######## block 1 ########
--- src/rtl/xdma_dsc_pkg.sv ---
// Shared types and constants for the XDMA descriptor-bypass generator.
// The optional statistics feature is enabled with DSC_BYP_STATS_EN.
package xdma_dsc_pkg;

    localparam int unsigned PAGE_BYTES   = 4096;
    localparam int unsigned CTL_STOP_BIT = 0;
    localparam int unsigned CTL_CMPL_BIT = 1;
    localparam logic [15:0] CTL_FINAL    = (16'd1 << CTL_STOP_BIT) | (16'd1 << CTL_CMPL_BIT);

    typedef struct packed {
        logic        is_c2h;
        logic [63:0] src;
        logic [63:0] dst;
        logic [27:0] len;
    } dsc_req_t;

    localparam int unsigned REQ_W = $bits(dsc_req_t);

    typedef enum logic [1:0] {
        ST_IDLE  = 2'd0,
        ST_LOAD  = 2'd1,
        ST_ISSUE = 2'd2
    } dsc_state_e;

    // Chunk never crosses a 4 KiB host page and never exceeds max_len.
    function automatic logic [27:0] chunk_len(input logic [27:0] rem,
                                              input logic [11:0] host_lo,
                                              input logic [28:0] max_len);
        logic [28:0] room;
        logic [28:0] len;
        room = 29'(PAGE_BYTES) - {17'd0, host_lo};
        len  = {1'b0, rem};
        if (room < len) begin
            len = room;
        end else begin
            len = len;
        end
        if (max_len < len) begin
            len = max_len;
        end else begin
            len = len;
        end
        return len[27:0];
    endfunction

endpackage

--- src/rtl/xdma_dsc_req_fifo.sv ---
// Request queue: synchronous FIFO with the head word held in registers,
// full/empty flags and a fill level. Accepts a write when full if a read happens too.
module xdma_dsc_req_fifo
    import xdma_dsc_pkg::*;
#(
    parameter int unsigned DEPTH = 4
) (
    input  logic                       clk,
    input  logic                       rst_n,
    input  logic                       wr_en,
    input  logic [REQ_W-1:0]           wr_data,
    input  logic                       rd_en,
    output logic [REQ_W-1:0]           rd_data,
    output logic                       full,
    output logic                       empty,
    output logic [$clog2(DEPTH):0]     level
);

    localparam int unsigned AW       = $clog2(DEPTH);
    localparam logic [AW:0] FULL_CNT = (AW+1)'(DEPTH);

    logic [REQ_W-1:0] mem_q [DEPTH];
    logic [AW-1:0]    wr_ptr_q, wr_ptr_d;
    logic [AW-1:0]    rd_ptr_q, rd_ptr_d;
    logic [AW:0]      cnt_q, cnt_d;
    logic             wr_ok, rd_ok;

    assign full    = (cnt_q == FULL_CNT);
    assign empty   = (cnt_q == {(AW+1){1'b0}});
    assign wr_ok   = wr_en & (~full | rd_en);
    assign rd_ok   = rd_en & ~empty;
    assign rd_data = mem_q[rd_ptr_q];
    assign level   = cnt_q;

    // Pointer and occupancy update; pointers wrap naturally at the power-of-two depth.
    always_comb begin
        wr_ptr_d = wr_ptr_q + AW'(wr_ok);
        rd_ptr_d = rd_ptr_q + AW'(rd_ok);
        cnt_d    = cnt_q + (AW+1)'(wr_ok) - (AW+1)'(rd_ok);
    end

    // Storage and pointer registers.
    always_ff @(posedge clk) begin
        if (!rst_n) begin
            wr_ptr_q <= {AW{1'b0}};
            rd_ptr_q <= {AW{1'b0}};
            cnt_q    <= {(AW+1){1'b0}};
            for (int i = 0; i < int'(DEPTH); i++) begin
                mem_q[i] <= {REQ_W{1'b0}};
            end
        end else begin
            wr_ptr_q <= wr_ptr_d;
            rd_ptr_q <= rd_ptr_d;
            cnt_q    <= cnt_d;
            if (wr_ok) begin
                mem_q[wr_ptr_q] <= wr_data;
            end
        end
    end

endmodule

--- src/rtl/xdma_dsc_byp_gen.sv ---
// Splits queued DMA requests into page-bounded XDMA bypass descriptors.
// Define DSC_BYP_STATS_EN to add per-direction accepted-descriptor counters.
module xdma_dsc_byp_gen
    import xdma_dsc_pkg::*;
#(
    parameter int unsigned MAX_DSC_LEN    = 4096,
    parameter int unsigned REQ_FIFO_DEPTH = 4
) (
    input  logic        axi_aclk,
    input  logic        axi_aresetn,
    input  logic        req_valid,
    output logic        req_ready,
    input  logic        req_is_c2h,
    input  logic [63:0] req_src_addr,
    input  logic [63:0] req_dst_addr,
    input  logic [27:0] req_len,
    output logic        h2c_dsc_byp_load,
    output logic [63:0] h2c_dsc_byp_src_addr,
    output logic [63:0] h2c_dsc_byp_dst_addr,
    output logic [27:0] h2c_dsc_byp_len,
    output logic [15:0] h2c_dsc_byp_ctl,
    input  logic        h2c_dsc_byp_ready,
    output logic        c2h_dsc_byp_load,
    output logic [63:0] c2h_dsc_byp_src_addr,
    output logic [63:0] c2h_dsc_byp_dst_addr,
    output logic [27:0] c2h_dsc_byp_len,
    output logic [15:0] c2h_dsc_byp_ctl,
    input  logic        c2h_dsc_byp_ready,
    output logic        busy,
    output logic        err_zero_len
`ifdef DSC_BYP_STATS_EN
    ,
    output logic [31:0] stat_h2c_dsc,
    output logic [31:0] stat_c2h_dsc
`endif
);

    localparam int unsigned LVL_W = $clog2(REQ_FIFO_DEPTH) + 1;

    dsc_state_e       state_q, state_d;
    logic             is_c2h_q, is_c2h_d;
    logic [63:0]      src_q, src_d, dst_q, dst_d;
    logic [27:0]      rem_q, rem_d;
    logic [63:0]      dsc_src_q, dsc_src_d, dsc_dst_q, dsc_dst_d;
    logic [27:0]      dsc_len_q, dsc_len_d;
    logic [15:0]      dsc_ctl_q, dsc_ctl_d;
    logic             h2c_load_q, h2c_load_d, c2h_load_q, c2h_load_d;
    logic             busy_q, busy_d, err_q, err_d, rdy_en_q;
    logic             take_chunk, clear_dsc;
    logic [REQ_W-1:0] fifo_rdata, fifo_wdata;
    dsc_req_t         fifo_head;
    logic             fifo_full, fifo_empty, push, pop, accept;
    logic [LVL_W-1:0] fifo_level, level_next;
    logic             sel_c2h;
    logic [63:0]      sel_src, sel_dst;
    logic [27:0]      sel_rem, chunk;

    assign fifo_wdata = {req_is_c2h, req_src_addr, req_dst_addr, req_len};
    assign fifo_head  = fifo_rdata;
    assign pop        = (state_q == ST_LOAD);
    // A full queue still accepts in the cycle the head is popped.
    assign req_ready  = rdy_en_q & (~fifo_full | pop);
    assign push       = req_valid & req_ready;
    assign accept     = (h2c_load_q & h2c_dsc_byp_ready) | (c2h_load_q & c2h_dsc_byp_ready);
    assign level_next = fifo_level + LVL_W'(push) - LVL_W'(pop);

    xdma_dsc_req_fifo #(.DEPTH(REQ_FIFO_DEPTH)) u_req_fifo (
        .clk     (axi_aclk),
        .rst_n   (axi_aresetn),
        .wr_en   (push),
        .wr_data (fifo_wdata),
        .rd_en   (pop),
        .rd_data (fifo_rdata),
        .full    (fifo_full),
        .empty   (fifo_empty),
        .level   (fifo_level)
    );

    // The first chunk comes straight from the queue head, later ones from the working registers.
    assign sel_c2h = pop ? fifo_head.is_c2h : is_c2h_q;
    assign sel_src = pop ? fifo_head.src    : src_q;
    assign sel_dst = pop ? fifo_head.dst    : dst_q;
    assign sel_rem = pop ? fifo_head.len    : rem_q;
    assign chunk   = chunk_len(sel_rem, sel_c2h ? sel_dst[11:0] : sel_src[11:0], 29'(MAX_DSC_LEN));

    // Next-state and descriptor-output logic.
    always_comb begin
        state_d    = state_q;
        is_c2h_d   = is_c2h_q;
        src_d      = src_q;
        dst_d      = dst_q;
        rem_d      = rem_q;
        dsc_src_d  = dsc_src_q;
        dsc_dst_d  = dsc_dst_q;
        dsc_len_d  = dsc_len_q;
        dsc_ctl_d  = dsc_ctl_q;
        h2c_load_d = h2c_load_q;
        c2h_load_d = c2h_load_q;
        err_d      = err_q;
        take_chunk = 1'b0;
        clear_dsc  = 1'b0;
        case (state_q)
            ST_IDLE: begin
                if (!fifo_empty) begin
                    state_d = ST_LOAD;
                end else begin
                    state_d = ST_IDLE;
                end
            end
            ST_LOAD: begin
                if (fifo_head.len == 28'd0) begin
                    err_d   = 1'b1;
                    state_d = ST_IDLE;
                end else begin
                    take_chunk = 1'b1;
                    state_d    = ST_ISSUE;
                end
            end
            ST_ISSUE: begin
                if (accept && (rem_q == 28'd0)) begin
                    clear_dsc = 1'b1;
                    state_d   = ST_IDLE;
                end else if (accept) begin
                    take_chunk = 1'b1;
                end else begin
                    state_d = ST_ISSUE;
                end
            end
            default: begin
                state_d = ST_IDLE;
            end
        endcase

        if (take_chunk) begin
            is_c2h_d   = sel_c2h;
            src_d      = sel_src + {36'd0, chunk};
            dst_d      = sel_dst + {36'd0, chunk};
            rem_d      = sel_rem - chunk;
            dsc_src_d  = sel_src;
            dsc_dst_d  = sel_dst;
            dsc_len_d  = chunk;
            dsc_ctl_d  = (sel_rem == chunk) ? CTL_FINAL : 16'd0;
            h2c_load_d = ~sel_c2h;
            c2h_load_d = sel_c2h;
        end else if (clear_dsc) begin
            dsc_src_d  = 64'd0;
            dsc_dst_d  = 64'd0;
            dsc_len_d  = 28'd0;
            dsc_ctl_d  = 16'd0;
            h2c_load_d = 1'b0;
            c2h_load_d = 1'b0;
        end else begin
            dsc_len_d = dsc_len_q;
        end

        busy_d = (state_d != ST_IDLE) | (level_next != {LVL_W{1'b0}});
    end

    // State, working and output registers.
    always_ff @(posedge axi_aclk) begin
        if (!axi_aresetn) begin
            state_q    <= ST_IDLE;
            is_c2h_q   <= 1'b0;
            src_q      <= 64'd0;
            dst_q      <= 64'd0;
            rem_q      <= 28'd0;
            dsc_src_q  <= 64'd0;
            dsc_dst_q  <= 64'd0;
            dsc_len_q  <= 28'd0;
            dsc_ctl_q  <= 16'd0;
            h2c_load_q <= 1'b0;
            c2h_load_q <= 1'b0;
            busy_q     <= 1'b0;
            err_q      <= 1'b0;
            rdy_en_q   <= 1'b0;
        end else begin
            state_q    <= state_d;
            is_c2h_q   <= is_c2h_d;
            src_q      <= src_d;
            dst_q      <= dst_d;
            rem_q      <= rem_d;
            dsc_src_q  <= dsc_src_d;
            dsc_dst_q  <= dsc_dst_d;
            dsc_len_q  <= dsc_len_d;
            dsc_ctl_q  <= dsc_ctl_d;
            h2c_load_q <= h2c_load_d;
            c2h_load_q <= c2h_load_d;
            busy_q     <= busy_d;
            err_q      <= err_d;
            rdy_en_q   <= 1'b1;
        end
    end

    assign h2c_dsc_byp_load     = h2c_load_q;
    assign h2c_dsc_byp_src_addr = dsc_src_q;
    assign h2c_dsc_byp_dst_addr = dsc_dst_q;
    assign h2c_dsc_byp_len      = dsc_len_q;
    assign h2c_dsc_byp_ctl      = dsc_ctl_q;
    assign c2h_dsc_byp_load     = c2h_load_q;
    assign c2h_dsc_byp_src_addr = dsc_src_q;
    assign c2h_dsc_byp_dst_addr = dsc_dst_q;
    assign c2h_dsc_byp_len      = dsc_len_q;
    assign c2h_dsc_byp_ctl      = dsc_ctl_q;
    assign busy                 = busy_q;
    assign err_zero_len         = err_q;

`ifdef DSC_BYP_STATS_EN
    logic [31:0] stat_h2c_q, stat_h2c_d, stat_c2h_q, stat_c2h_d;

    // Accepted-descriptor counters, wrapping at 2^32.
    always_comb begin
        stat_h2c_d = stat_h2c_q + {31'd0, h2c_load_q & h2c_dsc_byp_ready};
        stat_c2h_d = stat_c2h_q + {31'd0, c2h_load_q & c2h_dsc_byp_ready};
    end

    // Counter registers.
    always_ff @(posedge axi_aclk) begin
        if (!axi_aresetn) begin
            stat_h2c_q <= 32'd0;
            stat_c2h_q <= 32'd0;
        end else begin
            stat_h2c_q <= stat_h2c_d;
            stat_c2h_q <= stat_c2h_d;
        end
    end

    assign stat_h2c_dsc = stat_h2c_q;
    assign stat_c2h_dsc = stat_c2h_q;
`endif

endmodule

--- config.mk ---
export PLATFORM = sky130hd
export DESIGN_NAME = xdma_dsc_byp_gen
export DESIGN_NICKNAME = d
export VERILOG_FILES = /design/src/rtl/xdma_dsc_pkg.sv /design/src/rtl/xdma_dsc_req_fifo.sv /design/src/rtl/xdma_dsc_byp_gen.sv
export SDC_FILE = /design/constraint.sdc
export NUM_CORES = 2
export LEC_CHECK = 0
export CAP_MARGIN = 20
export CORE_MARGIN = 2
export CORE_UTILIZATION = 30
export CTS_BUF_LIST = sky130_fd_sc_hd__clkbuf_8 sky130_fd_sc_hd__clkbuf_16
export DETAILED_ROUTE_END_ITERATION = 7
export PLACE_DENSITY = 0.58
export SLEW_MARGIN = 25
export SYNTH_ARGS = -nofsm -noshare
export SYNTH_HDL_FRONTEND = slang
export SYNTH_SLANG_ARGS = --single-unit
--- constraint.sdc ---
create_clock -name axi_aclk -period 13.8 [get_ports axi_aclk]
set_input_delay 2.07 -clock axi_aclk [delete_from_list [all_inputs] [get_ports axi_aclk]]
set_output_delay 2.07 -clock axi_aclk [all_outputs]
set_load 0.05 [all_outputs]
######## block 2 ########
$ cat src/rtl/mult8_seq_ctrl.sv
// 8x8->16 unsigned multiplier time-sharing one 4x4 core over four nibble steps; valid/ready both sides.
// PIPE registers the core product (+1 cycle). Optional MULT_MAC_ACC_EN adds a 20-bit running sum of products.

module mult4x4_core (
  input  logic [3:0] i_a,
  input  logic [3:0] i_b,
  output logic [7:0] o_p
);
  // Shift-and-add array of AND rows; unsigned only.
  always_comb begin
    o_p = '0;
    for (int i = 0; i < 4; i++) begin
      o_p = o_p + ({4'b0000, i_a & {4{i_b[i]}}} << i);
    end
  end
endmodule

module mult8_seq_ctrl #(
  parameter int PIPE = 0
) (
  input  logic        clk,
  input  logic        rst,
  input  logic        in_valid,
  output logic        in_ready,
  input  logic [7:0]  in_a,
  input  logic [7:0]  in_b,
  output logic        out_valid,
  input  logic        out_ready,
  output logic [15:0] out_p,
`ifdef MULT_MAC_ACC_EN
  input  logic        acc_clr,
  output logic [19:0] acc_out,
`endif
  output logic        busy
);

  typedef enum logic [1:0] {IDLE, MUL, DONE} state_t;

  localparam logic [2:0] LAST_STEP = (PIPE != 0) ? 3'd4 : 3'd3;

  state_t      r_state;
  state_t      w_state_nxt;
  logic [7:0]  r_a;
  logic [7:0]  r_b;
  logic [2:0]  r_step;
  logic [15:0] r_acc;
  logic [3:0]  w_na;
  logic [3:0]  w_nb;
  logic [7:0]  w_core;
  logic [15:0] w_add;
  logic        w_accept;
  logic        w_last;

  function automatic logic [15:0] f_shift(input logic [7:0] pp, input logic [1:0] st);
    case (st)
      2'd0:    f_shift = {8'h00, pp};
      2'd3:    f_shift = {pp, 8'h00};
      default: f_shift = {4'h0, pp, 4'h0};
    endcase
  endfunction

  assign w_accept = (r_state == IDLE) && in_valid;
  assign w_last   = (r_step == LAST_STEP);

  // step bit0 picks the A nibble, bit1 the B nibble
  assign w_na = r_step[0] ? r_a[7:4] : r_a[3:0];
  assign w_nb = r_step[1] ? r_b[7:4] : r_b[3:0];

  mult4x4_core u_core (
    .i_a (w_na),
    .i_b (w_nb),
    .o_p (w_core)
  );

  generate
    if (PIPE != 0) begin : g_pipe
      logic [7:0] r_pp;
      logic [1:0] w_prev;

      // The product in r_pp belongs to the previous step, so shift by that step.
      assign w_prev = r_step[1:0] - 2'd1;
      assign w_add  = (r_step == 3'd0) ? 16'h0000 : f_shift(r_pp, w_prev);

      always_ff @(posedge clk or posedge rst) begin
        if (rst) begin
          r_pp <= '0;
        end else if (w_accept) begin
          r_pp <= '0;
        end else if (r_state == MUL) begin
          r_pp <= w_core;
        end
      end
    end else begin : g_nopipe
      assign w_add = f_shift(w_core, r_step[1:0]);
    end
  endgenerate

  always_ff @(posedge clk or posedge rst) begin
    if (rst) begin
      r_state <= IDLE;
    end else begin
      r_state <= w_state_nxt;
    end
  end

  always_comb begin
    w_state_nxt = r_state;
    case (r_state)
      IDLE:    if (in_valid)  w_state_nxt = MUL;
      MUL:     if (w_last)    w_state_nxt = DONE;
      DONE:    if (out_ready) w_state_nxt = IDLE;
      default: w_state_nxt = IDLE;
    endcase
  end

  always_comb begin
    in_ready  = (r_state == IDLE);
    out_valid = (r_state == DONE);
    busy      = (r_state != IDLE);
  end

  always_ff @(posedge clk or posedge rst) begin
    if (rst) begin
      r_a    <= '0;
      r_b    <= '0;
      r_step <= '0;
      r_acc  <= '0;
    end else if (w_accept) begin
      r_a    <= in_a;
      r_b    <= in_b;
      r_step <= '0;
      r_acc  <= '0;
    end else if (r_state == MUL) begin
      r_acc  <= r_acc + w_add;
      r_step <= r_step + 3'd1;
    end
  end

  assign out_p = r_acc;

`ifdef MULT_MAC_ACC_EN
  logic [19:0] r_mac;
  logic        w_hs;

  assign w_hs = out_valid && out_ready;

  always_ff @(posedge clk or posedge rst) begin
    if (rst) begin
      r_mac <= '0;
    end else if (acc_clr) begin
      r_mac <= w_hs ? {4'h0, out_p} : 20'h00000;
    end else if (w_hs) begin
      r_mac <= r_mac + {4'h0, out_p};
    end
  end

  assign acc_out = r_mac;
`endif

endmodule

$ cat config.mk
export PLATFORM = sky130hd
export DESIGN_NAME = mult8_seq_ctrl
export DESIGN_NICKNAME = d
export VERILOG_FILES = /design/src/rtl/mult8_seq_ctrl.sv
export SDC_FILE = /design/constraint.sdc
export NUM_CORES = 1
export LEC_CHECK = 0
export CAP_MARGIN = 10
export CORE_ASPECT_RATIO = 1.75
export CORE_MARGIN = 3
export CORE_UTILIZATION = 55
export DETAILED_ROUTE_END_ITERATION = 7
export GPL_TIMING_DRIVEN = 0
export MAX_ROUTING_LAYER = met4
export PLACE_DENSITY = 0.8
export SYNTH_ARGS = -nofsm -noshare
export SYNTH_HDL_FRONTEND = slang
export SYNTH_HIERARCHICAL = 1
export SYNTH_SLANG_ARGS = --single-unit
export TNS_END_PERCENT = 30
$ cat constraint.sdc
create_clock -name clk -period 6.2 [get_ports clk]
set_input_delay 1.24 -clock clk [delete_from_list [all_inputs] [get_ports clk]]
set_output_delay 1.24 -clock clk [all_outputs]
set_load 0.02 [all_outputs]
######## block 3 ########
File: src/rtl/mem_s2_arbiter.sv
// mem_s2_arbiter: arbiter and sequencer for port s2 of the shared Nios/Pi
// on-chip memory. Requester A is the Pi SPI bridge, requester B is the
// accelerometer sample writer. All memory-side signals are driven from
// registers. Read data comes back on the requester's rdata, with an rvalid
// pulse two cycles after the grant cycle.
//
// Build option: define MEM_ARB_FIXED_PRIO_EN to give port A absolute
// priority on simultaneous requests. When it is undefined (the default),
// arbitration is round-robin on the most recently granted port.

module mem_s2_arbiter #(
    parameter int unsigned ADDR_W = 7,
    parameter int unsigned DATA_W = 32
) (
    input  logic                  clk_clk,
    input  logic                  reset_reset_n,

    // Requester A (Pi SPI bridge)
    input  logic                  a_req,
    input  logic                  a_we,
    input  logic [ADDR_W-1:0]     a_addr,
    input  logic [DATA_W-1:0]     a_wdata,
    input  logic [DATA_W/8-1:0]   a_be,
    output logic                  a_gnt,
    output logic                  a_rvalid,
    output logic [DATA_W-1:0]     a_rdata,

    // Requester B (accelerometer sample writer)
    input  logic                  b_req,
    input  logic                  b_we,
    input  logic [ADDR_W-1:0]     b_addr,
    input  logic [DATA_W-1:0]     b_wdata,
    input  logic [DATA_W/8-1:0]   b_be,
    output logic                  b_gnt,
    output logic                  b_rvalid,
    output logic [DATA_W-1:0]     b_rdata,

    // Memory port s2
    output logic [ADDR_W-1:0]     mem_address,
    output logic                  mem_chipselect,
    output logic                  mem_clken,
    output logic                  mem_write,
    output logic [DATA_W-1:0]     mem_writedata,
    output logic [DATA_W/8-1:0]   mem_byteenable,
    input  logic [DATA_W-1:0]     mem_readdata
);

    localparam int unsigned BE_W = DATA_W / 8;

    typedef enum logic [1:0] {
        StIdle,
        StAccess,
        StCapture
    } state_e;

    state_e state_q, state_d;

    // Arbitration result for the current cycle (only meaningful in StIdle)
    logic win_a, win_b;

    // Port that owns the access in flight: 1 = B, 0 = A
    logic owner_b_q, owner_b_d;

    // Registered outputs
    logic [ADDR_W-1:0] mem_address_q, mem_address_d;
    logic [DATA_W-1:0] mem_writedata_q, mem_writedata_d;
    logic [BE_W-1:0]   mem_byteenable_q, mem_byteenable_d;
    logic              mem_chipselect_q, mem_chipselect_d;
    logic              mem_write_q, mem_write_d;
    logic              a_gnt_q, a_gnt_d;
    logic              b_gnt_q, b_gnt_d;
    logic              a_rvalid_q, a_rvalid_d;
    logic              b_rvalid_q, b_rvalid_d;
    logic [DATA_W-1:0] a_rdata_q, a_rdata_d;
    logic [DATA_W-1:0] b_rdata_q, b_rdata_d;

`ifdef MEM_ARB_FIXED_PRIO_EN

    // Fixed priority: A wins any request it makes
    always_comb begin
        win_a = a_req;
        win_b = b_req & ~a_req;
    end

`else

    // Most recently granted port: 1 = B, 0 = A. Resets to B so A wins the first tie.
    logic last_b_q, last_b_d;

    // Round-robin: on a tie, grant the port that was not granted last
    always_comb begin
        win_a    = a_req & (~b_req | last_b_q);
        win_b    = b_req & ~win_a;
        last_b_d = last_b_q;
        if ((state_q == StIdle) && (a_req || b_req)) begin
            last_b_d = win_b;
        end
    end

    // Round-robin history register
    always_ff @(posedge clk_clk) begin
        if (!reset_reset_n) begin
            last_b_q <= 1'b1;
        end else begin
            last_b_q <= last_b_d;
        end
    end

`endif

    // FSM state register
    always_ff @(posedge clk_clk) begin
        if (!reset_reset_n) begin
            state_q <= StIdle;
        end else begin
            state_q <= state_d;
        end
    end

    // FSM next state: writes take one access cycle, reads add a capture cycle
    always_comb begin
        state_d = state_q;
        case (state_q)
            StIdle: begin
                if (a_req || b_req) begin
                    state_d = StAccess;
                end
            end
            StAccess: begin
                state_d = mem_write_q ? StIdle : StCapture;
            end
            StCapture: begin
                state_d = StIdle;
            end
            default: begin
                state_d = StIdle;
            end
        endcase
    end

    // FSM outputs: next values for the registered grant, memory and read-return signals
    always_comb begin
        // Address/data/byte enables hold when idle; only chipselect/write qualify an access
        mem_address_d    = mem_address_q;
        mem_writedata_d  = mem_writedata_q;
        mem_byteenable_d = mem_byteenable_q;
        mem_chipselect_d = 1'b0;
        mem_write_d      = 1'b0;
        a_gnt_d          = 1'b0;
        b_gnt_d          = 1'b0;
        a_rvalid_d       = 1'b0;
        b_rvalid_d       = 1'b0;
        a_rdata_d        = a_rdata_q;
        b_rdata_d        = b_rdata_q;
        owner_b_d        = owner_b_q;

        case (state_q)
            StIdle: begin
                if (win_a) begin
                    mem_address_d    = a_addr;
                    mem_writedata_d  = a_wdata;
                    mem_byteenable_d = a_be;
                    mem_chipselect_d = 1'b1;
                    mem_write_d      = a_we;
                    a_gnt_d          = 1'b1;
                    owner_b_d        = 1'b0;
                end else if (win_b) begin
                    mem_address_d    = b_addr;
                    mem_writedata_d  = b_wdata;
                    mem_byteenable_d = b_be;
                    mem_chipselect_d = 1'b1;
                    mem_write_d      = b_we;
                    b_gnt_d          = 1'b1;
                    owner_b_d        = 1'b1;
                end
            end
            StAccess: begin
                // Access completes at the end of this cycle; defaults drop the strobes
            end
            StCapture: begin
                // Memory read data is valid in this cycle
                if (owner_b_q) begin
                    b_rdata_d  = mem_readdata;
                    b_rvalid_d = 1'b1;
                end else begin
                    a_rdata_d  = mem_readdata;
                    a_rvalid_d = 1'b1;
                end
            end
            default: begin
            end
        endcase
    end

    // Output and ownership registers
    always_ff @(posedge clk_clk) begin
        if (!reset_reset_n) begin
            mem_address_q    <= '0;
            mem_writedata_q  <= '0;
            mem_byteenable_q <= '0;
            mem_chipselect_q <= 1'b0;
            mem_write_q      <= 1'b0;
            a_gnt_q          <= 1'b0;
            b_gnt_q          <= 1'b0;
            a_rvalid_q       <= 1'b0;
            b_rvalid_q       <= 1'b0;
            a_rdata_q        <= '0;
            b_rdata_q        <= '0;
            owner_b_q        <= 1'b0;
        end else begin
            mem_address_q    <= mem_address_d;
            mem_writedata_q  <= mem_writedata_d;
            mem_byteenable_q <= mem_byteenable_d;
            mem_chipselect_q <= mem_chipselect_d;
            mem_write_q      <= mem_write_d;
            a_gnt_q          <= a_gnt_d;
            b_gnt_q          <= b_gnt_d;
            a_rvalid_q       <= a_rvalid_d;
            b_rvalid_q       <= b_rvalid_d;
            a_rdata_q        <= a_rdata_d;
            b_rdata_q        <= b_rdata_d;
            owner_b_q        <= owner_b_d;
        end
    end

    assign mem_address    = mem_address_q;
    assign mem_writedata  = mem_writedata_q;
    assign mem_byteenable = mem_byteenable_q;
    assign mem_chipselect = mem_chipselect_q;
    assign mem_write      = mem_write_q;
    assign mem_clken      = 1'b1;
    assign a_gnt          = a_gnt_q;
    assign b_gnt          = b_gnt_q;
    assign a_rvalid       = a_rvalid_q;
    assign b_rvalid       = b_rvalid_q;
    assign a_rdata        = a_rdata_q;
    assign b_rdata        = b_rdata_q;

endmodule

File: config.mk
export PLATFORM = sky130hd
export DESIGN_NAME = mem_s2_arbiter
export DESIGN_NICKNAME = d
export VERILOG_FILES = /design/src/rtl/mem_s2_arbiter.sv
export SDC_FILE = /design/constraint.sdc
export NUM_CORES = 1
export LEC_CHECK = 0
export CAP_MARGIN = 30
export CORE_ASPECT_RATIO = 1.1
export CORE_MARGIN = 4
export CORE_UTILIZATION = 37
export CTS_CLUSTER_DIAMETER = 30
export CTS_CLUSTER_SIZE = 28
export DETAILED_ROUTE_END_ITERATION = 7
export GPL_TIMING_DRIVEN = 0
export PLACE_DENSITY = 0.76
export SYNTH_ARGS = -nofsm -noshare
export SYNTH_HDL_FRONTEND = slang
export SYNTH_SLANG_ARGS = --single-unit
File: constraint.sdc
create_clock -name clk_clk -period 1.3 [get_ports clk_clk]
set_input_delay 0.13 -clock clk_clk [delete_from_list [all_inputs] [get_ports clk_clk]]
set_output_delay 0.13 -clock clk_clk [all_outputs]
set_load 0.02 [all_outputs]
==> block_1/m4.png <==
Cells faint in the background.
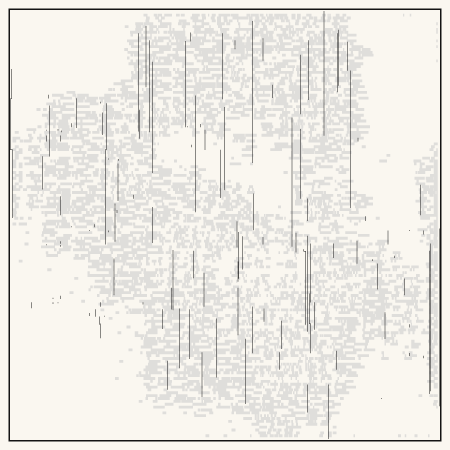
nets with wire on the layer = 76
main direction = vertical

==> block_1/congestion_map.png <==
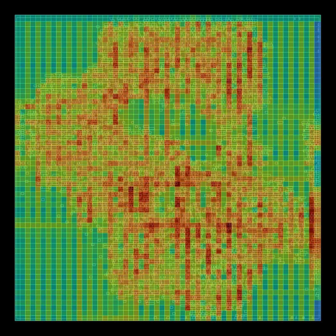
Most Crowded Layer GR: met2
global routing met2 resource utilization: 29.3%

==> ci_impl_report.md, block 1 <==
### Metrics collected by this job

| Metric | Value |
|---|---|
| Vias/cell | 5.10 |
| Placeable Area | 0.163 mm^2 |
| Start point of the worst min-delay path | dst_q[19] |
| ANT nets after route | 0 |
| Inverters | 70 |
| Max Buffers Root-to-Sink | 3 |
| Top-level I/O count | 511 |
| Worst Hold Depth | 2 |
| Top cells, area | edfxtp_1 (38%), dfxtp_1 (13%), and2_1 (6.5%), mux4_2 (5.7%), buf_4 (3.1%) |
| Setup repair after global routing missed its margin | no |
| Number of max-cap violations | 0 |
| Post-CTS Setup Inserts | 0 |
| Crit Reg-Reg Startpoint | state_q[1] |
| Most common cell after layout, fill and taps aside | edfxtp_1 |
| Total cells reported by yosys after synthesis | 4,385 |
| Chip area from the yosys synthesis statistics | 0.0492 mm^2 |
| Setup crit start kind | flip-flop |
| Yosys adder share | 2.90% |
| Family of cells with the greatest summed delay on the critical path | simple AND/OR/NAND/NOR gates |
| Count of nets after finishing | 4,888 |
| Worst r2r dst | src_q[42] |
| Critical path launch point | state_q[1] |
| Top-area cell share | 38.4% |
| Violation count after the first detailed-route iteration | 2,785 |
| Flops after synth | 956 |
| Number of remaining DRC errors | 0 |
| Outcome | completed |
| Largest non-sequential cell family by area | simple AND/OR/NAND/NOR gates |
| Row count | 148 |
| Number of antenna violations at the first check in global routing | 48 |
| Die width | 409 um |
| Parity-gate share of the synthesized area counting xor and xnor cells | 1.96% |
| Setup crit end kind | flip-flop |
| Headroom to the max-slew limit | 23.7% |
| Seq Cell Count | 956 |
| Clock-pin slew reported for the worst setup and hold paths after clock tree synthesis | 0.06 ns |
| Mux share of post-synthesis cell area | 10.7% |
| Number of OpenROAD warnings | 41 |
| Routed length per placed instance | 23.7 um |
| Sequential cell area share | 43.7% |
| Number of pins exceeding their max-slew limit in the final report | 0 |
| Fraction of final layout cells sized beyond drive strength 1 | 9.24% |
| Root buf cell | clkbuf_16 |
block 1: per-stage QoR:
stage / std cells / setup slack, ns / hold WS [ns] / utilization [%]
2_1_floorplan: 4455 / 4.85 / 0.417 / -
3_3_place_gp: 6681 / 3.99 / 0.426 / 33.6
3_5_place_dp: 6681 / 3.98 / 0.442 / 33.6
4_1_cts: 6881 / 3.86 / 0.449 / 35.7
5_1_grt: 6884 / 2.89 / 0.461 / 35.7
6_report: 6891 / 3.86 / 0.447 / 35.7
block 1: per-layer routing:
metal	wire length, um	global-route usage (%)
met1	71500	25.6
met2	73600	29.3
met3	13500	5.49
met4	4100	5.33
met5	412	0
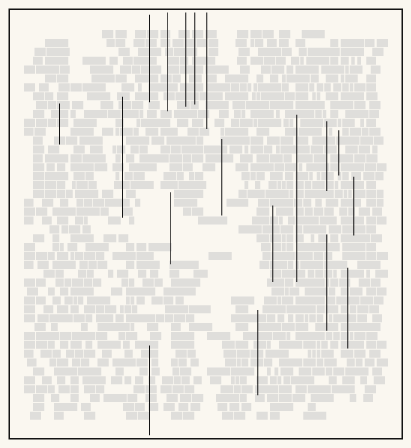
(block_3/m4.png)
Cells faint in the background.
share of all routed wire = 2.3%
longest straight run = 51.0 um
main direction = vertical
wire length on this layer = 475 um
overall via count from detail_route: 5,653
wirelength, routed: 20.8 mm

==> ci_impl_report.md, block 3 <==
### Metrics collected by this job

| Metric | Value |
|---|---|
| Post-Place Cells | 968 |
| Number of antenna violations at the first check in global routing | 0 |
| Post-CTS Setup Inserts | 17 |
| WL met2 | 10.6 mm |
| Routed length per placed instance | 20.0 um |
| Largest non-sequential cell family by area | AND-OR/OR-AND gates |
| Final Setup Violations | 108 |
| Violated checks | setup timing |
| Clock latency reported for the late side of the worst-skew pair | 0.41 ns |
| Number of OpenROAD warnings | 29 |
| Synthesized Nets | 673 |
| Top cells, area | dfxtp_1 (46%), a21boi_0 (13%), nand2_1 (9.5%), o311a_1 (5.1%), o21bai_1 (4.0%) |
| Max incr delay on CP | 0.36 ns |
| Via count of the first global-routing pass | 5,712 |
| Growth of design area from synthesis to finish | 85.8% |
| Asr flop ratio synth | 0% |
| Non-clock buffer instance count of the final layout | 334 |
| ANT nets after route | 0 |
| N_diodes | 0 |
| Vias/cell | 5.43 |
| Starting utilization of the core area | 38.1% |
| Basic-gate share of the synthesized area counting and, or, nand and nor cells | 15.3% |
| Multi-input combinational cell count | 374 |
| Clock buf/inv share | 5.85% |
| Arrival time reported for the critical path endpoint | 1.82 ns |
| Num tapcells | 184 |
| GPL Wtd Cong | 0.842 |
| Pin count of the biggest net entering global routing | 17 |
| All-layer global routing usage | 22.5% |
| Worst Path Class, Setup | reg -> reg |
| Global route overflow | 0 |
| Outcome | complete, but fails checks |
| Setup slack of the critical path after layout | -0.228 ns |
| Post-CTS Hold Buffers | 0 |
| Final hold violation count | 0 |
| Deepest level of the CTS H-tree | 4 |
| Met3 Track Usage GR | 7.39% |
| Number of detailed-route iterations in the first pass | 5 |
| Setup crit end kind | flip-flop |
| Finished layout cell area | 0.00948 mm^2 |
| Total cells reported by yosys after synthesis | 549 |
| Most Crowded Layer GR | met2 |
| Area taken by flip-flops and latches | 0.00235 mm^2 |
| Dominant Register Cell | dfxtp_1 |
| Fillers | 976 |
| Seq Cell Count | 117 |
| Top layer in use | met4 |
| Largest cell class | non-clock buffers |
-- block 3: worst max-delay path: cells and delay by family (launching register included) --
kind	cells	cell delay (ns)
compound gates	2	0.51
buf+inv	2	0.27
simple gates	1	0.29
flops	1	0.36
-- block 3: final timing paths --
check                           slack, ns                end             from  depth (start not counted)
worst max-delay path                -0.23  mem_writedata[12]       state_q[0]                          5
worst min register to register       0.42         state_q[1]        mem_write                          1
worst min-delay path                 0.30         a_rdata[1]  mem_readdata[1]                          3
worst max register to register      -0.23  mem_writedata[12]       state_q[0]                          5
==> block_2/closeup.png <==
Region (33, 13) to (58, 38) um. Cells in gray, sequential cells in the stronger gray; small squares are vias.
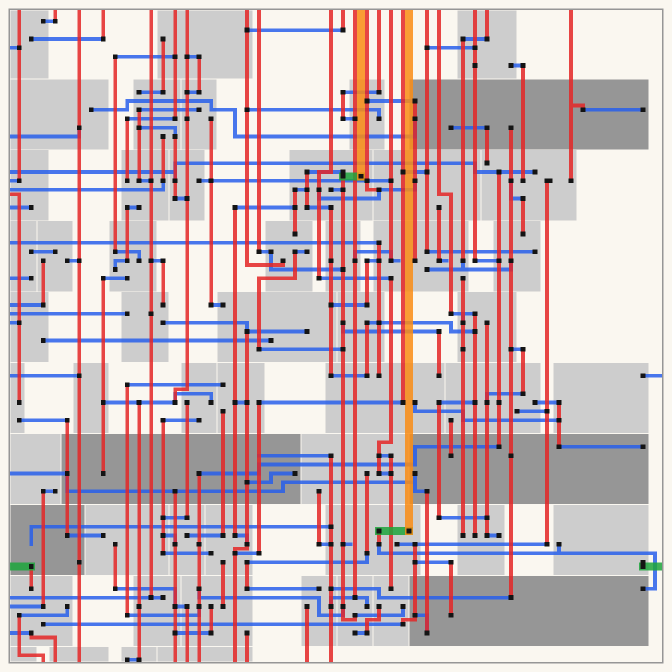
orange -> M4
blue -> M1
green -> M3
red -> M2
most frequent = nand2_1 (6), nand3_1 (5)
sequential cells in the window = 4
netlist names of flops here include = out_p (4)
cells with their middle in the window = 48

==> block_2/layers.png <==
Only two layers are drawn.
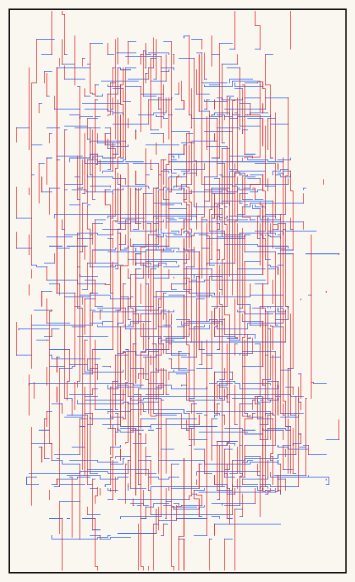
red -> M2  # wire length 3,900 um
blue -> M1  # wire length 2,410 um
all-layer global routing usage: 26.2%
wirelength, routed: 7.11 mm
routed length per placed instance: 17.1 um
overall via count from detail_route: 2,514

==> ci_impl_report.md, block 2 <==
### Metrics collected by this job

| Metric | Value |
|---|---|
| Outcome | completed |
| Register-to-Register Setup Slack | 0.53 ns |
| Buf+Inv Stages, Crit Path | 2 |
| Area taken by flip-flops and latches | 926 um^2 |
| Die width | 60.7 um |
| Total die size | 0.00618 mm^2 |
| Arrival time reported for the critical path endpoint | 5.86 ns |
| Root buf cell | clkbuf_8 |
| Growth of design area from synthesis to finish | 19.5% |
| Wire length of the first global-routing pass | 11.7 mm |
| Synth unique cells | 41 |
| Basic-gate share of the synthesized area counting and, or, nand and nor cells | 17.1% |
| Final Setup Violations | 0 |
| Top cell type by total area after synthesis | dfrtp_1 |
| Seq Cell Count | 37 |
| Chip area from the yosys synthesis statistics | 0.00288 mm^2 |
| Max incr delay on CP | 0.50 ns |
| Critical path's slowest cell | fa_1 |
| Share of cell area taken by multi-input logic gates | 53.4% |
| Largest non-sequential cell family by area | simple AND/OR/NAND/NOR gates |
| Crit Reg-Reg Startpoint | r_step[0] |
| TritonCTS clock tree | yes |
| Highest clock rate | 177 MHz |
| Number of max-cap violations | 0 |
| Global route overflow | 0 |
| Sequential cell area fraction in the yosys report | 32.1% |
| Count of nets after finishing | 416 |
| Family of cells with the greatest summed delay on the critical path | adder cells |
| Most frequent cells in the layout | nand2_1 (51), clkdlybuf4s50_1 (38), dfrtp_1 (37), o21ai_0 (29), ha_1 (28) |
| Setup crit start kind | flip-flop |
| Number of warning messages in the yosys log | 6 |
| Setup crit end kind | flip-flop |
| Data required time of the worst path | 6.39 ns |
| Headroom to the max-slew limit | 47.0% |
==> block 2: metrics by stage <==
stage	util (%)	setup slack (ns)	instance area (um^2)	hold slack, ns
floorplan	-	1.31	2880	0.450
finish	68.6	0.535	3450	0.496
detailed placement	66.4	0.572	3330	0.482
CTS	68.6	0.559	3450	0.501
global route	68.6	0.203	3450	0.527
global placement	66.4	0.682	3330	0.464
==> block 2: routing by layer <==
metal	global-route usage (%)	share of wire, %	up-vias
met5	-	0	-
met4	19.5	8.0	0
met3	3.70	3.2	46
met2	45.3	55	81
met1	25.1	34	1178
li1	-	-	1209

######## block 4 ########
==> block_4/layers.png <==
Only two layers are drawn.
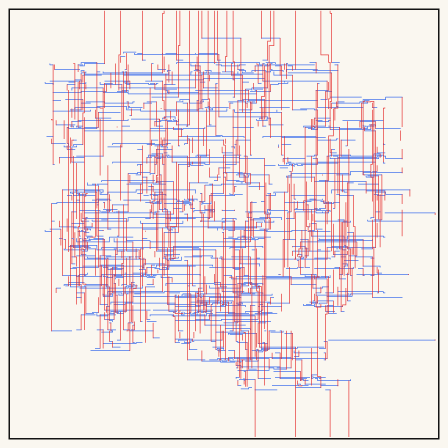

### config.mk
export PLATFORM = sky130hd
export DESIGN_NAME = mcpu_prog_loader
export DESIGN_NICKNAME = d
export VERILOG_FILES = /design/src/rtl/mcpu_prog_loader.sv
export SDC_FILE = /design/constraint.sdc
export NUM_CORES = 1
export LEC_CHECK = 0
export CORE_MARGIN = 10
export CORE_UTILIZATION = 30
export DETAILED_ROUTE_END_ITERATION = 16
export DONT_BUFFER_PORTS = 1
export GPL_ROUTABILITY_DRIVEN = 0
export PLACE_DENSITY_LB_ADDON = 0.08
export SETUP_SLACK_MARGIN = 0.02
export SLEW_MARGIN = 0
export SYNTH_ARGS = -nofsm -noshare
export SYNTH_HDL_FRONTEND = slang
export SYNTH_SLANG_ARGS = --single-unit
### constraint.sdc
create_clock -name clk -period 1.54 [get_ports clk]
set_input_delay 0.308 -clock clk [delete_from_list [all_inputs] [get_ports clk]]
set_output_delay 0.308 -clock clk [all_outputs]
set_load 0.03 [all_outputs]
### src/rtl/mcpu_prog_loader.sv
// Purpose: assembles a framed byte stream (HEADER, LEN, word bytes, CSUM) into 16-bit words and writes them into MCPU RAM from address 0 upward.
// Latency: ram_we is high in the cycle after a word's low byte is accepted; done/err are registered on the edge that accepts CSUM.
// Backpressure: in_ready is registered and stays high, except in DONE where it drops and holds until reset; cpu_reset is released only in DONE.
module mcpu_prog_loader #(
  parameter int          WORD_SIZE = 16,
  parameter int          ADDR_SIZE = 8,
  parameter int          RAM_SIZE  = 256,
  parameter logic [7:0]  HEADER    = 8'hA5
) (
  input  logic                 clk,
  input  logic                 reset,
  input  logic                 in_valid,
  input  logic [7:0]           in_data,
  output logic                 in_ready,
  output logic                 ram_we,
  output logic [ADDR_SIZE-1:0] ram_addr,
  output logic [WORD_SIZE-1:0] ram_wdata,
  output logic                 cpu_reset,
  output logic                 done,
  output logic                 err,
  output logic [ADDR_SIZE:0]   word_count
);

  typedef enum logic [2:0] {
    IDLE = 3'd0,
    LEN  = 3'd1,
    HI   = 3'd2,
    LO   = 3'd3,
    CSUM = 3'd4,
    DONE = 3'd5,
    ERR  = 3'd6
  } state_t;

  state_t             state;
  logic [7:0]         checksum;
  logic [7:0]         hi_byte;
  logic [ADDR_SIZE:0] remaining;
  logic               accept;

  assign accept = in_valid && in_ready;

  // Frame parser: one byte per accepted handshake, all outputs registered.
  always_ff @(posedge clk or negedge reset) begin
    if (!reset) begin
      state      <= IDLE;
      in_ready   <= 1'b0;
      ram_we     <= 1'b0;
      ram_addr   <= '0;
      ram_wdata  <= '0;
      cpu_reset  <= 1'b1;
      done       <= 1'b0;
      err        <= 1'b0;
      word_count <= '0;
      checksum   <= '0;
      hi_byte    <= '0;
      remaining  <= '0;
    end else begin
      // Write strobe is a single-cycle pulse by default.
      ram_we <= 1'b0;
      // Ready rises on the first edge out of reset; only DONE holds it low.
      if (state != DONE) in_ready <= 1'b1;
      if (accept) begin
        case (state)
          IDLE: begin
            if (in_data == HEADER) begin
              checksum   <= '0;
              word_count <= '0;
              ram_addr   <= '0;
              state      <= LEN;
            end
          end
          LEN: begin
            // A zero length byte encodes a full-RAM image.
            remaining <= (in_data == 8'h00) ? (ADDR_SIZE+1)'(RAM_SIZE)
                                            : (ADDR_SIZE+1)'(in_data);
            state     <= HI;
          end
          HI: begin
            hi_byte  <= in_data;
            checksum <= checksum ^ in_data;
            state    <= LO;
          end
          LO: begin
            checksum   <= checksum ^ in_data;
            ram_wdata  <= {hi_byte, in_data};
            ram_addr   <= word_count[ADDR_SIZE-1:0];
            ram_we     <= 1'b1;
            word_count <= word_count + 1'b1;
            remaining  <= remaining - 1'b1;
            state      <= (remaining == (ADDR_SIZE+1)'(1)) ? CSUM : HI;
          end
          CSUM: begin
            if (in_data == checksum) begin
              done      <= 1'b1;
              cpu_reset <= 1'b0;
              in_ready  <= 1'b0;
              state     <= DONE;
            end else begin
              err   <= 1'b1;
              state <= ERR;
            end
          end
          ERR: begin
            // A fresh header retries the load from address 0.
            if (in_data == HEADER) begin
              err        <= 1'b0;
              checksum   <= '0;
              word_count <= '0;
              ram_addr   <= '0;
              state      <= LEN;
            end
          end
          DONE: begin
          end
          default: state <= IDLE;
        endcase
      end
    end
  end

endmodule

######## block 5 ########
[config.mk]
export PLATFORM = sky130hd
export DESIGN_NAME = sal_bank_ctrl_flat
export DESIGN_NICKNAME = d
export VERILOG_FILES = /design/src/rtl/sal_bk_pkg.sv /design/src/rtl/sal_bank_ctrl_if.sv /design/src/rtl/sal_bk_timer.sv /design/src/rtl/sal_bank_ctrl.sv /design/src/flat_wrapper.sv
export SDC_FILE = /design/constraint.sdc
export NUM_CORES = 1
export LEC_CHECK = 0
export CAP_MARGIN = 20
export CORE_MARGIN = 2
export CORE_UTILIZATION = 29
export DETAILED_ROUTE_END_ITERATION = 6
export HOLD_SLACK_MARGIN = 0.12
export PLACE_DENSITY = 0.61
export SYNTH_ARGS = -nofsm -noshare
export SYNTH_HDL_FRONTEND = slang
export SYNTH_SLANG_ARGS = --single-unit
[constraint.sdc]
create_clock -name clk -period 4 [get_ports clk]
set_input_delay 1.2 -clock clk [delete_from_list [all_inputs] [get_ports clk]]
set_output_delay 1.2 -clock clk [all_outputs]
set_load 0.01 [all_outputs]
[src/rtl/sal_bk_pkg.sv]
// Shared types and widths for the per-bank DRAM controller (sal_bank_ctrl).
// Timer width follows the widest T_*_WIDTH macro; each one can be overridden at build time.
`ifndef T_RC_WIDTH
`define T_RC_WIDTH 6
`endif
`ifndef T_RCD_WIDTH
`define T_RCD_WIDTH 4
`endif
`ifndef T_RP_WIDTH
`define T_RP_WIDTH 4
`endif
`ifndef T_RAS_WIDTH
`define T_RAS_WIDTH 6
`endif
`ifndef T_RTP_WIDTH
`define T_RTP_WIDTH 4
`endif
`ifndef T_WTP_WIDTH
`define T_WTP_WIDTH 4
`endif
`ifndef T_RFC_WIDTH
`define T_RFC_WIDTH 8
`endif

package sal_bk_pkg;
   localparam int ID_W  = 4;
   localparam int RA_W  = 14;
   localparam int CA_W  = 10;
   localparam int LEN_W = 4;
   localparam int BA_W  = 3;

   function automatic int max_i(input int a, input int b);
      return (a > b) ? a : b;
   endfunction

   localparam int TMR_W = max_i(max_i(max_i(`T_RC_WIDTH, `T_RCD_WIDTH), max_i(`T_RP_WIDTH, `T_RAS_WIDTH)),
                                max_i(max_i(`T_RTP_WIDTH, `T_WTP_WIDTH), `T_RFC_WIDTH));

   typedef enum logic [1:0] {CLOSED, ACTIVE, REFRESHING} bk_state_t;

   typedef struct packed {
      logic [ID_W-1:0]  id;
      logic [RA_W-1:0]  ra;
      logic [CA_W-1:0]  ca;
      logic             wr;
      logic [LEN_W-1:0] len;
   } pend_req_t;
endpackage

[src/rtl/sal_bank_ctrl_if.sv]
// Interfaces of the bank controller: timing parameters, request source and scheduler grants.
interface sal_timing_if;
   import sal_bk_pkg::*;
   logic [TMR_W-1:0] t_rc_m1, t_rcd_m1, t_rp_m1, t_ras_m1, t_rtp_m1, t_wtp_m1, t_rfc_m1;
   logic [TMR_W-1:0] row_open_cnt;

   modport src (output t_rc_m1, t_rcd_m1, t_rp_m1, t_ras_m1, t_rtp_m1, t_wtp_m1, t_rfc_m1, row_open_cnt);
   modport mon (input  t_rc_m1, t_rcd_m1, t_rp_m1, t_ras_m1, t_rtp_m1, t_wtp_m1, t_rfc_m1, row_open_cnt);
endinterface

interface sal_req_if;
   import sal_bk_pkg::*;
   logic             valid, ready, wr;
   logic [ID_W-1:0]  id;
   logic [RA_W-1:0]  ra;
   logic [CA_W-1:0]  ca;
   logic [LEN_W-1:0] len;

   modport src (output valid, id, ra, ca, wr, len, input  ready);
   modport dst (input  valid, id, ra, ca, wr, len, output ready);
endinterface

interface sal_sched_if;
   import sal_bk_pkg::*;
   logic             act_gnt, rd_gnt, wr_gnt, pre_gnt, ref_gnt;
   logic [BA_W-1:0]  ba;
   logic [RA_W-1:0]  ra;
   logic [CA_W-1:0]  ca;
   logic [ID_W-1:0]  id;
   logic [LEN_W-1:0] len;

   modport bk_ctrl (output act_gnt, rd_gnt, wr_gnt, pre_gnt, ref_gnt, ba, ra, ca, id, len);
   modport sched   (input  act_gnt, rd_gnt, wr_gnt, pre_gnt, ref_gnt, ba, ra, ca, id, len);
endinterface

[src/rtl/sal_bk_timer.sv]
// Saturating down-counter: load_val is taken on load, then counts down to zero and holds there.
module sal_bk_timer
   import sal_bk_pkg::*;
(
   input  logic             clk,
   input  logic             rst_n,
   input  logic             load,
   input  logic [TMR_W-1:0] load_val,
   output logic             is_zero
);
   logic [TMR_W-1:0] cnt_q;

   // NOTE: registers are written with <= so every flop samples pre-edge values, independent of block order.
   always_ff @(posedge clk or negedge rst_n) begin
      if (!rst_n)              cnt_q <= '0;
      else if (load)           cnt_q <= load_val;
      else if (cnt_q != '0)    cnt_q <= cnt_q - TMR_W'(1);
   end

   assign is_zero = (cnt_q == '0);
endmodule

[src/rtl/sal_bank_ctrl.sv]
// Per-bank open-page DRAM controller: one-entry request buffer, intra-bank timers, ACT/RD/WR/PRE grants.
// Optional refresh support (ref_req port, REF grant, REFRESHING state) is enabled by SAL_BK_REF_EN.
module sal_bank_ctrl
   import sal_bk_pkg::*;
#(
   parameter int BK_ID = 0
) (
   input  logic         clk,
   input  logic         rst_n,
`ifdef SAL_BK_REF_EN
   input  logic         ref_req,
`endif
   sal_timing_if.mon    timing_if,
   sal_req_if.dst       req_if,
   sal_sched_if.bk_ctrl sched_if
);
   bk_state_t        state_q, state_d;
   pend_req_t        pend_q;
   logic             pend_vld_q, pend_vld_d, ready_q, run_q;
   logic [RA_W-1:0]  open_row_q;
   logic [TMR_W-1:0] idle_q;
   logic             act, rd, wr, pre, rf, accept, ref_act;
   logic             rcd_z, ras_z, rc_z, rp_z, rtp_z, wtp_z, idle_z, close_ok, row_hit;

   sal_bk_timer u_rcd (.clk(clk), .rst_n(rst_n), .load(act), .load_val(timing_if.t_rcd_m1), .is_zero(rcd_z));
   sal_bk_timer u_ras (.clk(clk), .rst_n(rst_n), .load(act), .load_val(timing_if.t_ras_m1), .is_zero(ras_z));
   sal_bk_timer u_rc  (.clk(clk), .rst_n(rst_n), .load(act), .load_val(timing_if.t_rc_m1),  .is_zero(rc_z));
   sal_bk_timer u_rp  (.clk(clk), .rst_n(rst_n), .load(pre), .load_val(timing_if.t_rp_m1),  .is_zero(rp_z));
   sal_bk_timer u_rtp (.clk(clk), .rst_n(rst_n), .load(rd),  .load_val(timing_if.t_rtp_m1), .is_zero(rtp_z));
   sal_bk_timer u_wtp (.clk(clk), .rst_n(rst_n), .load(wr),  .load_val(timing_if.t_wtp_m1), .is_zero(wtp_z));

`ifdef SAL_BK_REF_EN
   logic rfc_z;
   assign ref_act = ref_req;
   sal_bk_timer u_rfc (.clk(clk), .rst_n(rst_n), .load(rf), .load_val(timing_if.t_rfc_m1), .is_zero(rfc_z));
`else
   assign ref_act = 1'b0;
`endif

   assign accept   = req_if.valid & ready_q;
   assign close_ok = ras_z & rtp_z & wtp_z;
   assign row_hit  = (pend_q.ra == open_row_q);
   assign idle_z   = (idle_q == '0);

   // run_q keeps every grant low while reset is asserted, whatever ref_req is doing.
   always_comb begin
      // NOTE: every output gets a default first so no path leaves a value unassigned (no latches).
      state_d = state_q;
      act = 1'b0; rd = 1'b0; wr = 1'b0; pre = 1'b0; rf = 1'b0;
      if (run_q) begin
         case (state_q)
            CLOSED: begin
               if (ref_act && rp_z && rc_z) begin
                  rf = 1'b1; state_d = REFRESHING;
               end else if (pend_vld_q && rp_z && rc_z) begin
                  act = 1'b1; state_d = ACTIVE;
               end
            end
            ACTIVE: begin
               if (ref_act) begin
                  if (close_ok) begin pre = 1'b1; state_d = CLOSED; end
               end else if (pend_vld_q && row_hit) begin
                  if (rcd_z) begin rd = ~pend_q.wr; wr = pend_q.wr; end
               end else if (pend_vld_q || idle_z) begin
                  if (close_ok) begin pre = 1'b1; state_d = CLOSED; end
               end
            end
`ifdef SAL_BK_REF_EN
            REFRESHING: if (rfc_z) state_d = CLOSED;
`endif
            default: state_d = CLOSED;
         endcase
      end
   end

   assign pend_vld_d = (pend_vld_q & ~(rd | wr)) | accept;

   always_ff @(posedge clk or negedge rst_n) begin
      if (!rst_n) begin
         state_q    <= CLOSED;
         pend_vld_q <= 1'b0;
         ready_q    <= 1'b0;
         run_q      <= 1'b0;
         open_row_q <= '0;
         idle_q     <= '0;
      end else begin
         state_q    <= state_d;
         pend_vld_q <= pend_vld_d;
         ready_q    <= ~pend_vld_d;
         run_q      <= 1'b1;
         if (act) open_row_q <= pend_q.ra;
         if (act | rd | wr)
            idle_q <= timing_if.row_open_cnt;
         else if (state_q == ACTIVE && !pend_vld_q && !idle_z)
            idle_q <= idle_q - TMR_W'(1);
      end
   end

   // NOTE: the payload register has no reset; pend_vld_q qualifies it and the bus outputs are gated.
   always_ff @(posedge clk) begin
      if (accept) pend_q <= '{id: req_if.id, ra: req_if.ra, ca: req_if.ca, wr: req_if.wr, len: req_if.len};
   end

   assign req_if.ready     = ready_q;
   assign sched_if.act_gnt = act;
   assign sched_if.rd_gnt  = rd;
   assign sched_if.wr_gnt  = wr;
   assign sched_if.pre_gnt = pre;
   assign sched_if.ref_gnt = rf;
   assign sched_if.ba      = BA_W'(BK_ID);
   assign sched_if.ra      = (act | rd | wr) ? pend_q.ra  : '0;
   assign sched_if.ca      = (rd | wr)       ? pend_q.ca  : '0;
   assign sched_if.id      = (rd | wr)       ? pend_q.id  : '0;
   assign sched_if.len     = (rd | wr)       ? pend_q.len : '0;
endmodule

[src/flat_wrapper.sv]
// flat-port wrapper written by rule: the top's interface ports become plain ports
module sal_bank_ctrl_flat import sal_bk_pkg::*;
#(
   parameter int BK_ID = 0
)
  (clk, rst_n, timing_if_t_rc_m1, timing_if_t_rcd_m1, timing_if_t_rp_m1, timing_if_t_ras_m1, timing_if_t_rtp_m1, timing_if_t_wtp_m1, timing_if_t_rfc_m1, timing_if_row_open_cnt, req_if_valid, req_if_id, req_if_ra, req_if_ca, req_if_wr, req_if_len, req_if_ready, sched_if_act_gnt, sched_if_rd_gnt, sched_if_wr_gnt, sched_if_pre_gnt, sched_if_ref_gnt, sched_if_ba, sched_if_ra, sched_if_ca, sched_if_id, sched_if_len);
  sal_timing_if timing_if_i ();
  sal_req_if req_if_i ();
  sal_sched_if sched_if_i ();
  input  logic clk;
  input  logic rst_n;
  input wire logic [$bits(timing_if_i.t_rc_m1)-1:0] timing_if_t_rc_m1;
  input wire logic [$bits(timing_if_i.t_rcd_m1)-1:0] timing_if_t_rcd_m1;
  input wire logic [$bits(timing_if_i.t_rp_m1)-1:0] timing_if_t_rp_m1;
  input wire logic [$bits(timing_if_i.t_ras_m1)-1:0] timing_if_t_ras_m1;
  input wire logic [$bits(timing_if_i.t_rtp_m1)-1:0] timing_if_t_rtp_m1;
  input wire logic [$bits(timing_if_i.t_wtp_m1)-1:0] timing_if_t_wtp_m1;
  input wire logic [$bits(timing_if_i.t_rfc_m1)-1:0] timing_if_t_rfc_m1;
  input wire logic [$bits(timing_if_i.row_open_cnt)-1:0] timing_if_row_open_cnt;
  input wire logic [$bits(req_if_i.valid)-1:0] req_if_valid;
  input wire logic [$bits(req_if_i.id)-1:0] req_if_id;
  input wire logic [$bits(req_if_i.ra)-1:0] req_if_ra;
  input wire logic [$bits(req_if_i.ca)-1:0] req_if_ca;
  input wire logic [$bits(req_if_i.wr)-1:0] req_if_wr;
  input wire logic [$bits(req_if_i.len)-1:0] req_if_len;
  output wire logic [$bits(req_if_i.ready)-1:0] req_if_ready;
  output wire logic [$bits(sched_if_i.act_gnt)-1:0] sched_if_act_gnt;
  output wire logic [$bits(sched_if_i.rd_gnt)-1:0] sched_if_rd_gnt;
  output wire logic [$bits(sched_if_i.wr_gnt)-1:0] sched_if_wr_gnt;
  output wire logic [$bits(sched_if_i.pre_gnt)-1:0] sched_if_pre_gnt;
  output wire logic [$bits(sched_if_i.ref_gnt)-1:0] sched_if_ref_gnt;
  output wire logic [$bits(sched_if_i.ba)-1:0] sched_if_ba;
  output wire logic [$bits(sched_if_i.ra)-1:0] sched_if_ra;
  output wire logic [$bits(sched_if_i.ca)-1:0] sched_if_ca;
  output wire logic [$bits(sched_if_i.id)-1:0] sched_if_id;
  output wire logic [$bits(sched_if_i.len)-1:0] sched_if_len;
  assign timing_if_i.t_rc_m1 = timing_if_t_rc_m1;
  assign timing_if_i.t_rcd_m1 = timing_if_t_rcd_m1;
  assign timing_if_i.t_rp_m1 = timing_if_t_rp_m1;
  assign timing_if_i.t_ras_m1 = timing_if_t_ras_m1;
  assign timing_if_i.t_rtp_m1 = timing_if_t_rtp_m1;
  assign timing_if_i.t_wtp_m1 = timing_if_t_wtp_m1;
  assign timing_if_i.t_rfc_m1 = timing_if_t_rfc_m1;
  assign timing_if_i.row_open_cnt = timing_if_row_open_cnt;
  assign req_if_i.valid = req_if_valid;
  assign req_if_i.id = req_if_id;
  assign req_if_i.ra = req_if_ra;
  assign req_if_i.ca = req_if_ca;
  assign req_if_i.wr = req_if_wr;
  assign req_if_i.len = req_if_len;
  assign req_if_ready = req_if_i.ready;
  assign sched_if_act_gnt = sched_if_i.act_gnt;
  assign sched_if_rd_gnt = sched_if_i.rd_gnt;
  assign sched_if_wr_gnt = sched_if_i.wr_gnt;
  assign sched_if_pre_gnt = sched_if_i.pre_gnt;
  assign sched_if_ref_gnt = sched_if_i.ref_gnt;
  assign sched_if_ba = sched_if_i.ba;
  assign sched_if_ra = sched_if_i.ra;
  assign sched_if_ca = sched_if_i.ca;
  assign sched_if_id = sched_if_i.id;
  assign sched_if_len = sched_if_i.len;
  sal_bank_ctrl #(.BK_ID(BK_ID)) u_core (.clk(clk), .rst_n(rst_n), .timing_if(timing_if_i), .req_if(req_if_i), .sched_if(sched_if_i));
endmodule
==> block_5/layers.png <==
Only two layers are drawn.
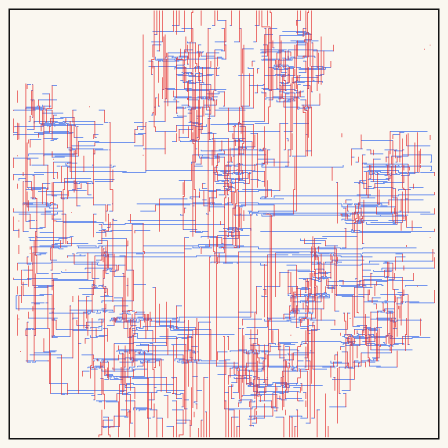
blue -> M1  # wire length 5,860 um
red -> M2  # wire length 6,690 um
all-layer global routing usage: 13.7%
routed length per placed instance: 15.1 um

==> ci_impl_report.md, block 5 <==
### Metrics collected by this job

| Metric | Value |
|---|---|
| Worst path cell trace | or4_4 -> or3_4 -> nor3_4 -> buf_4 -> clkdlybuf4s50_1 |
| Last element of the critical path | sched_if_act_gnt |
| Setup crit start kind | flip-flop |
| Hold Worst Slack | 0.494 ns |
| Top-level I/O count | 141 |
| Pin count of the biggest net entering global routing | 75 |
| Switching Fraction | 27.7% |
| Global route overflow | 0 |
| Net load switching power | 796 uW |
| Cell with the most instances after synthesis | nand2_1 |
| Number of warning messages in the yosys log | 0 |
| Combinational power share | 19.9% |
| Data required time of the worst path | 2.80 ns |
| Yosys adder share | 3.14% |
| Number of OpenROAD warnings | 41 |
| Most frequent cells in the layout | clkdlybuf4s50_1 (113), nand2_1 (75), dfrtp_1 (74), nor2_1 (46), xnor2_1 (35) |
| Growth of design area from synthesis to finish | 35.5% |
| Sequential cell power | 1380 uW |
| Flip-flop count of the largest register after layout | 33 |
| Clock-pin slew reported for the worst setup and hold paths after clock tree synthesis | 0.08 ns |
| Starting utilization of the core area | 29.7% |
| Worst r2r dst | u_core.u_rc.cnt_q[1] |
| N_diodes | 0 |
| Wire length of the first global-routing pass | 21.7 mm |
| Number of remaining DRC errors | 0 |
| Leakage power | 0.00343 uW |
| Outcome | completed |
| Setup crit end kind | primary output |
-- block 5: area by class of cell --
type	instances	area [um^2]
clock buffer	10	229
fill	1784	11200
tap	234	293
timing repair buffer	144	1440
sequential	107	2840
multi-input combinational	374	2600
clock inverter	6	73.8
inverter	22	82.6
-- block 5: per-layer routing --
layer | wire [um] | global-route usage, % | vias up
li1 | - | - | 2052
met1 | 5860 | 16.6 | 1992
met2 | 6690 | 23.3 | 99
met3 | 816 | 4.39 | 12
met4 | 174 | 4.22 | 0
met5 | 0 | 0 | -
==> block_4/closeup.png <==
Region (82, 19) to (107, 44) um. Cells in gray, sequential cells in the stronger gray; small squares are vias.
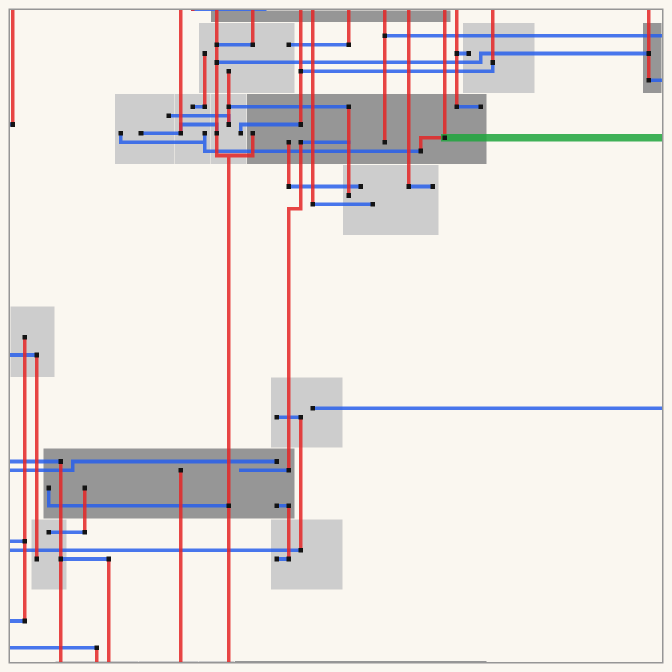
red -> M2
green -> M3
blue -> M1
most frequent = nand2_1 (3), buf_4 (3), mux2i_1 (2)
netlist names of flops here include = in_ready (1), word_count (1)
cells with their middle in the window = 11
sequential cells in the window = 2

## Picture notes: block_4/layers.png
red -> M2  # wire length 4,980 um
blue -> M1  # wire length 4,500 um
all-layer global routing usage: 12.8%
wirelength, routed: 10.2 mm
overall via count from detail_route: 2,808

==> ci_impl_report.md, block 4 <==
### Metrics collected by this job

| Metric | Value |
|---|---|
| Asr flop ratio synth | 100% |
| Largest registers | ram_wdata (16), remaining (9), word_count (9) |
| Num tapcells | 140 |
| Cell resize tally after clock tree synthesis | 45 |
| Class of the worst hold path | in -> async |
| Top layer in use | met4 |
| Clock buf/inv share | 4.81% |
| Setup slack of the critical path after layout | -0.0599 ns |
| Flip-flop count of the largest register after layout | 16 |
| Most common cell after layout, fill and taps aside | dfrtp_1 |
| Routed length per placed instance | 18.5 um |
| Violated checks | hold timing, setup timing |
| Number of pins exceeding their max-slew limit in the final report | 0 |
| Synth unique cells | 60 |
| Final critical-path share of the clock period | 104% |
| Non-clock buffer instance count of the final layout | 80 |
| Number of max-cap violations | 0 |
| Placeable Area | 0.0109 mm^2 |
| Die width | 126 um |
| Final Setup Violations | 23 |
| Combinational power share | 36.9% |
| TritonCTS clock tree | yes |
| Dominant Register Cell | dfrtp_1 |
| Number of antenna violations at the first check in global routing | 0 |
| Final hold violation count | 66 |
| Register-to-Register Setup Slack | -0.06 ns |
| Wl on met1 | 4.50 mm |
| Sequential cell area share | 35.0% |
| Number of OpenROAD warnings | 32 |
| Count of clock-net buffers in the final layout | 10 |
| Register ranked first by flip-flop count | ram_wdata |
| Leakage power | 0.00204 uW |
| Deepest level of the CTS H-tree | 3 |
| Inverters | 10 |
| Post-synthesis compound-gate area fraction | 18.0% |
| Violation count after the first detailed-route iteration | 131 |
| Hold Worst Slack | -0.353 ns |
| Number of remaining DRC errors | 0 |
| Share of cell area taken by multi-input logic gates | 38.7% |
| Outcome | complete, but fails checks |
| Total number of clock tree sinks | 66 |
| Pin count of the biggest net entering global routing | 67 |
| Top cell type by total area after synthesis | dfrtp_1 |
| Area taken by flip-flops and latches | 0.00166 mm^2 |
| Height of the chip | 126 um |
| Wire length of the first global-routing pass | 16.4 mm |
| Global route overflow | 0 |
[block 4: metrics by stage]
| step | setup TNS [ns] | instance area [um^2] | std cells | hold slack (ns) | utilization (%) |
|---|---|---|---|---|---|
| after floorplan | -3.04 | 3430 | 341 | 0.0124 | - |
| final | -0.380 | 4730 | 553 | -0.353 | 43.5 |
| after detailed placement | -4.03 | 3900 | 519 | 0.0167 | 35.9 |
| after global routing | -3.04 | 4730 | 553 | -0.379 | 43.5 |
| after global placement | -3.32 | 3900 | 519 | 0.0165 | 35.9 |
| after CTS | -0.171 | 4440 | 546 | -0.376 | 40.7 |

==> notes/layouts.md <==
Pictures saved along the way, in no particular order.

Power grid.
Scale bar: 50 um. Pins as bars on the die edge. Tap cells in gray.
panel A
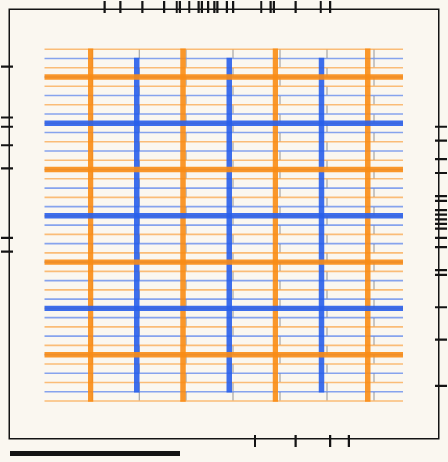
panel B
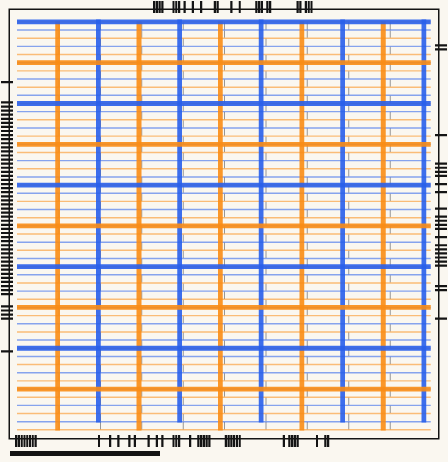
- block 4 = panel A
- block 5 = panel B
- most pins: panel B

Key to panel A:
blue -> VDD
orange -> VSS
tap cells = 140
signal pins = 49
met5 straps = 7
met4 straps = 7
met1 rails = 39


######## block 6 ########
==> block_6/floorplan.png <==
Scale bar: 20 um. Pins as bars on the die edge. Tap cells in gray.
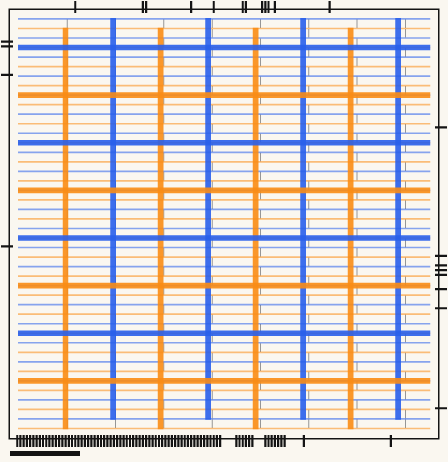

===== src/rtl/uart_rx.sv =====
// uart_rx: memory-mapped 8N1 UART receiver with a receive FIFO.
//   clk, rst      : system clock, synchronous active-high reset
//   addr          : bus address, only addr[3:2] decoded
//                   (0 DATA, 1 STATUS, 2 CTRL, 3 reserved)
//   write_data    : bus write data
//   write_enable  : register write strobe
//   read_enable   : register read strobe
//   read_data     : register read data, combinational while read_enable=1
//   rx_valid      : read acknowledge, high the cycle after a read cycle
//   rx            : asynchronous serial input, idle high
//   rx_interrupt  : registered level interrupt
module uart_rx #(
  parameter int unsigned CLK_FREQ   = 50000000,
  parameter int unsigned BAUD_RATE  = 115200,
  parameter int unsigned FIFO_DEPTH = 8
) (
  input  logic        clk,
  input  logic        rst,
  input  logic [31:0] addr,
  input  logic [31:0] write_data,
  input  logic        write_enable,
  input  logic        read_enable,
  output logic [31:0] read_data,
  output logic        rx_valid,
  input  logic        rx,
  output logic        rx_interrupt
);

  localparam int unsigned CLKS_PER_BIT = CLK_FREQ / BAUD_RATE;
  localparam int unsigned HALF_BIT     = CLKS_PER_BIT / 2;
  localparam int unsigned CLK_CNT_W    = $clog2(CLKS_PER_BIT);
  localparam int unsigned PTR_W        = $clog2(FIFO_DEPTH);
  localparam int unsigned CNT_W        = $clog2(FIFO_DEPTH + 1);

  typedef enum logic [2:0] {
    ST_IDLE,
    ST_START,
    ST_DATA,
    ST_STOP,
    ST_WAIT_HIGH
  } state_t;

  // Receiver state
  logic                 rx_meta;
  logic                 rx_s;
  state_t               state_q, state_d;
  logic [CLK_CNT_W-1:0] clk_cnt_q, clk_cnt_d;
  logic [2:0]           bit_cnt_q, bit_cnt_d;
  logic [7:0]           shift_q, shift_d;
  logic                 push_c;
  logic                 frame_set_c;

  // Register / FIFO state
  logic                 rx_en_q;
  logic                 irq_en_q;
  logic                 overrun_q;
  logic                 frame_err_q;
  logic                 hold_q;
  logic [7:0]           mem [FIFO_DEPTH];
  logic [PTR_W-1:0]     wr_ptr_q;
  logic [PTR_W-1:0]     rd_ptr_q;
  logic [CNT_W-1:0]     count_q;

  logic                 data_sel;
  logic                 status_sel;
  logic                 ctrl_sel;
  logic                 not_empty;
  logic                 full;
  logic                 pop_c;
  logic                 accept_c;
  logic                 overrun_set_c;
  logic                 status_wr_c;
  logic [31:0]          status_word;

  // Only addr[3:2] and the low control bits of write_data are meaningful
  logic unused_bits;
  assign unused_bits = ^{addr[31:4], addr[1:0], write_data[31:4]};

  // Two-flop synchroniser; the line idles high
  always_ff @(posedge clk) begin
    if (rst) begin
      rx_meta <= 1'b1;
      rx_s    <= 1'b1;
    end else begin
      rx_meta <= rx;
      rx_s    <= rx_meta;
    end
  end

  // Receiver FSM state register
  always_ff @(posedge clk) begin
    if (rst) begin
      state_q   <= ST_IDLE;
      clk_cnt_q <= '0;
      bit_cnt_q <= '0;
      shift_q   <= '0;
    end else begin
      state_q   <= state_d;
      clk_cnt_q <= clk_cnt_d;
      bit_cnt_q <= bit_cnt_d;
      shift_q   <= shift_d;
    end
  end

  // Receiver FSM next state: mid-bit sampling, LSB first
  always_comb begin
    state_d     = state_q;
    clk_cnt_d   = clk_cnt_q;
    bit_cnt_d   = bit_cnt_q;
    shift_d     = shift_q;
    push_c      = 1'b0;
    frame_set_c = 1'b0;
    case (state_q)
      ST_IDLE: begin
        if (rx_en_q && !rx_s) begin
          state_d   = ST_START;
          clk_cnt_d = '0;
          bit_cnt_d = '0;
        end
      end
      ST_START: begin
        if (clk_cnt_q == CLK_CNT_W'(HALF_BIT - 1)) begin
          clk_cnt_d = '0;
          // A start bit that is high again at mid-bit was a glitch
          state_d   = rx_s ? ST_IDLE : ST_DATA;
        end else begin
          clk_cnt_d = clk_cnt_q + 1'b1;
        end
      end
      ST_DATA: begin
        if (clk_cnt_q == CLK_CNT_W'(CLKS_PER_BIT - 1)) begin
          clk_cnt_d = '0;
          shift_d   = {rx_s, shift_q[7:1]};
          bit_cnt_d = bit_cnt_q + 3'd1;
          if (bit_cnt_q == 3'd7) begin
            state_d = ST_STOP;
          end
        end else begin
          clk_cnt_d = clk_cnt_q + 1'b1;
        end
      end
      ST_STOP: begin
        if (clk_cnt_q == CLK_CNT_W'(CLKS_PER_BIT - 1)) begin
          clk_cnt_d = '0;
          if (rx_s) begin
            push_c  = 1'b1;
            state_d = ST_IDLE;
          end else begin
            frame_set_c = 1'b1;
            state_d     = ST_WAIT_HIGH;
          end
        end else begin
          clk_cnt_d = clk_cnt_q + 1'b1;
        end
      end
      ST_WAIT_HIGH: begin
        // A held-low break must not look like a new start bit
        if (rx_s) begin
          state_d = ST_IDLE;
        end
      end
      default: state_d = ST_IDLE;
    endcase
  end

  // Address decode and FIFO handshake
  assign data_sel      = (addr[3:2] == 2'd0);
  assign status_sel    = (addr[3:2] == 2'd1);
  assign ctrl_sel      = (addr[3:2] == 2'd2);
  assign not_empty     = (count_q != '0);
  assign full          = (count_q == CNT_W'(FIFO_DEPTH));
  assign pop_c         = read_enable & data_sel & ~hold_q & not_empty;
  assign accept_c      = push_c & (~full | pop_c);
  assign overrun_set_c = push_c & full & ~pop_c;
  assign status_wr_c   = write_enable & status_sel;

  assign status_word = {16'd0, 8'(count_q), 4'd0, frame_err_q, overrun_q, full, not_empty};

  // Combinational read mux
  always_comb begin
    read_data = '0;
    if (read_enable) begin
      case (addr[3:2])
        2'd0:    read_data = not_empty ? {24'd0, mem[rd_ptr_q]} : 32'd0;
        2'd1:    read_data = status_word;
        2'd2:    read_data = {30'd0, irq_en_q, rx_en_q};
        default: read_data = '0;
      endcase
    end
  end

  // FIFO storage
  always_ff @(posedge clk) begin
    if (accept_c) begin
      mem[wr_ptr_q] <= shift_q;
    end
  end

  // FIFO pointers, control, status flags, ack and interrupt
  always_ff @(posedge clk) begin
    if (rst) begin
      wr_ptr_q     <= '0;
      rd_ptr_q     <= '0;
      count_q      <= '0;
      hold_q       <= 1'b0;
      rx_en_q      <= 1'b1;
      irq_en_q     <= 1'b0;
      overrun_q    <= 1'b0;
      frame_err_q  <= 1'b0;
      rx_valid     <= 1'b0;
      rx_interrupt <= 1'b0;
    end else begin
      if (accept_c) begin
        wr_ptr_q <= wr_ptr_q + 1'b1;
      end
      if (pop_c) begin
        rd_ptr_q <= rd_ptr_q + 1'b1;
      end
      case ({accept_c, pop_c})
        2'b10:   count_q <= count_q + 1'b1;
        2'b01:   count_q <= count_q - 1'b1;
        default: count_q <= count_q;
      endcase
      // One pop per contiguous DATA read, however long it is held
      hold_q <= read_enable & data_sel;
      if (write_enable && ctrl_sel) begin
        rx_en_q  <= write_data[0];
        irq_en_q <= write_data[1];
      end
      // New error events win over a simultaneous clear
      overrun_q   <= overrun_set_c | (overrun_q & ~(status_wr_c & write_data[2]));
      frame_err_q <= frame_set_c | (frame_err_q & ~(status_wr_c & write_data[3]));
      rx_valid     <= read_enable;
      rx_interrupt <= irq_en_q & (not_empty | overrun_q | frame_err_q);
    end
  end

endmodule

===== config.mk =====
export PLATFORM = sky130hd
export DESIGN_NAME = uart_rx
export DESIGN_NICKNAME = d
export VERILOG_FILES = /design/src/rtl/uart_rx.sv
export SDC_FILE = /design/constraint.sdc
export NUM_CORES = 1
export LEC_CHECK = 0
export CAP_MARGIN = 20
export CORE_MARGIN = 2
export CORE_UTILIZATION = 35
export CTS_BUF_LIST = sky130_fd_sc_hd__clkbuf_8
export CTS_CLUSTER_DIAMETER = 80
export CTS_CLUSTER_SIZE = 30
export DETAILED_ROUTE_END_ITERATION = 8
export GPL_TIMING_DRIVEN = 0
export PLACE_DENSITY = 0.69
export SETUP_SLACK_MARGIN = 0.2
export SYNTH_ARGS = -nofsm -noshare
export SYNTH_HDL_FRONTEND = slang
export SYNTH_SLANG_ARGS = --single-unit

===== constraint.sdc =====
create_clock -name clk -period 3.3 [get_ports clk]
set_clock_uncertainty 0.15 [all_clocks]
set_input_delay 0.33 -clock clk [delete_from_list [all_inputs] [get_ports clk]]
set_output_delay 0.33 -clock clk [all_outputs]
set_load 0.005 [all_outputs]

######## block 7 ########
## config.mk

```make
export PLATFORM = sky130hd
export DESIGN_NAME = key_vault_gated_flat
export DESIGN_NICKNAME = d
export VERILOG_FILES = /design/src/rtl/key_vault_pkg.sv /design/src/rtl/key_vault_if.sv /design/src/rtl/key_vault_lockout_ctr.sv /design/src/rtl/key_vault_gated.sv /design/src/flat_wrapper.sv
export SDC_FILE = /design/constraint.sdc
export NUM_CORES = 1
export LEC_CHECK = 0
export CAP_MARGIN = 20
export CELL_PAD_IN_SITES_DETAIL_PLACEMENT = 1
export CELL_PAD_IN_SITES_GLOBAL_PLACEMENT = 2
export CORE_ASPECT_RATIO = 0.8
export CORE_MARGIN = 4
export CORE_UTILIZATION = 44
export CTS_CLUSTER_DIAMETER = 40
export DETAILED_ROUTE_END_ITERATION = 16
export PLACE_DENSITY = 0.91
export SYNTH_ARGS = -nofsm -noshare
export SYNTH_HDL_FRONTEND = slang
export SYNTH_SLANG_ARGS = --single-unit
```

## constraint.sdc

```tcl
create_clock -name clk -period 4.99 [get_ports clk]
set_clock_uncertainty 0.1 [all_clocks]
set_input_delay 1.2475 -clock clk [delete_from_list [all_inputs] [get_ports clk]]
set_output_delay 1.2475 -clock clk [all_outputs]
set_load 0.005 [all_outputs]
```

## src/rtl/key_vault_pkg.sv

```systemverilog
`default_nettype none
// ============================================================================
// Module   : key_vault_pkg
// Purpose  : Shared types and helpers for the key_vault_gated slice.
//            Contains the release-FSM state enum, the slot-index width
//            function and a zero-key constant.
// Ports    : none (package)
// Revision : 1.0 - initial release
// ============================================================================
package key_vault_pkg;

  typedef enum logic [2:0] {
    ST_IDLE    = 3'd0,
    ST_CHECK   = 3'd1,
    ST_GRANT   = 3'd2,
    ST_DENY    = 3'd3,
    ST_LOCKOUT = 3'd4
  } kv_state_t;

  // Wide enough for any supported KEY_W; consumers take the low KEY_W bits.
  localparam int                      KV_MAX_KEY_W = 1024;
  localparam logic [KV_MAX_KEY_W-1:0] KV_ZERO_KEY  = '0;

  // Index width for a slot array; never narrower than one bit.
  function automatic int kv_slot_w(input int num_slots);
    return (num_slots > 1) ? $clog2(num_slots) : 1;
  endfunction

endpackage
`default_nettype wire

```

## src/rtl/key_vault_if.sv

```systemverilog
`default_nettype none
// ============================================================================
// Module   : key_vault_if
// Purpose  : Provisioning / request / release bundle of the key vault.
//            master = access-control fabric side, slave = vault side.
// Signals  : prov_en/prov_slot/prov_key/prov_owner/prov_lock (provisioning),
//            req_valid/req_ready/req_slot/req_id (request handshake),
//            key_valid/key_out/deny/locked_out/prov_locked (results),
//            zeroize (only when KEY_VAULT_ZEROIZE_EN is defined).
// Revision : 1.0 - initial release
// ============================================================================
interface key_vault_if
  import key_vault_pkg::*;
#(
  parameter int KEY_W     = 32,
  parameter int NUM_SLOTS = 4,
  parameter int ID_W      = 4
) ();
  localparam int SLOT_W = kv_slot_w(NUM_SLOTS);

  logic              prov_en;
  logic [SLOT_W-1:0] prov_slot;
  logic [KEY_W-1:0]  prov_key;
  logic [ID_W-1:0]   prov_owner;
  logic              prov_lock;
  logic              req_valid;
  logic              req_ready;
  logic [SLOT_W-1:0] req_slot;
  logic [ID_W-1:0]   req_id;
  logic              key_valid;
  logic [KEY_W-1:0]  key_out;
  logic              deny;
  logic              locked_out;
  logic              prov_locked;
`ifdef KEY_VAULT_ZEROIZE_EN
  logic              zeroize;
`endif

  modport master (
    output prov_en, prov_slot, prov_key, prov_owner, prov_lock,
    output req_valid, req_slot, req_id,
`ifdef KEY_VAULT_ZEROIZE_EN
    output zeroize,
`endif
    input  req_ready, key_valid, key_out, deny, locked_out, prov_locked
  );

  modport slave (
    input  prov_en, prov_slot, prov_key, prov_owner, prov_lock,
    input  req_valid, req_slot, req_id,
`ifdef KEY_VAULT_ZEROIZE_EN
    input  zeroize,
`endif
    output req_ready, key_valid, key_out, deny, locked_out, prov_locked
  );

endinterface
`default_nettype wire

```

## src/rtl/key_vault_lockout_ctr.sv

```systemverilog
`default_nettype none
// ============================================================================
// Module   : key_vault_lockout_ctr
// Purpose  : Consecutive-denial counter plus lockout timer.
// Ports    : clk, rst_n (async active-low)
//            i_deny       - release FSM is in its DENY cycle
//            i_grant      - release FSM is emitting a key this cycle
//            o_lock_start - this denial reaches MAX_FAIL (timer loads)
//            o_lock_done  - last lockout cycle (timer == 1)
//            o_locked_out - lockout active
// Revision : 1.0 - initial release
// ============================================================================
module key_vault_lockout_ctr #(
  parameter int MAX_FAIL    = 3,
  parameter int LOCK_CYCLES = 16
) (
  input  logic clk,
  input  logic rst_n,
  input  logic i_deny,
  input  logic i_grant,
  output logic o_lock_start,
  output logic o_lock_done,
  output logic o_locked_out
);
  localparam int FAIL_W = $clog2(MAX_FAIL + 1);
  localparam int TMR_W  = $clog2(LOCK_CYCLES + 1);
  localparam logic [FAIL_W-1:0] c_MAX_FAIL  = FAIL_W'(MAX_FAIL);
  localparam logic [TMR_W-1:0]  c_LOCK_LOAD = TMR_W'(LOCK_CYCLES);

  logic [FAIL_W-1:0] r_fail_cnt;
  logic [TMR_W-1:0]  r_timer;
  logic [FAIL_W-1:0] w_fail_inc;

  always_comb begin
    w_fail_inc   = (r_fail_cnt == c_MAX_FAIL) ? r_fail_cnt : r_fail_cnt + 1'b1;
    o_lock_start = i_deny && (w_fail_inc == c_MAX_FAIL);
    o_lock_done  = (r_timer == TMR_W'(1));
    // Timer is loaded on the DENY edge, so it is non-zero for exactly the
    // LOCK_CYCLES cycles the FSM spends in LOCKOUT.
    o_locked_out = (r_timer != '0);
  end

  always_ff @(posedge clk or negedge rst_n) begin
    if (!rst_n) begin
      r_fail_cnt <= '0;
      r_timer    <= '0;
    end else begin
      if (i_grant || o_lock_done) begin
        r_fail_cnt <= '0;
      end else if (i_deny) begin
        r_fail_cnt <= w_fail_inc;
      end

      if (o_lock_start) begin
        r_timer <= c_LOCK_LOAD;
      end else if (r_timer != '0) begin
        r_timer <= r_timer - 1'b1;
      end
    end
  end

endmodule
`default_nettype wire

```

## src/rtl/key_vault_gated.sv

```systemverilog
`default_nettype none
// ============================================================================
// Module   : key_vault_gated
// Purpose  : Multi-slot secret-key store with owner-checked, single-cycle
//            key release and timed lockout after repeated denials.
// Ports    : clk, rst_n (async active-low)
//            kv (key_vault_if.slave) - provisioning, request and result
//            signals. Optional macro KEY_VAULT_ZEROIZE_EN adds kv.zeroize,
//            which wipes all slots and suppresses any in-flight release.
// Revision : 1.0 - initial release
// ============================================================================
module key_vault_gated
  import key_vault_pkg::*;
#(
  parameter int KEY_W       = 32,
  parameter int NUM_SLOTS   = 4,
  parameter int ID_W        = 4,
  parameter int MAX_FAIL    = 3,
  parameter int LOCK_CYCLES = 16
) (
  input  logic        clk,
  input  logic        rst_n,
  key_vault_if.slave  kv
);
  localparam int SLOT_W = kv_slot_w(NUM_SLOTS);

  logic [KEY_W-1:0]     r_key   [NUM_SLOTS];
  logic [ID_W-1:0]      r_owner [NUM_SLOTS];
  logic [NUM_SLOTS-1:0] r_slot_vld;
  logic                 r_prov_locked;
  logic                 r_started;
  kv_state_t            r_state;
  kv_state_t            w_next;
  logic [SLOT_W-1:0]    r_req_slot;
  logic [ID_W-1:0]      r_req_id;
  logic [KEY_W-1:0]     r_key_hold;

  logic w_zeroize;
  logic w_ready;
  logic w_match;
  logic w_in_grant;
  logic w_lock_start;
  logic w_lock_done;
  logic w_locked;

`ifdef KEY_VAULT_ZEROIZE_EN
  assign w_zeroize = kv.zeroize;
`else
  assign w_zeroize = 1'b0;
`endif

  // req_ready stays low in the first cycle after reset release.
  assign w_ready    = r_started && (r_state == ST_IDLE);
  assign w_match    = r_slot_vld[r_req_slot] && (r_owner[r_req_slot] == r_req_id);
  assign w_in_grant = (r_state == ST_GRANT) && !w_zeroize;

  // Slot storage and the sticky provisioning lock.
  always_ff @(posedge clk or negedge rst_n) begin
    if (!rst_n) begin
      for (int i = 0; i < NUM_SLOTS; i++) begin
        r_key[i]   <= '0;
        r_owner[i] <= '0;
      end
      r_slot_vld    <= '0;
      r_prov_locked <= 1'b0;
    end else begin
      if (w_zeroize) begin
        for (int i = 0; i < NUM_SLOTS; i++) begin
          r_key[i]   <= '0;
          r_owner[i] <= '0;
        end
        r_slot_vld <= '0;
      end else if (kv.prov_en && !r_prov_locked) begin
        r_key[kv.prov_slot]      <= kv.prov_key;
        r_owner[kv.prov_slot]    <= kv.prov_owner;
        r_slot_vld[kv.prov_slot] <= 1'b1;
      end
      // A write in the same cycle still lands because the lock is
      // evaluated from the registered value above.
      if (kv.prov_lock) begin
        r_prov_locked <= 1'b1;
      end
    end
  end

  // Request capture, key staging and state register.
  always_ff @(posedge clk or negedge rst_n) begin
    if (!rst_n) begin
      r_state    <= ST_IDLE;
      r_started  <= 1'b0;
      r_req_slot <= '0;
      r_req_id   <= '0;
      r_key_hold <= '0;
    end else begin
      r_state   <= w_next;
      r_started <= 1'b1;
      if (w_ready && kv.req_valid) begin
        r_req_slot <= kv.req_slot;
        r_req_id   <= kv.req_id;
      end
      // The staging register only ever holds a key during GRANT, so the
      // output path carries no residual key in any other cycle.
      if ((r_state == ST_CHECK) && w_match && !w_zeroize) begin
        r_key_hold <= r_key[r_req_slot];
      end else begin
        r_key_hold <= '0;
      end
    end
  end

  always_comb begin
    w_next = r_state;
    case (r_state)
      ST_IDLE:    if (w_ready && kv.req_valid) w_next = ST_CHECK;
      ST_CHECK:   w_next = w_match ? ST_GRANT : ST_DENY;
      ST_GRANT:   w_next = ST_IDLE;
      ST_DENY:    w_next = w_lock_start ? ST_LOCKOUT : ST_IDLE;
      ST_LOCKOUT: if (w_lock_done) w_next = ST_IDLE;
      default:    w_next = ST_IDLE;
    endcase
    // Zeroize aborts an in-flight release only; it must not shorten or
    // skip a lockout that the denial counter has already committed to.
    if (w_zeroize && ((r_state == ST_CHECK) || (r_state == ST_GRANT))) begin
      w_next = ST_IDLE;
    end
  end

  key_vault_lockout_ctr #(
    .MAX_FAIL    (MAX_FAIL),
    .LOCK_CYCLES (LOCK_CYCLES)
  ) u_lockout_ctr (
    .clk          (clk),
    .rst_n        (rst_n),
    .i_deny       (r_state == ST_DENY),
    .i_grant      (w_in_grant),
    .o_lock_start (w_lock_start),
    .o_lock_done  (w_lock_done),
    .o_locked_out (w_locked)
  );

  assign kv.req_ready   = w_ready;
  assign kv.key_valid   = w_in_grant;
  assign kv.key_out     = w_in_grant ? r_key_hold : KV_ZERO_KEY[KEY_W-1:0];
  assign kv.deny        = (r_state == ST_DENY);
  assign kv.locked_out  = w_locked;
  assign kv.prov_locked = r_prov_locked;

endmodule
`default_nettype wire

```

## src/flat_wrapper.sv

```systemverilog
// flat-port wrapper written by rule: the top's interface ports become plain ports
module key_vault_gated_flat import key_vault_pkg::*;
#(
  parameter int KEY_W       = 32,
  parameter int NUM_SLOTS   = 4,
  parameter int ID_W        = 4,
  parameter int MAX_FAIL    = 3,
  parameter int LOCK_CYCLES = 16
)
  (clk, rst_n, kv_prov_en, kv_prov_slot, kv_prov_key, kv_prov_owner, kv_prov_lock, kv_req_valid, kv_req_slot, kv_req_id, kv_req_ready, kv_key_valid, kv_key_out, kv_deny, kv_locked_out, kv_prov_locked);
  key_vault_if #(.KEY_W(KEY_W), .NUM_SLOTS(NUM_SLOTS), .ID_W(ID_W)) kv_i ();
  input  logic clk;
  input  logic rst_n;
  input wire logic [$bits(kv_i.prov_en)-1:0] kv_prov_en;
  input wire logic [$bits(kv_i.prov_slot)-1:0] kv_prov_slot;
  input wire logic [$bits(kv_i.prov_key)-1:0] kv_prov_key;
  input wire logic [$bits(kv_i.prov_owner)-1:0] kv_prov_owner;
  input wire logic [$bits(kv_i.prov_lock)-1:0] kv_prov_lock;
  input wire logic [$bits(kv_i.req_valid)-1:0] kv_req_valid;
  input wire logic [$bits(kv_i.req_slot)-1:0] kv_req_slot;
  input wire logic [$bits(kv_i.req_id)-1:0] kv_req_id;
  output wire logic [$bits(kv_i.req_ready)-1:0] kv_req_ready;
  output wire logic [$bits(kv_i.key_valid)-1:0] kv_key_valid;
  output wire logic [$bits(kv_i.key_out)-1:0] kv_key_out;
  output wire logic [$bits(kv_i.deny)-1:0] kv_deny;
  output wire logic [$bits(kv_i.locked_out)-1:0] kv_locked_out;
  output wire logic [$bits(kv_i.prov_locked)-1:0] kv_prov_locked;
  assign kv_i.prov_en = kv_prov_en;
  assign kv_i.prov_slot = kv_prov_slot;
  assign kv_i.prov_key = kv_prov_key;
  assign kv_i.prov_owner = kv_prov_owner;
  assign kv_i.prov_lock = kv_prov_lock;
  assign kv_i.req_valid = kv_req_valid;
  assign kv_i.req_slot = kv_req_slot;
  assign kv_i.req_id = kv_req_id;
  assign kv_req_ready = kv_i.req_ready;
  assign kv_key_valid = kv_i.key_valid;
  assign kv_key_out = kv_i.key_out;
  assign kv_deny = kv_i.deny;
  assign kv_locked_out = kv_i.locked_out;
  assign kv_prov_locked = kv_i.prov_locked;
  key_vault_gated #(.KEY_W(KEY_W), .NUM_SLOTS(NUM_SLOTS), .ID_W(ID_W), .MAX_FAIL(MAX_FAIL), .LOCK_CYCLES(LOCK_CYCLES)) u_core (.clk(clk), .rst_n(rst_n), .kv(kv_i));
endmodule
```

######## block 8 ########
===== src/rtl/dm_arbiter_if.sv =====
// Bus bundle for dm_arbiter: two requester ports (CPU MEM stage and DMA/debug)
// plus the data-memory side. The slave modport is the arbiter's view.
interface dm_arbiter_if;
   // Port 0: CPU memory stage
   logic        m0_req;
   logic        m0_we;
   logic [3:0]  m0_be;
   logic [31:0] m0_addr;
   logic [31:0] m0_wdata;
   logic [31:0] m0_pc;
   logic        m0_lock;
   logic        m0_gnt;
   logic        m0_rvalid;
   logic [31:0] m0_rdata;
   logic        m0_err;

   // Port 1: DMA / debug requester
   logic        m1_req;
   logic        m1_we;
   logic [3:0]  m1_be;
   logic [31:0] m1_addr;
   logic [31:0] m1_wdata;
   logic        m1_gnt;
   logic        m1_rvalid;
   logic [31:0] m1_rdata;
   logic        m1_err;

   // Data memory side
   logic [31:0] dm_addr;
   logic [31:0] dm_wd;
   logic [3:0]  dm_we;
   logic [31:0] dm_pc;
   logic [31:0] dm_rdata;

   modport slave (
      input  m0_req, m0_we, m0_be, m0_addr, m0_wdata, m0_pc, m0_lock,
      output m0_gnt, m0_rvalid, m0_rdata, m0_err,
      input  m1_req, m1_we, m1_be, m1_addr, m1_wdata,
      output m1_gnt, m1_rvalid, m1_rdata, m1_err,
      output dm_addr, dm_wd, dm_we, dm_pc,
      input  dm_rdata
   );

   modport master (
      output m0_req, m0_we, m0_be, m0_addr, m0_wdata, m0_pc, m0_lock,
      input  m0_gnt, m0_rvalid, m0_rdata, m0_err,
      output m1_req, m1_we, m1_be, m1_addr, m1_wdata,
      input  m1_gnt, m1_rvalid, m1_rdata, m1_err,
      input  dm_addr, dm_wd, dm_we, dm_pc,
      output dm_rdata
   );
endinterface


===== src/rtl/dm_arbiter.sv =====
// Two-port round-robin arbiter in front of the single-port data memory.
// Port 0 may lock the grant for up to MAX_LOCK extra cycles (atomic RMW).
// Addresses are range-checked; each accepted access gets a registered
// response (rvalid/rdata/err) one cycle later.
module dm_arbiter #(
   parameter int DM_BYTES = 12288,
   parameter int MAX_LOCK = 4
) (
   input  logic         clk,
   input  logic         reset,
   dm_arbiter_if.slave  bus
);
   localparam int              CNT_W      = $clog2(MAX_LOCK + 1);
   localparam logic [31:0]     ADDR_LIMIT = 32'(DM_BYTES);
   localparam logic [CNT_W-1:0] LOCK_MAX  = CNT_W'(MAX_LOCK);

   typedef enum logic {PORT0 = 1'b0, PORT1 = 1'b1} port_e;

   port_e             r_last_grant;
   logic [CNT_W-1:0]  r_lock_cnt;
   logic              r_m0_rvalid, r_m0_err;
   logic              r_m1_rvalid, r_m1_err;
   logic [31:0]       r_m0_rdata, r_m1_rdata;

   logic w_lock_active;
   logic w_in0, w_in1;
   logic w_err0, w_err1;
   logic w_gnt0, w_gnt1;

   // A non-zero lock count means port 0 owns the grant this cycle if it asks.
   assign w_lock_active = (r_lock_cnt != '0);

   assign w_in0  = (bus.m0_addr < ADDR_LIMIT);
   assign w_in1  = (bus.m1_addr < ADDR_LIMIT);
   assign w_err0 = !w_in0 || (bus.m0_we && (bus.m0_be == 4'b0000));
   assign w_err1 = !w_in1 || (bus.m1_we && (bus.m1_be == 4'b0000));

   // Port 0 wins when locked, uncontested, or port 1 was granted last.
   assign w_gnt0 = !reset && bus.m0_req &&
                   (w_lock_active || !bus.m1_req || (r_last_grant == PORT1));
   assign w_gnt1 = !reset && bus.m1_req && !w_gnt0;

   assign bus.m0_gnt    = w_gnt0;
   assign bus.m1_gnt    = w_gnt1;
   assign bus.m0_rvalid = r_m0_rvalid;
   assign bus.m0_rdata  = r_m0_rdata;
   assign bus.m0_err    = r_m0_err;
   assign bus.m1_rvalid = r_m1_rvalid;
   assign bus.m1_rdata  = r_m1_rdata;
   assign bus.m1_err    = r_m1_err;

   // Route the granted port onto the DM; writes only when in range.
   always_comb begin
      // NOTE: every output gets a default first so no path leaves a latch.
      bus.dm_addr = '0;
      bus.dm_wd   = '0;
      bus.dm_pc   = '0;
      bus.dm_we   = '0;
      if (w_gnt0) begin
         bus.dm_addr = bus.m0_addr;
         bus.dm_wd   = bus.m0_wdata;
         bus.dm_pc   = bus.m0_pc;
         if (bus.m0_we && w_in0) bus.dm_we = bus.m0_be;
      end else if (w_gnt1) begin
         bus.dm_addr = bus.m1_addr;
         bus.dm_wd   = bus.m1_wdata;
         if (bus.m1_we && w_in1) bus.dm_we = bus.m1_be;
      end
   end

   // Round-robin pointer and bounded lock counter.
   always_ff @(posedge clk or posedge reset) begin
      if (reset) begin
         // NOTE: sequential state uses non-blocking assignments only.
         r_last_grant <= PORT1;
         r_lock_cnt   <= '0;
      end else begin
         if (w_gnt0)      r_last_grant <= PORT0;
         else if (w_gnt1) r_last_grant <= PORT1;

         // At the cap the lock request is ignored and the count restarts.
         if (w_gnt0 && bus.m0_lock)
            r_lock_cnt <= (r_lock_cnt == LOCK_MAX) ? '0 : r_lock_cnt + CNT_W'(1);
         else
            r_lock_cnt <= '0;
      end
   end

   // Register the one-cycle response for whichever port was accepted.
   always_ff @(posedge clk or posedge reset) begin
      if (reset) begin
         r_m0_rvalid <= 1'b0;
         r_m0_err    <= 1'b0;
         r_m0_rdata  <= '0;
         r_m1_rvalid <= 1'b0;
         r_m1_err    <= 1'b0;
         r_m1_rdata  <= '0;
      end else begin
         r_m0_rvalid <= w_gnt0;
         r_m0_err    <= w_gnt0 && w_err0;
         r_m0_rdata  <= (w_gnt0 && !bus.m0_we && w_in0) ? bus.dm_rdata : '0;
         r_m1_rvalid <= w_gnt1;
         r_m1_err    <= w_gnt1 && w_err1;
         r_m1_rdata  <= (w_gnt1 && !bus.m1_we && w_in1) ? bus.dm_rdata : '0;
      end
   end
endmodule


===== src/flat_wrapper.sv =====
// flat-port wrapper written by rule: the top's interface ports become plain ports
module dm_arbiter_flat 
#(
   parameter int DM_BYTES = 12288,
   parameter int MAX_LOCK = 4
)
  (clk, reset, bus_m0_req, bus_m0_we, bus_m0_be, bus_m0_addr, bus_m0_wdata, bus_m0_pc, bus_m0_lock, bus_m0_gnt, bus_m0_rvalid, bus_m0_rdata, bus_m0_err, bus_m1_req, bus_m1_we, bus_m1_be, bus_m1_addr, bus_m1_wdata, bus_m1_gnt, bus_m1_rvalid, bus_m1_rdata, bus_m1_err, bus_dm_addr, bus_dm_wd, bus_dm_we, bus_dm_pc, bus_dm_rdata);
  dm_arbiter_if bus_i ();
  input  logic clk;
  input  logic reset;
  input wire logic [$bits(bus_i.m0_req)-1:0] bus_m0_req;
  input wire logic [$bits(bus_i.m0_we)-1:0] bus_m0_we;
  input wire logic [$bits(bus_i.m0_be)-1:0] bus_m0_be;
  input wire logic [$bits(bus_i.m0_addr)-1:0] bus_m0_addr;
  input wire logic [$bits(bus_i.m0_wdata)-1:0] bus_m0_wdata;
  input wire logic [$bits(bus_i.m0_pc)-1:0] bus_m0_pc;
  input wire logic [$bits(bus_i.m0_lock)-1:0] bus_m0_lock;
  output wire logic [$bits(bus_i.m0_gnt)-1:0] bus_m0_gnt;
  output wire logic [$bits(bus_i.m0_rvalid)-1:0] bus_m0_rvalid;
  output wire logic [$bits(bus_i.m0_rdata)-1:0] bus_m0_rdata;
  output wire logic [$bits(bus_i.m0_err)-1:0] bus_m0_err;
  input wire logic [$bits(bus_i.m1_req)-1:0] bus_m1_req;
  input wire logic [$bits(bus_i.m1_we)-1:0] bus_m1_we;
  input wire logic [$bits(bus_i.m1_be)-1:0] bus_m1_be;
  input wire logic [$bits(bus_i.m1_addr)-1:0] bus_m1_addr;
  input wire logic [$bits(bus_i.m1_wdata)-1:0] bus_m1_wdata;
  output wire logic [$bits(bus_i.m1_gnt)-1:0] bus_m1_gnt;
  output wire logic [$bits(bus_i.m1_rvalid)-1:0] bus_m1_rvalid;
  output wire logic [$bits(bus_i.m1_rdata)-1:0] bus_m1_rdata;
  output wire logic [$bits(bus_i.m1_err)-1:0] bus_m1_err;
  output wire logic [$bits(bus_i.dm_addr)-1:0] bus_dm_addr;
  output wire logic [$bits(bus_i.dm_wd)-1:0] bus_dm_wd;
  output wire logic [$bits(bus_i.dm_we)-1:0] bus_dm_we;
  output wire logic [$bits(bus_i.dm_pc)-1:0] bus_dm_pc;
  input wire logic [$bits(bus_i.dm_rdata)-1:0] bus_dm_rdata;
  assign bus_i.m0_req = bus_m0_req;
  assign bus_i.m0_we = bus_m0_we;
  assign bus_i.m0_be = bus_m0_be;
  assign bus_i.m0_addr = bus_m0_addr;
  assign bus_i.m0_wdata = bus_m0_wdata;
  assign bus_i.m0_pc = bus_m0_pc;
  assign bus_i.m0_lock = bus_m0_lock;
  assign bus_m0_gnt = bus_i.m0_gnt;
  assign bus_m0_rvalid = bus_i.m0_rvalid;
  assign bus_m0_rdata = bus_i.m0_rdata;
  assign bus_m0_err = bus_i.m0_err;
  assign bus_i.m1_req = bus_m1_req;
  assign bus_i.m1_we = bus_m1_we;
  assign bus_i.m1_be = bus_m1_be;
  assign bus_i.m1_addr = bus_m1_addr;
  assign bus_i.m1_wdata = bus_m1_wdata;
  assign bus_m1_gnt = bus_i.m1_gnt;
  assign bus_m1_rvalid = bus_i.m1_rvalid;
  assign bus_m1_rdata = bus_i.m1_rdata;
  assign bus_m1_err = bus_i.m1_err;
  assign bus_dm_addr = bus_i.dm_addr;
  assign bus_dm_wd = bus_i.dm_wd;
  assign bus_dm_we = bus_i.dm_we;
  assign bus_dm_pc = bus_i.dm_pc;
  assign bus_i.dm_rdata = bus_dm_rdata;
  dm_arbiter #(.DM_BYTES(DM_BYTES), .MAX_LOCK(MAX_LOCK)) u_core (.clk(clk), .reset(reset), .bus(bus_i));
endmodule

===== config.mk =====
export PLATFORM = sky130hd
export DESIGN_NAME = dm_arbiter_flat
export DESIGN_NICKNAME = d
export VERILOG_FILES = /design/src/rtl/dm_arbiter_if.sv /design/src/rtl/dm_arbiter.sv /design/src/flat_wrapper.sv
export SDC_FILE = /design/constraint.sdc
export NUM_CORES = 1
export LEC_CHECK = 0
export CORE_AREA = 2 2 148 150
export DETAILED_ROUTE_END_ITERATION = 6
export DIE_AREA = 0 0 150 152
export PLACE_DENSITY = 0.48
export SYNTH_ARGS = -nofsm -noshare
export SYNTH_HDL_FRONTEND = slang
export SYNTH_SLANG_ARGS = --single-unit

===== constraint.sdc =====
create_clock -name clk -period 2.6 [get_ports clk]
set_input_delay 0.52 -clock clk [delete_from_list [all_inputs] [get_ports clk]]
set_output_delay 0.52 -clock clk [all_outputs]
set_load 0.05 [all_outputs]


==> notes/layouts.md <==
Pictures saved along the way, in no particular order.

Zoomed window.
picture 1
Region (111, 21) to (136, 46) um. Cells in gray, sequential cells in the stronger gray; small squares are vias.
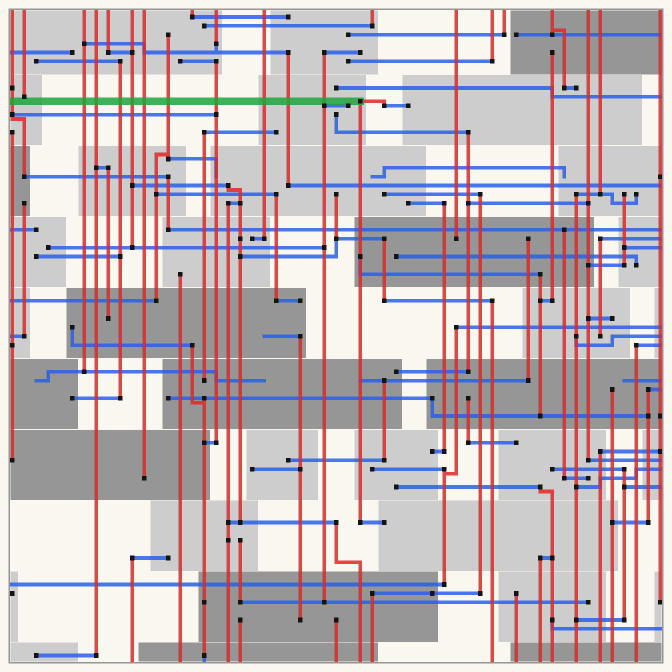
picture 2
Region (100, 26) to (125, 51) um. Cells in gray, sequential cells in the stronger gray; small squares are vias.
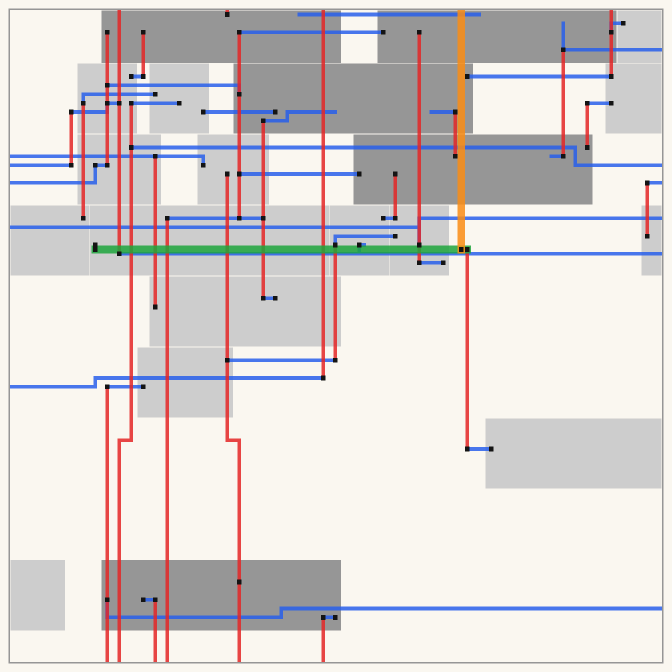
picture 3
Region (79, 18) to (104, 43) um. Cells in gray, sequential cells in the stronger gray; small squares are vias.
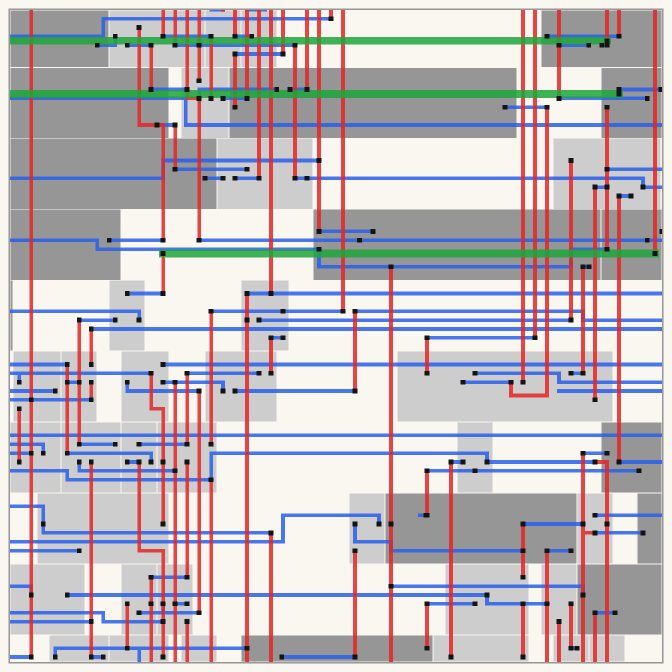
| picture | from |
|---|---|
| picture 3 | block 6 |
| picture 1 | block 7 |
| picture 2 | block 8 |

Key to picture 3:
green -> M3
blue -> M1
red -> M2
cells with their middle in the window = 31
netlist names of flops here include = mem (4), rd_ptr_q (1)
sequential cells in the window = 5
most frequent = nor2_1 (6), nand2_1 (4), edfxtp_1 (4)

==> block_8/floorplan.png <==
Scale bar: 50 um. Pins as bars on the die edge. Tap cells in gray.
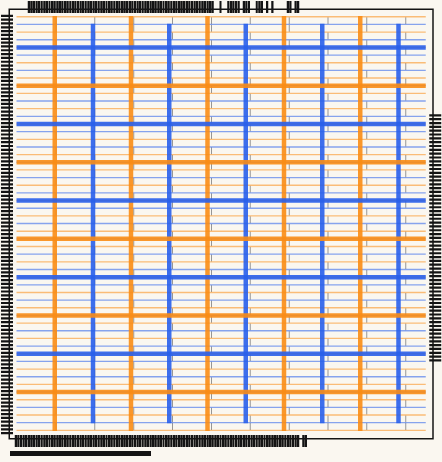
blue -> VDD
orange -> VSS
met4 straps = 10
tap cells = 280
met5 straps = 10
signal pins = 377
height of the chip: 152 um
die width: 150 um
worst vdd rail ir drop: 0.258 mV

==> ci_impl_report.md, block 8 <==
### Metrics collected by this job

| Metric | Value |
|---|---|
| Cell resize tally after clock tree synthesis | 96 |
| Last element of the critical path | bus_dm_wd[16] |
| Number of OpenROAD warnings | 29 |
| Setup slack of the critical path after layout | -0.156 ns |
| Final Setup Violations | 98 |
| Family of cells with the greatest summed delay on the critical path | buffers and inverters |
| Cell with the most instances after synthesis | and2_1 |
| Wl on met1 | 6.79 mm |
| WHS Endpoint | u_core.r_lock_cnt[0] |
| Total number of clock tree sinks | 72 |
| Headroom to the max-slew limit | 62.9% |
| Yosys adder share | 0.727% |
| Setup clock skew after layout | 0.00672 ns |
| Switching Fraction | 30.7% |
| Register-to-Register Setup Slack | 0.51 ns |
| Outcome | complete, but fails checks |
| Violated checks | setup timing |
==> block 8: power by group through the flow <==
stage | Clock [uW] | Combinational (uW) | Sequential, uW
2_1_floorplan | 0 | 536 | 1170
3_3_place_gp | 0 | 1480 | 1150
3_5_place_dp | 0 | 1490 | 1150
4_1_cts | 1280 | 1630 | 1130
5_1_grt | 1320 | 1740 | 1130
6_report | 1230 | 1670 | 1130
==> block 8: cell families after synthesis <==
family	after synthesis
flops	72
buf+inv	29
simple gates	125
fa+ha+maj	2
mux	1
compound gates	76
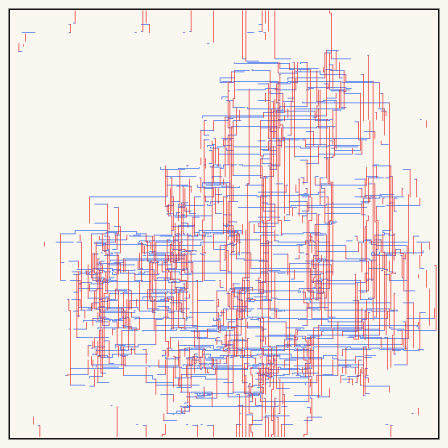
(block_6/layers.png)
Only two layers are drawn.
blue -> M1  # wire length 4,080 um
red -> M2  # wire length 4,920 um

==> block_6/congestion_map.png <==
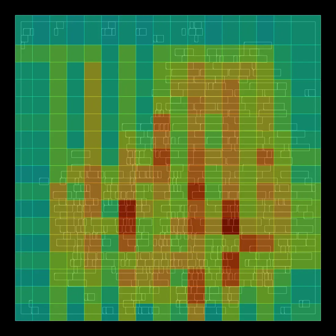
final core area utilization: 41.1%
met1 track demand over resource: 16.7%
routed length per placed instance: 15.0 um

## Picture notes: block_6/floorplan.png
blue -> VDD
orange -> VSS
met5 straps = 8
signal pins = 103
met1 rails = 44
height of the chip: 122 um
Placeable Area: 0.0138 mm^2
die width: 122 um
worst vdd rail ir drop: 0.189 mV

==> ci_impl_report.md, block 6 <==
### Metrics collected by this job

| Metric | Value |
|---|---|
| Post-CTS Hold Buffers | 1 |
| Fillers | 1,302 |
| Most common cell after layout, fill and taps aside | edfxtp_1 |
| Leakage power | 0.00191 uW |
| Register-to-Register Setup Slack | 0.43 ns |
| Slew at the pin closest to its max-slew limit | 0.971 ns |
| Yosys adder share | 2.05% |
| Area taken by flip-flops and latches | 0.00282 mm^2 |
| Number of max-cap violations | 0 |
| Final Setup Violations | 0 |
| Headroom to the max-slew limit | 35.0% |
| Switching Fraction | 26.4% |
| Final critical-path share of the clock period | 88.3% |
| Min cycle time layout | 2.91 ns |
| Count of nets after finishing | 526 |
| Arrival time reported for the critical path endpoint | 2.43 ns |
| Synthesized area | 0.00489 mm^2 |
| Overall via count from detail_route | 3,076 |
| Total of buffers placed on input and output ports | 23 |
| Top layer in use | met4 |
| Inverters | 7 |
| Largest non-sequential cell family by area | simple AND/OR/NAND/NOR gates |
| Multi-input combinational cell count | 257 |
| Number of remaining DRC errors | 0 |
| Top-area cell share | 39.3% |
| Worst path cell trace | buf_4 -> mux4_2 -> mux2_2 -> o21ai_0 -> a21boi_0 -> clkdlybuf4s50_1 |
| Combinational power share | 11.8% |
| Last element of the critical path | read_data[0] |
| Number of OpenROAD warnings | 87 |
| Global route overflow | 0 |
| Post-Place Cells | 617 |
| Pre-CTS worst setup slack | 0.0729 ns |
| Number of antenna violations at the first check in global routing | 0 |
| Setup crit end kind | primary output |
| Outcome | completed |
| Top cell type by total area after synthesis | edfxtp_1 |
| Number of flops mapped to enable cells by yosys | 64 |
| Post-synthesis average cell area | 12.5 um^2 |
| Setup repair after global routing missed its margin | yes |
| PnR Total Power | 2540 uW |
| Starting utilization of the core area | 35.5% |
| N_diodes | 0 |
| Via count of the first global-routing pass | 3,074 |
| WL met2 | 4.92 mm |
| Clk pwr | 778 uW |
| Max incr delay on CP | 0.53 ns |
-- block 6: registers in the layout, indices dropped and copies added, names as in the netlist, 3 cells and up, named ones only --
name,cells
shift_q,8
mem,64
state_q,3
count_q,4
bit_cnt_q,3
clk_cnt_q,9
wr_ptr_q,3
rd_ptr_q,3
-- block 6: metrics by stage --
step | hold WS [ns] | instance area, um^2 | setup TNS, ns
floorplan | 0.239 | 4960 | 0
global placement | 0.252 | 5420 | -2.16
detailed placement | 0.256 | 5440 | 0
CTS | 0.281 | 5640 | 0
global route | 0.293 | 5650 | 0
finish | 0.285 | 5650 | 0
==> block_7/congestion_map.png <==
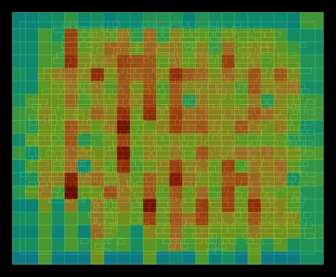
global routing met2 resource utilization: 33.1%
all-layer global routing usage: 19.1%
met1 track demand over resource: 24.0%
Most Crowded Layer GR: met2
final core area utilization: 54.1%

==> block_7/floorplan.png <==
Scale bar: 50 um. Pins as bars on the die edge. Tap cells in gray.
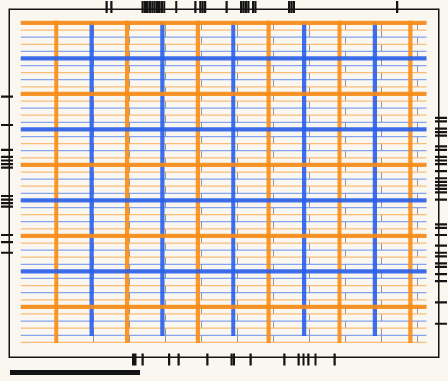
blue -> VDD
orange -> VSS
met4 straps = 11
tap cells = 258

==> ci_impl_report.md, block 7 <==
### Metrics collected by this job

| Metric | Value |
|---|---|
| Outcome | completed |
| Highest clock rate | 249 MHz |
| Worst Reg2Reg Path Length in Cells | 7 |
| Total placed instance area | 0.00970 mm^2 |
| Top-level I/O count | 86 |
| Worst Path Class, Setup | reg -> out |
| Asr flop ratio synth | 100% |
| Flops after synth | 198 |
| Number of flops mapped to enable cells by yosys | 0 |
| Setup crit start kind | flip-flop |
| WHS Endpoint | u_core.r_slot_vld[1] |
| Post-CTS Hold Buffers | 0 |
| Clock buf/inv share | 5.82% |
| Fraction of power consumed by sequential logic | 47.0% |
| Last element of the critical path | kv_key_out[25] |
## block 7: per-layer routing
| metal | vias to the layer above | share of wire (%) | global-route usage (%) |
|---|---|---|---|
| met3 | 25 | 3.5 | 4.64 |
| li1 | 2110 | - | - |
| met1 | 2600 | 42 | 24.0 |
| met2 | 87 | 53 | 33.1 |
| met5 | - | 0 | 0 |
| met4 | 0 | 1.4 | 5.22 |
## block 7: power by group through the flow
stage                     combinational [uW]  sequential [uW]  clock, uW
after global placement                   703             1990          0
after CTS                                799             1940       1430
final                                    780             1940       1400
after global routing                     852             1960       1510
after detailed placement                 787             1970          0
after floorplan                          643             1830          0


## Gallery

Metal 4.
Cells faint in the background.
Plate I
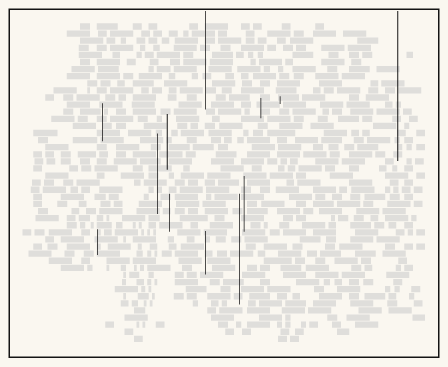
Plate II
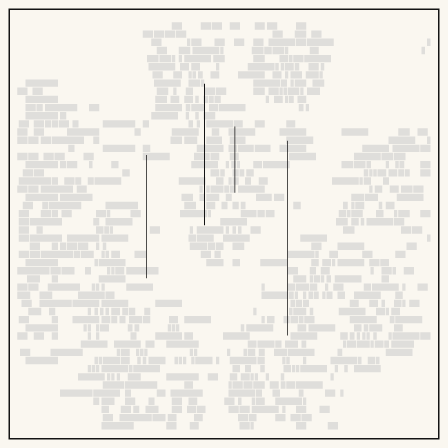
Plate III
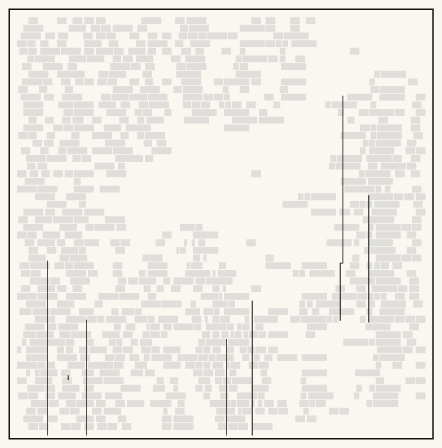
Plate IV
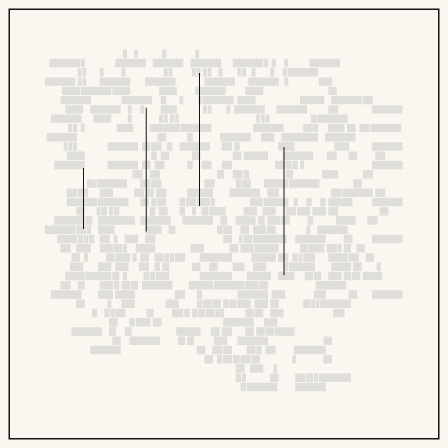
Plate V
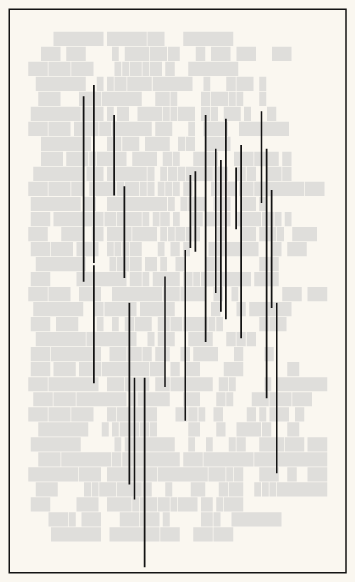
For block 5, see Plate II.
For block 2, see Plate V.
For block 7, see Plate I.
For block 4, see Plate IV.
For block 8, see Plate III.

Key to Plate IV:
wire length on this layer = 130 um
share of all routed wire = 1.3%


==> notes/layouts.md <==
Pictures saved along the way, in no particular order.

Zoomed window.
shot_01.png
Region (95, 23) to (120, 48) um. Cells in gray, sequential cells in the stronger gray; small squares are vias.
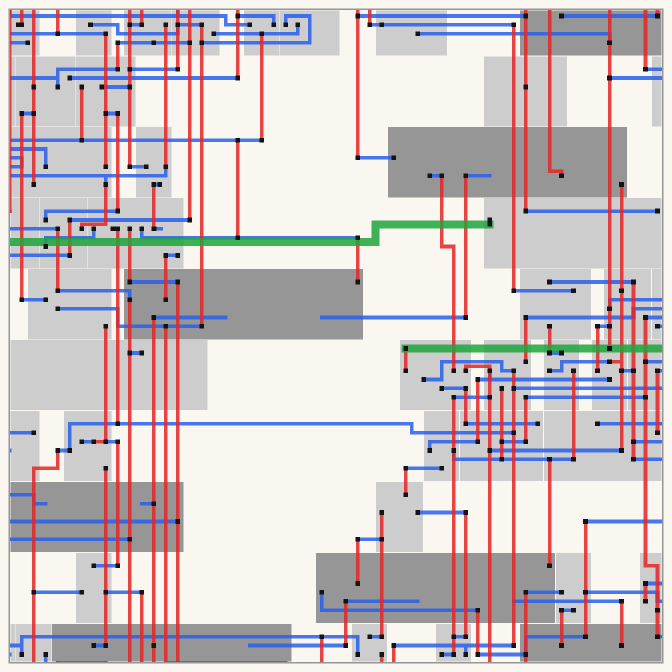
shot_02.png
Region (77, 20) to (102, 45) um. Cells in gray, sequential cells in the stronger gray; small squares are vias.
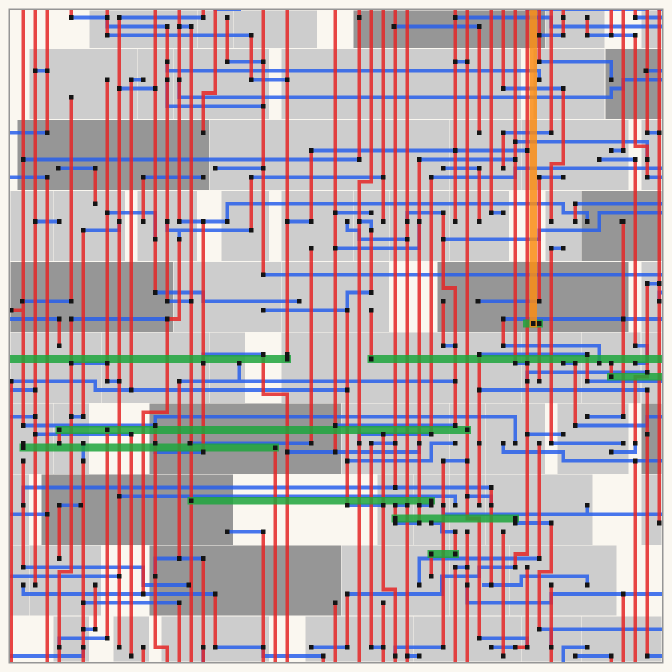
shot_03.png
Region (294, 90) to (319, 115) um. Cells in gray, sequential cells in the stronger gray; small squares are vias.
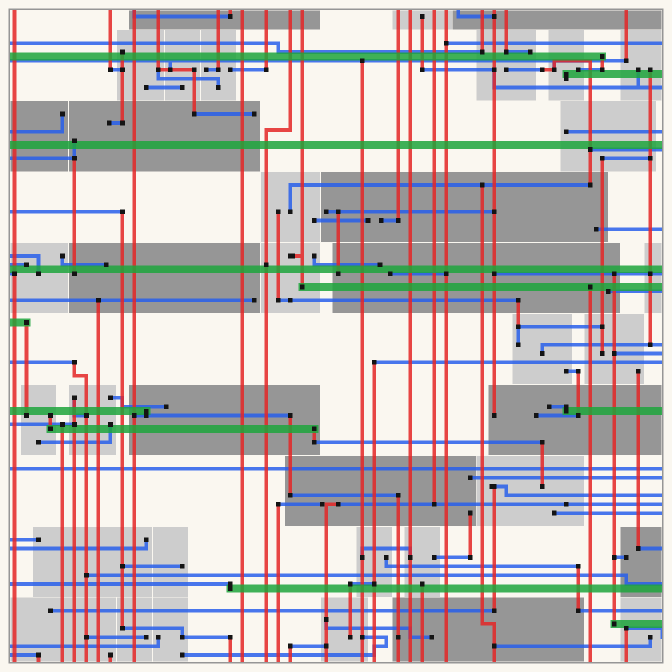
shot_02.png comes from block 3.
shot_03.png comes from block 1.
shot_01.png comes from block 5.

No activity file was given, so power comes from the tool's default toggle rates.
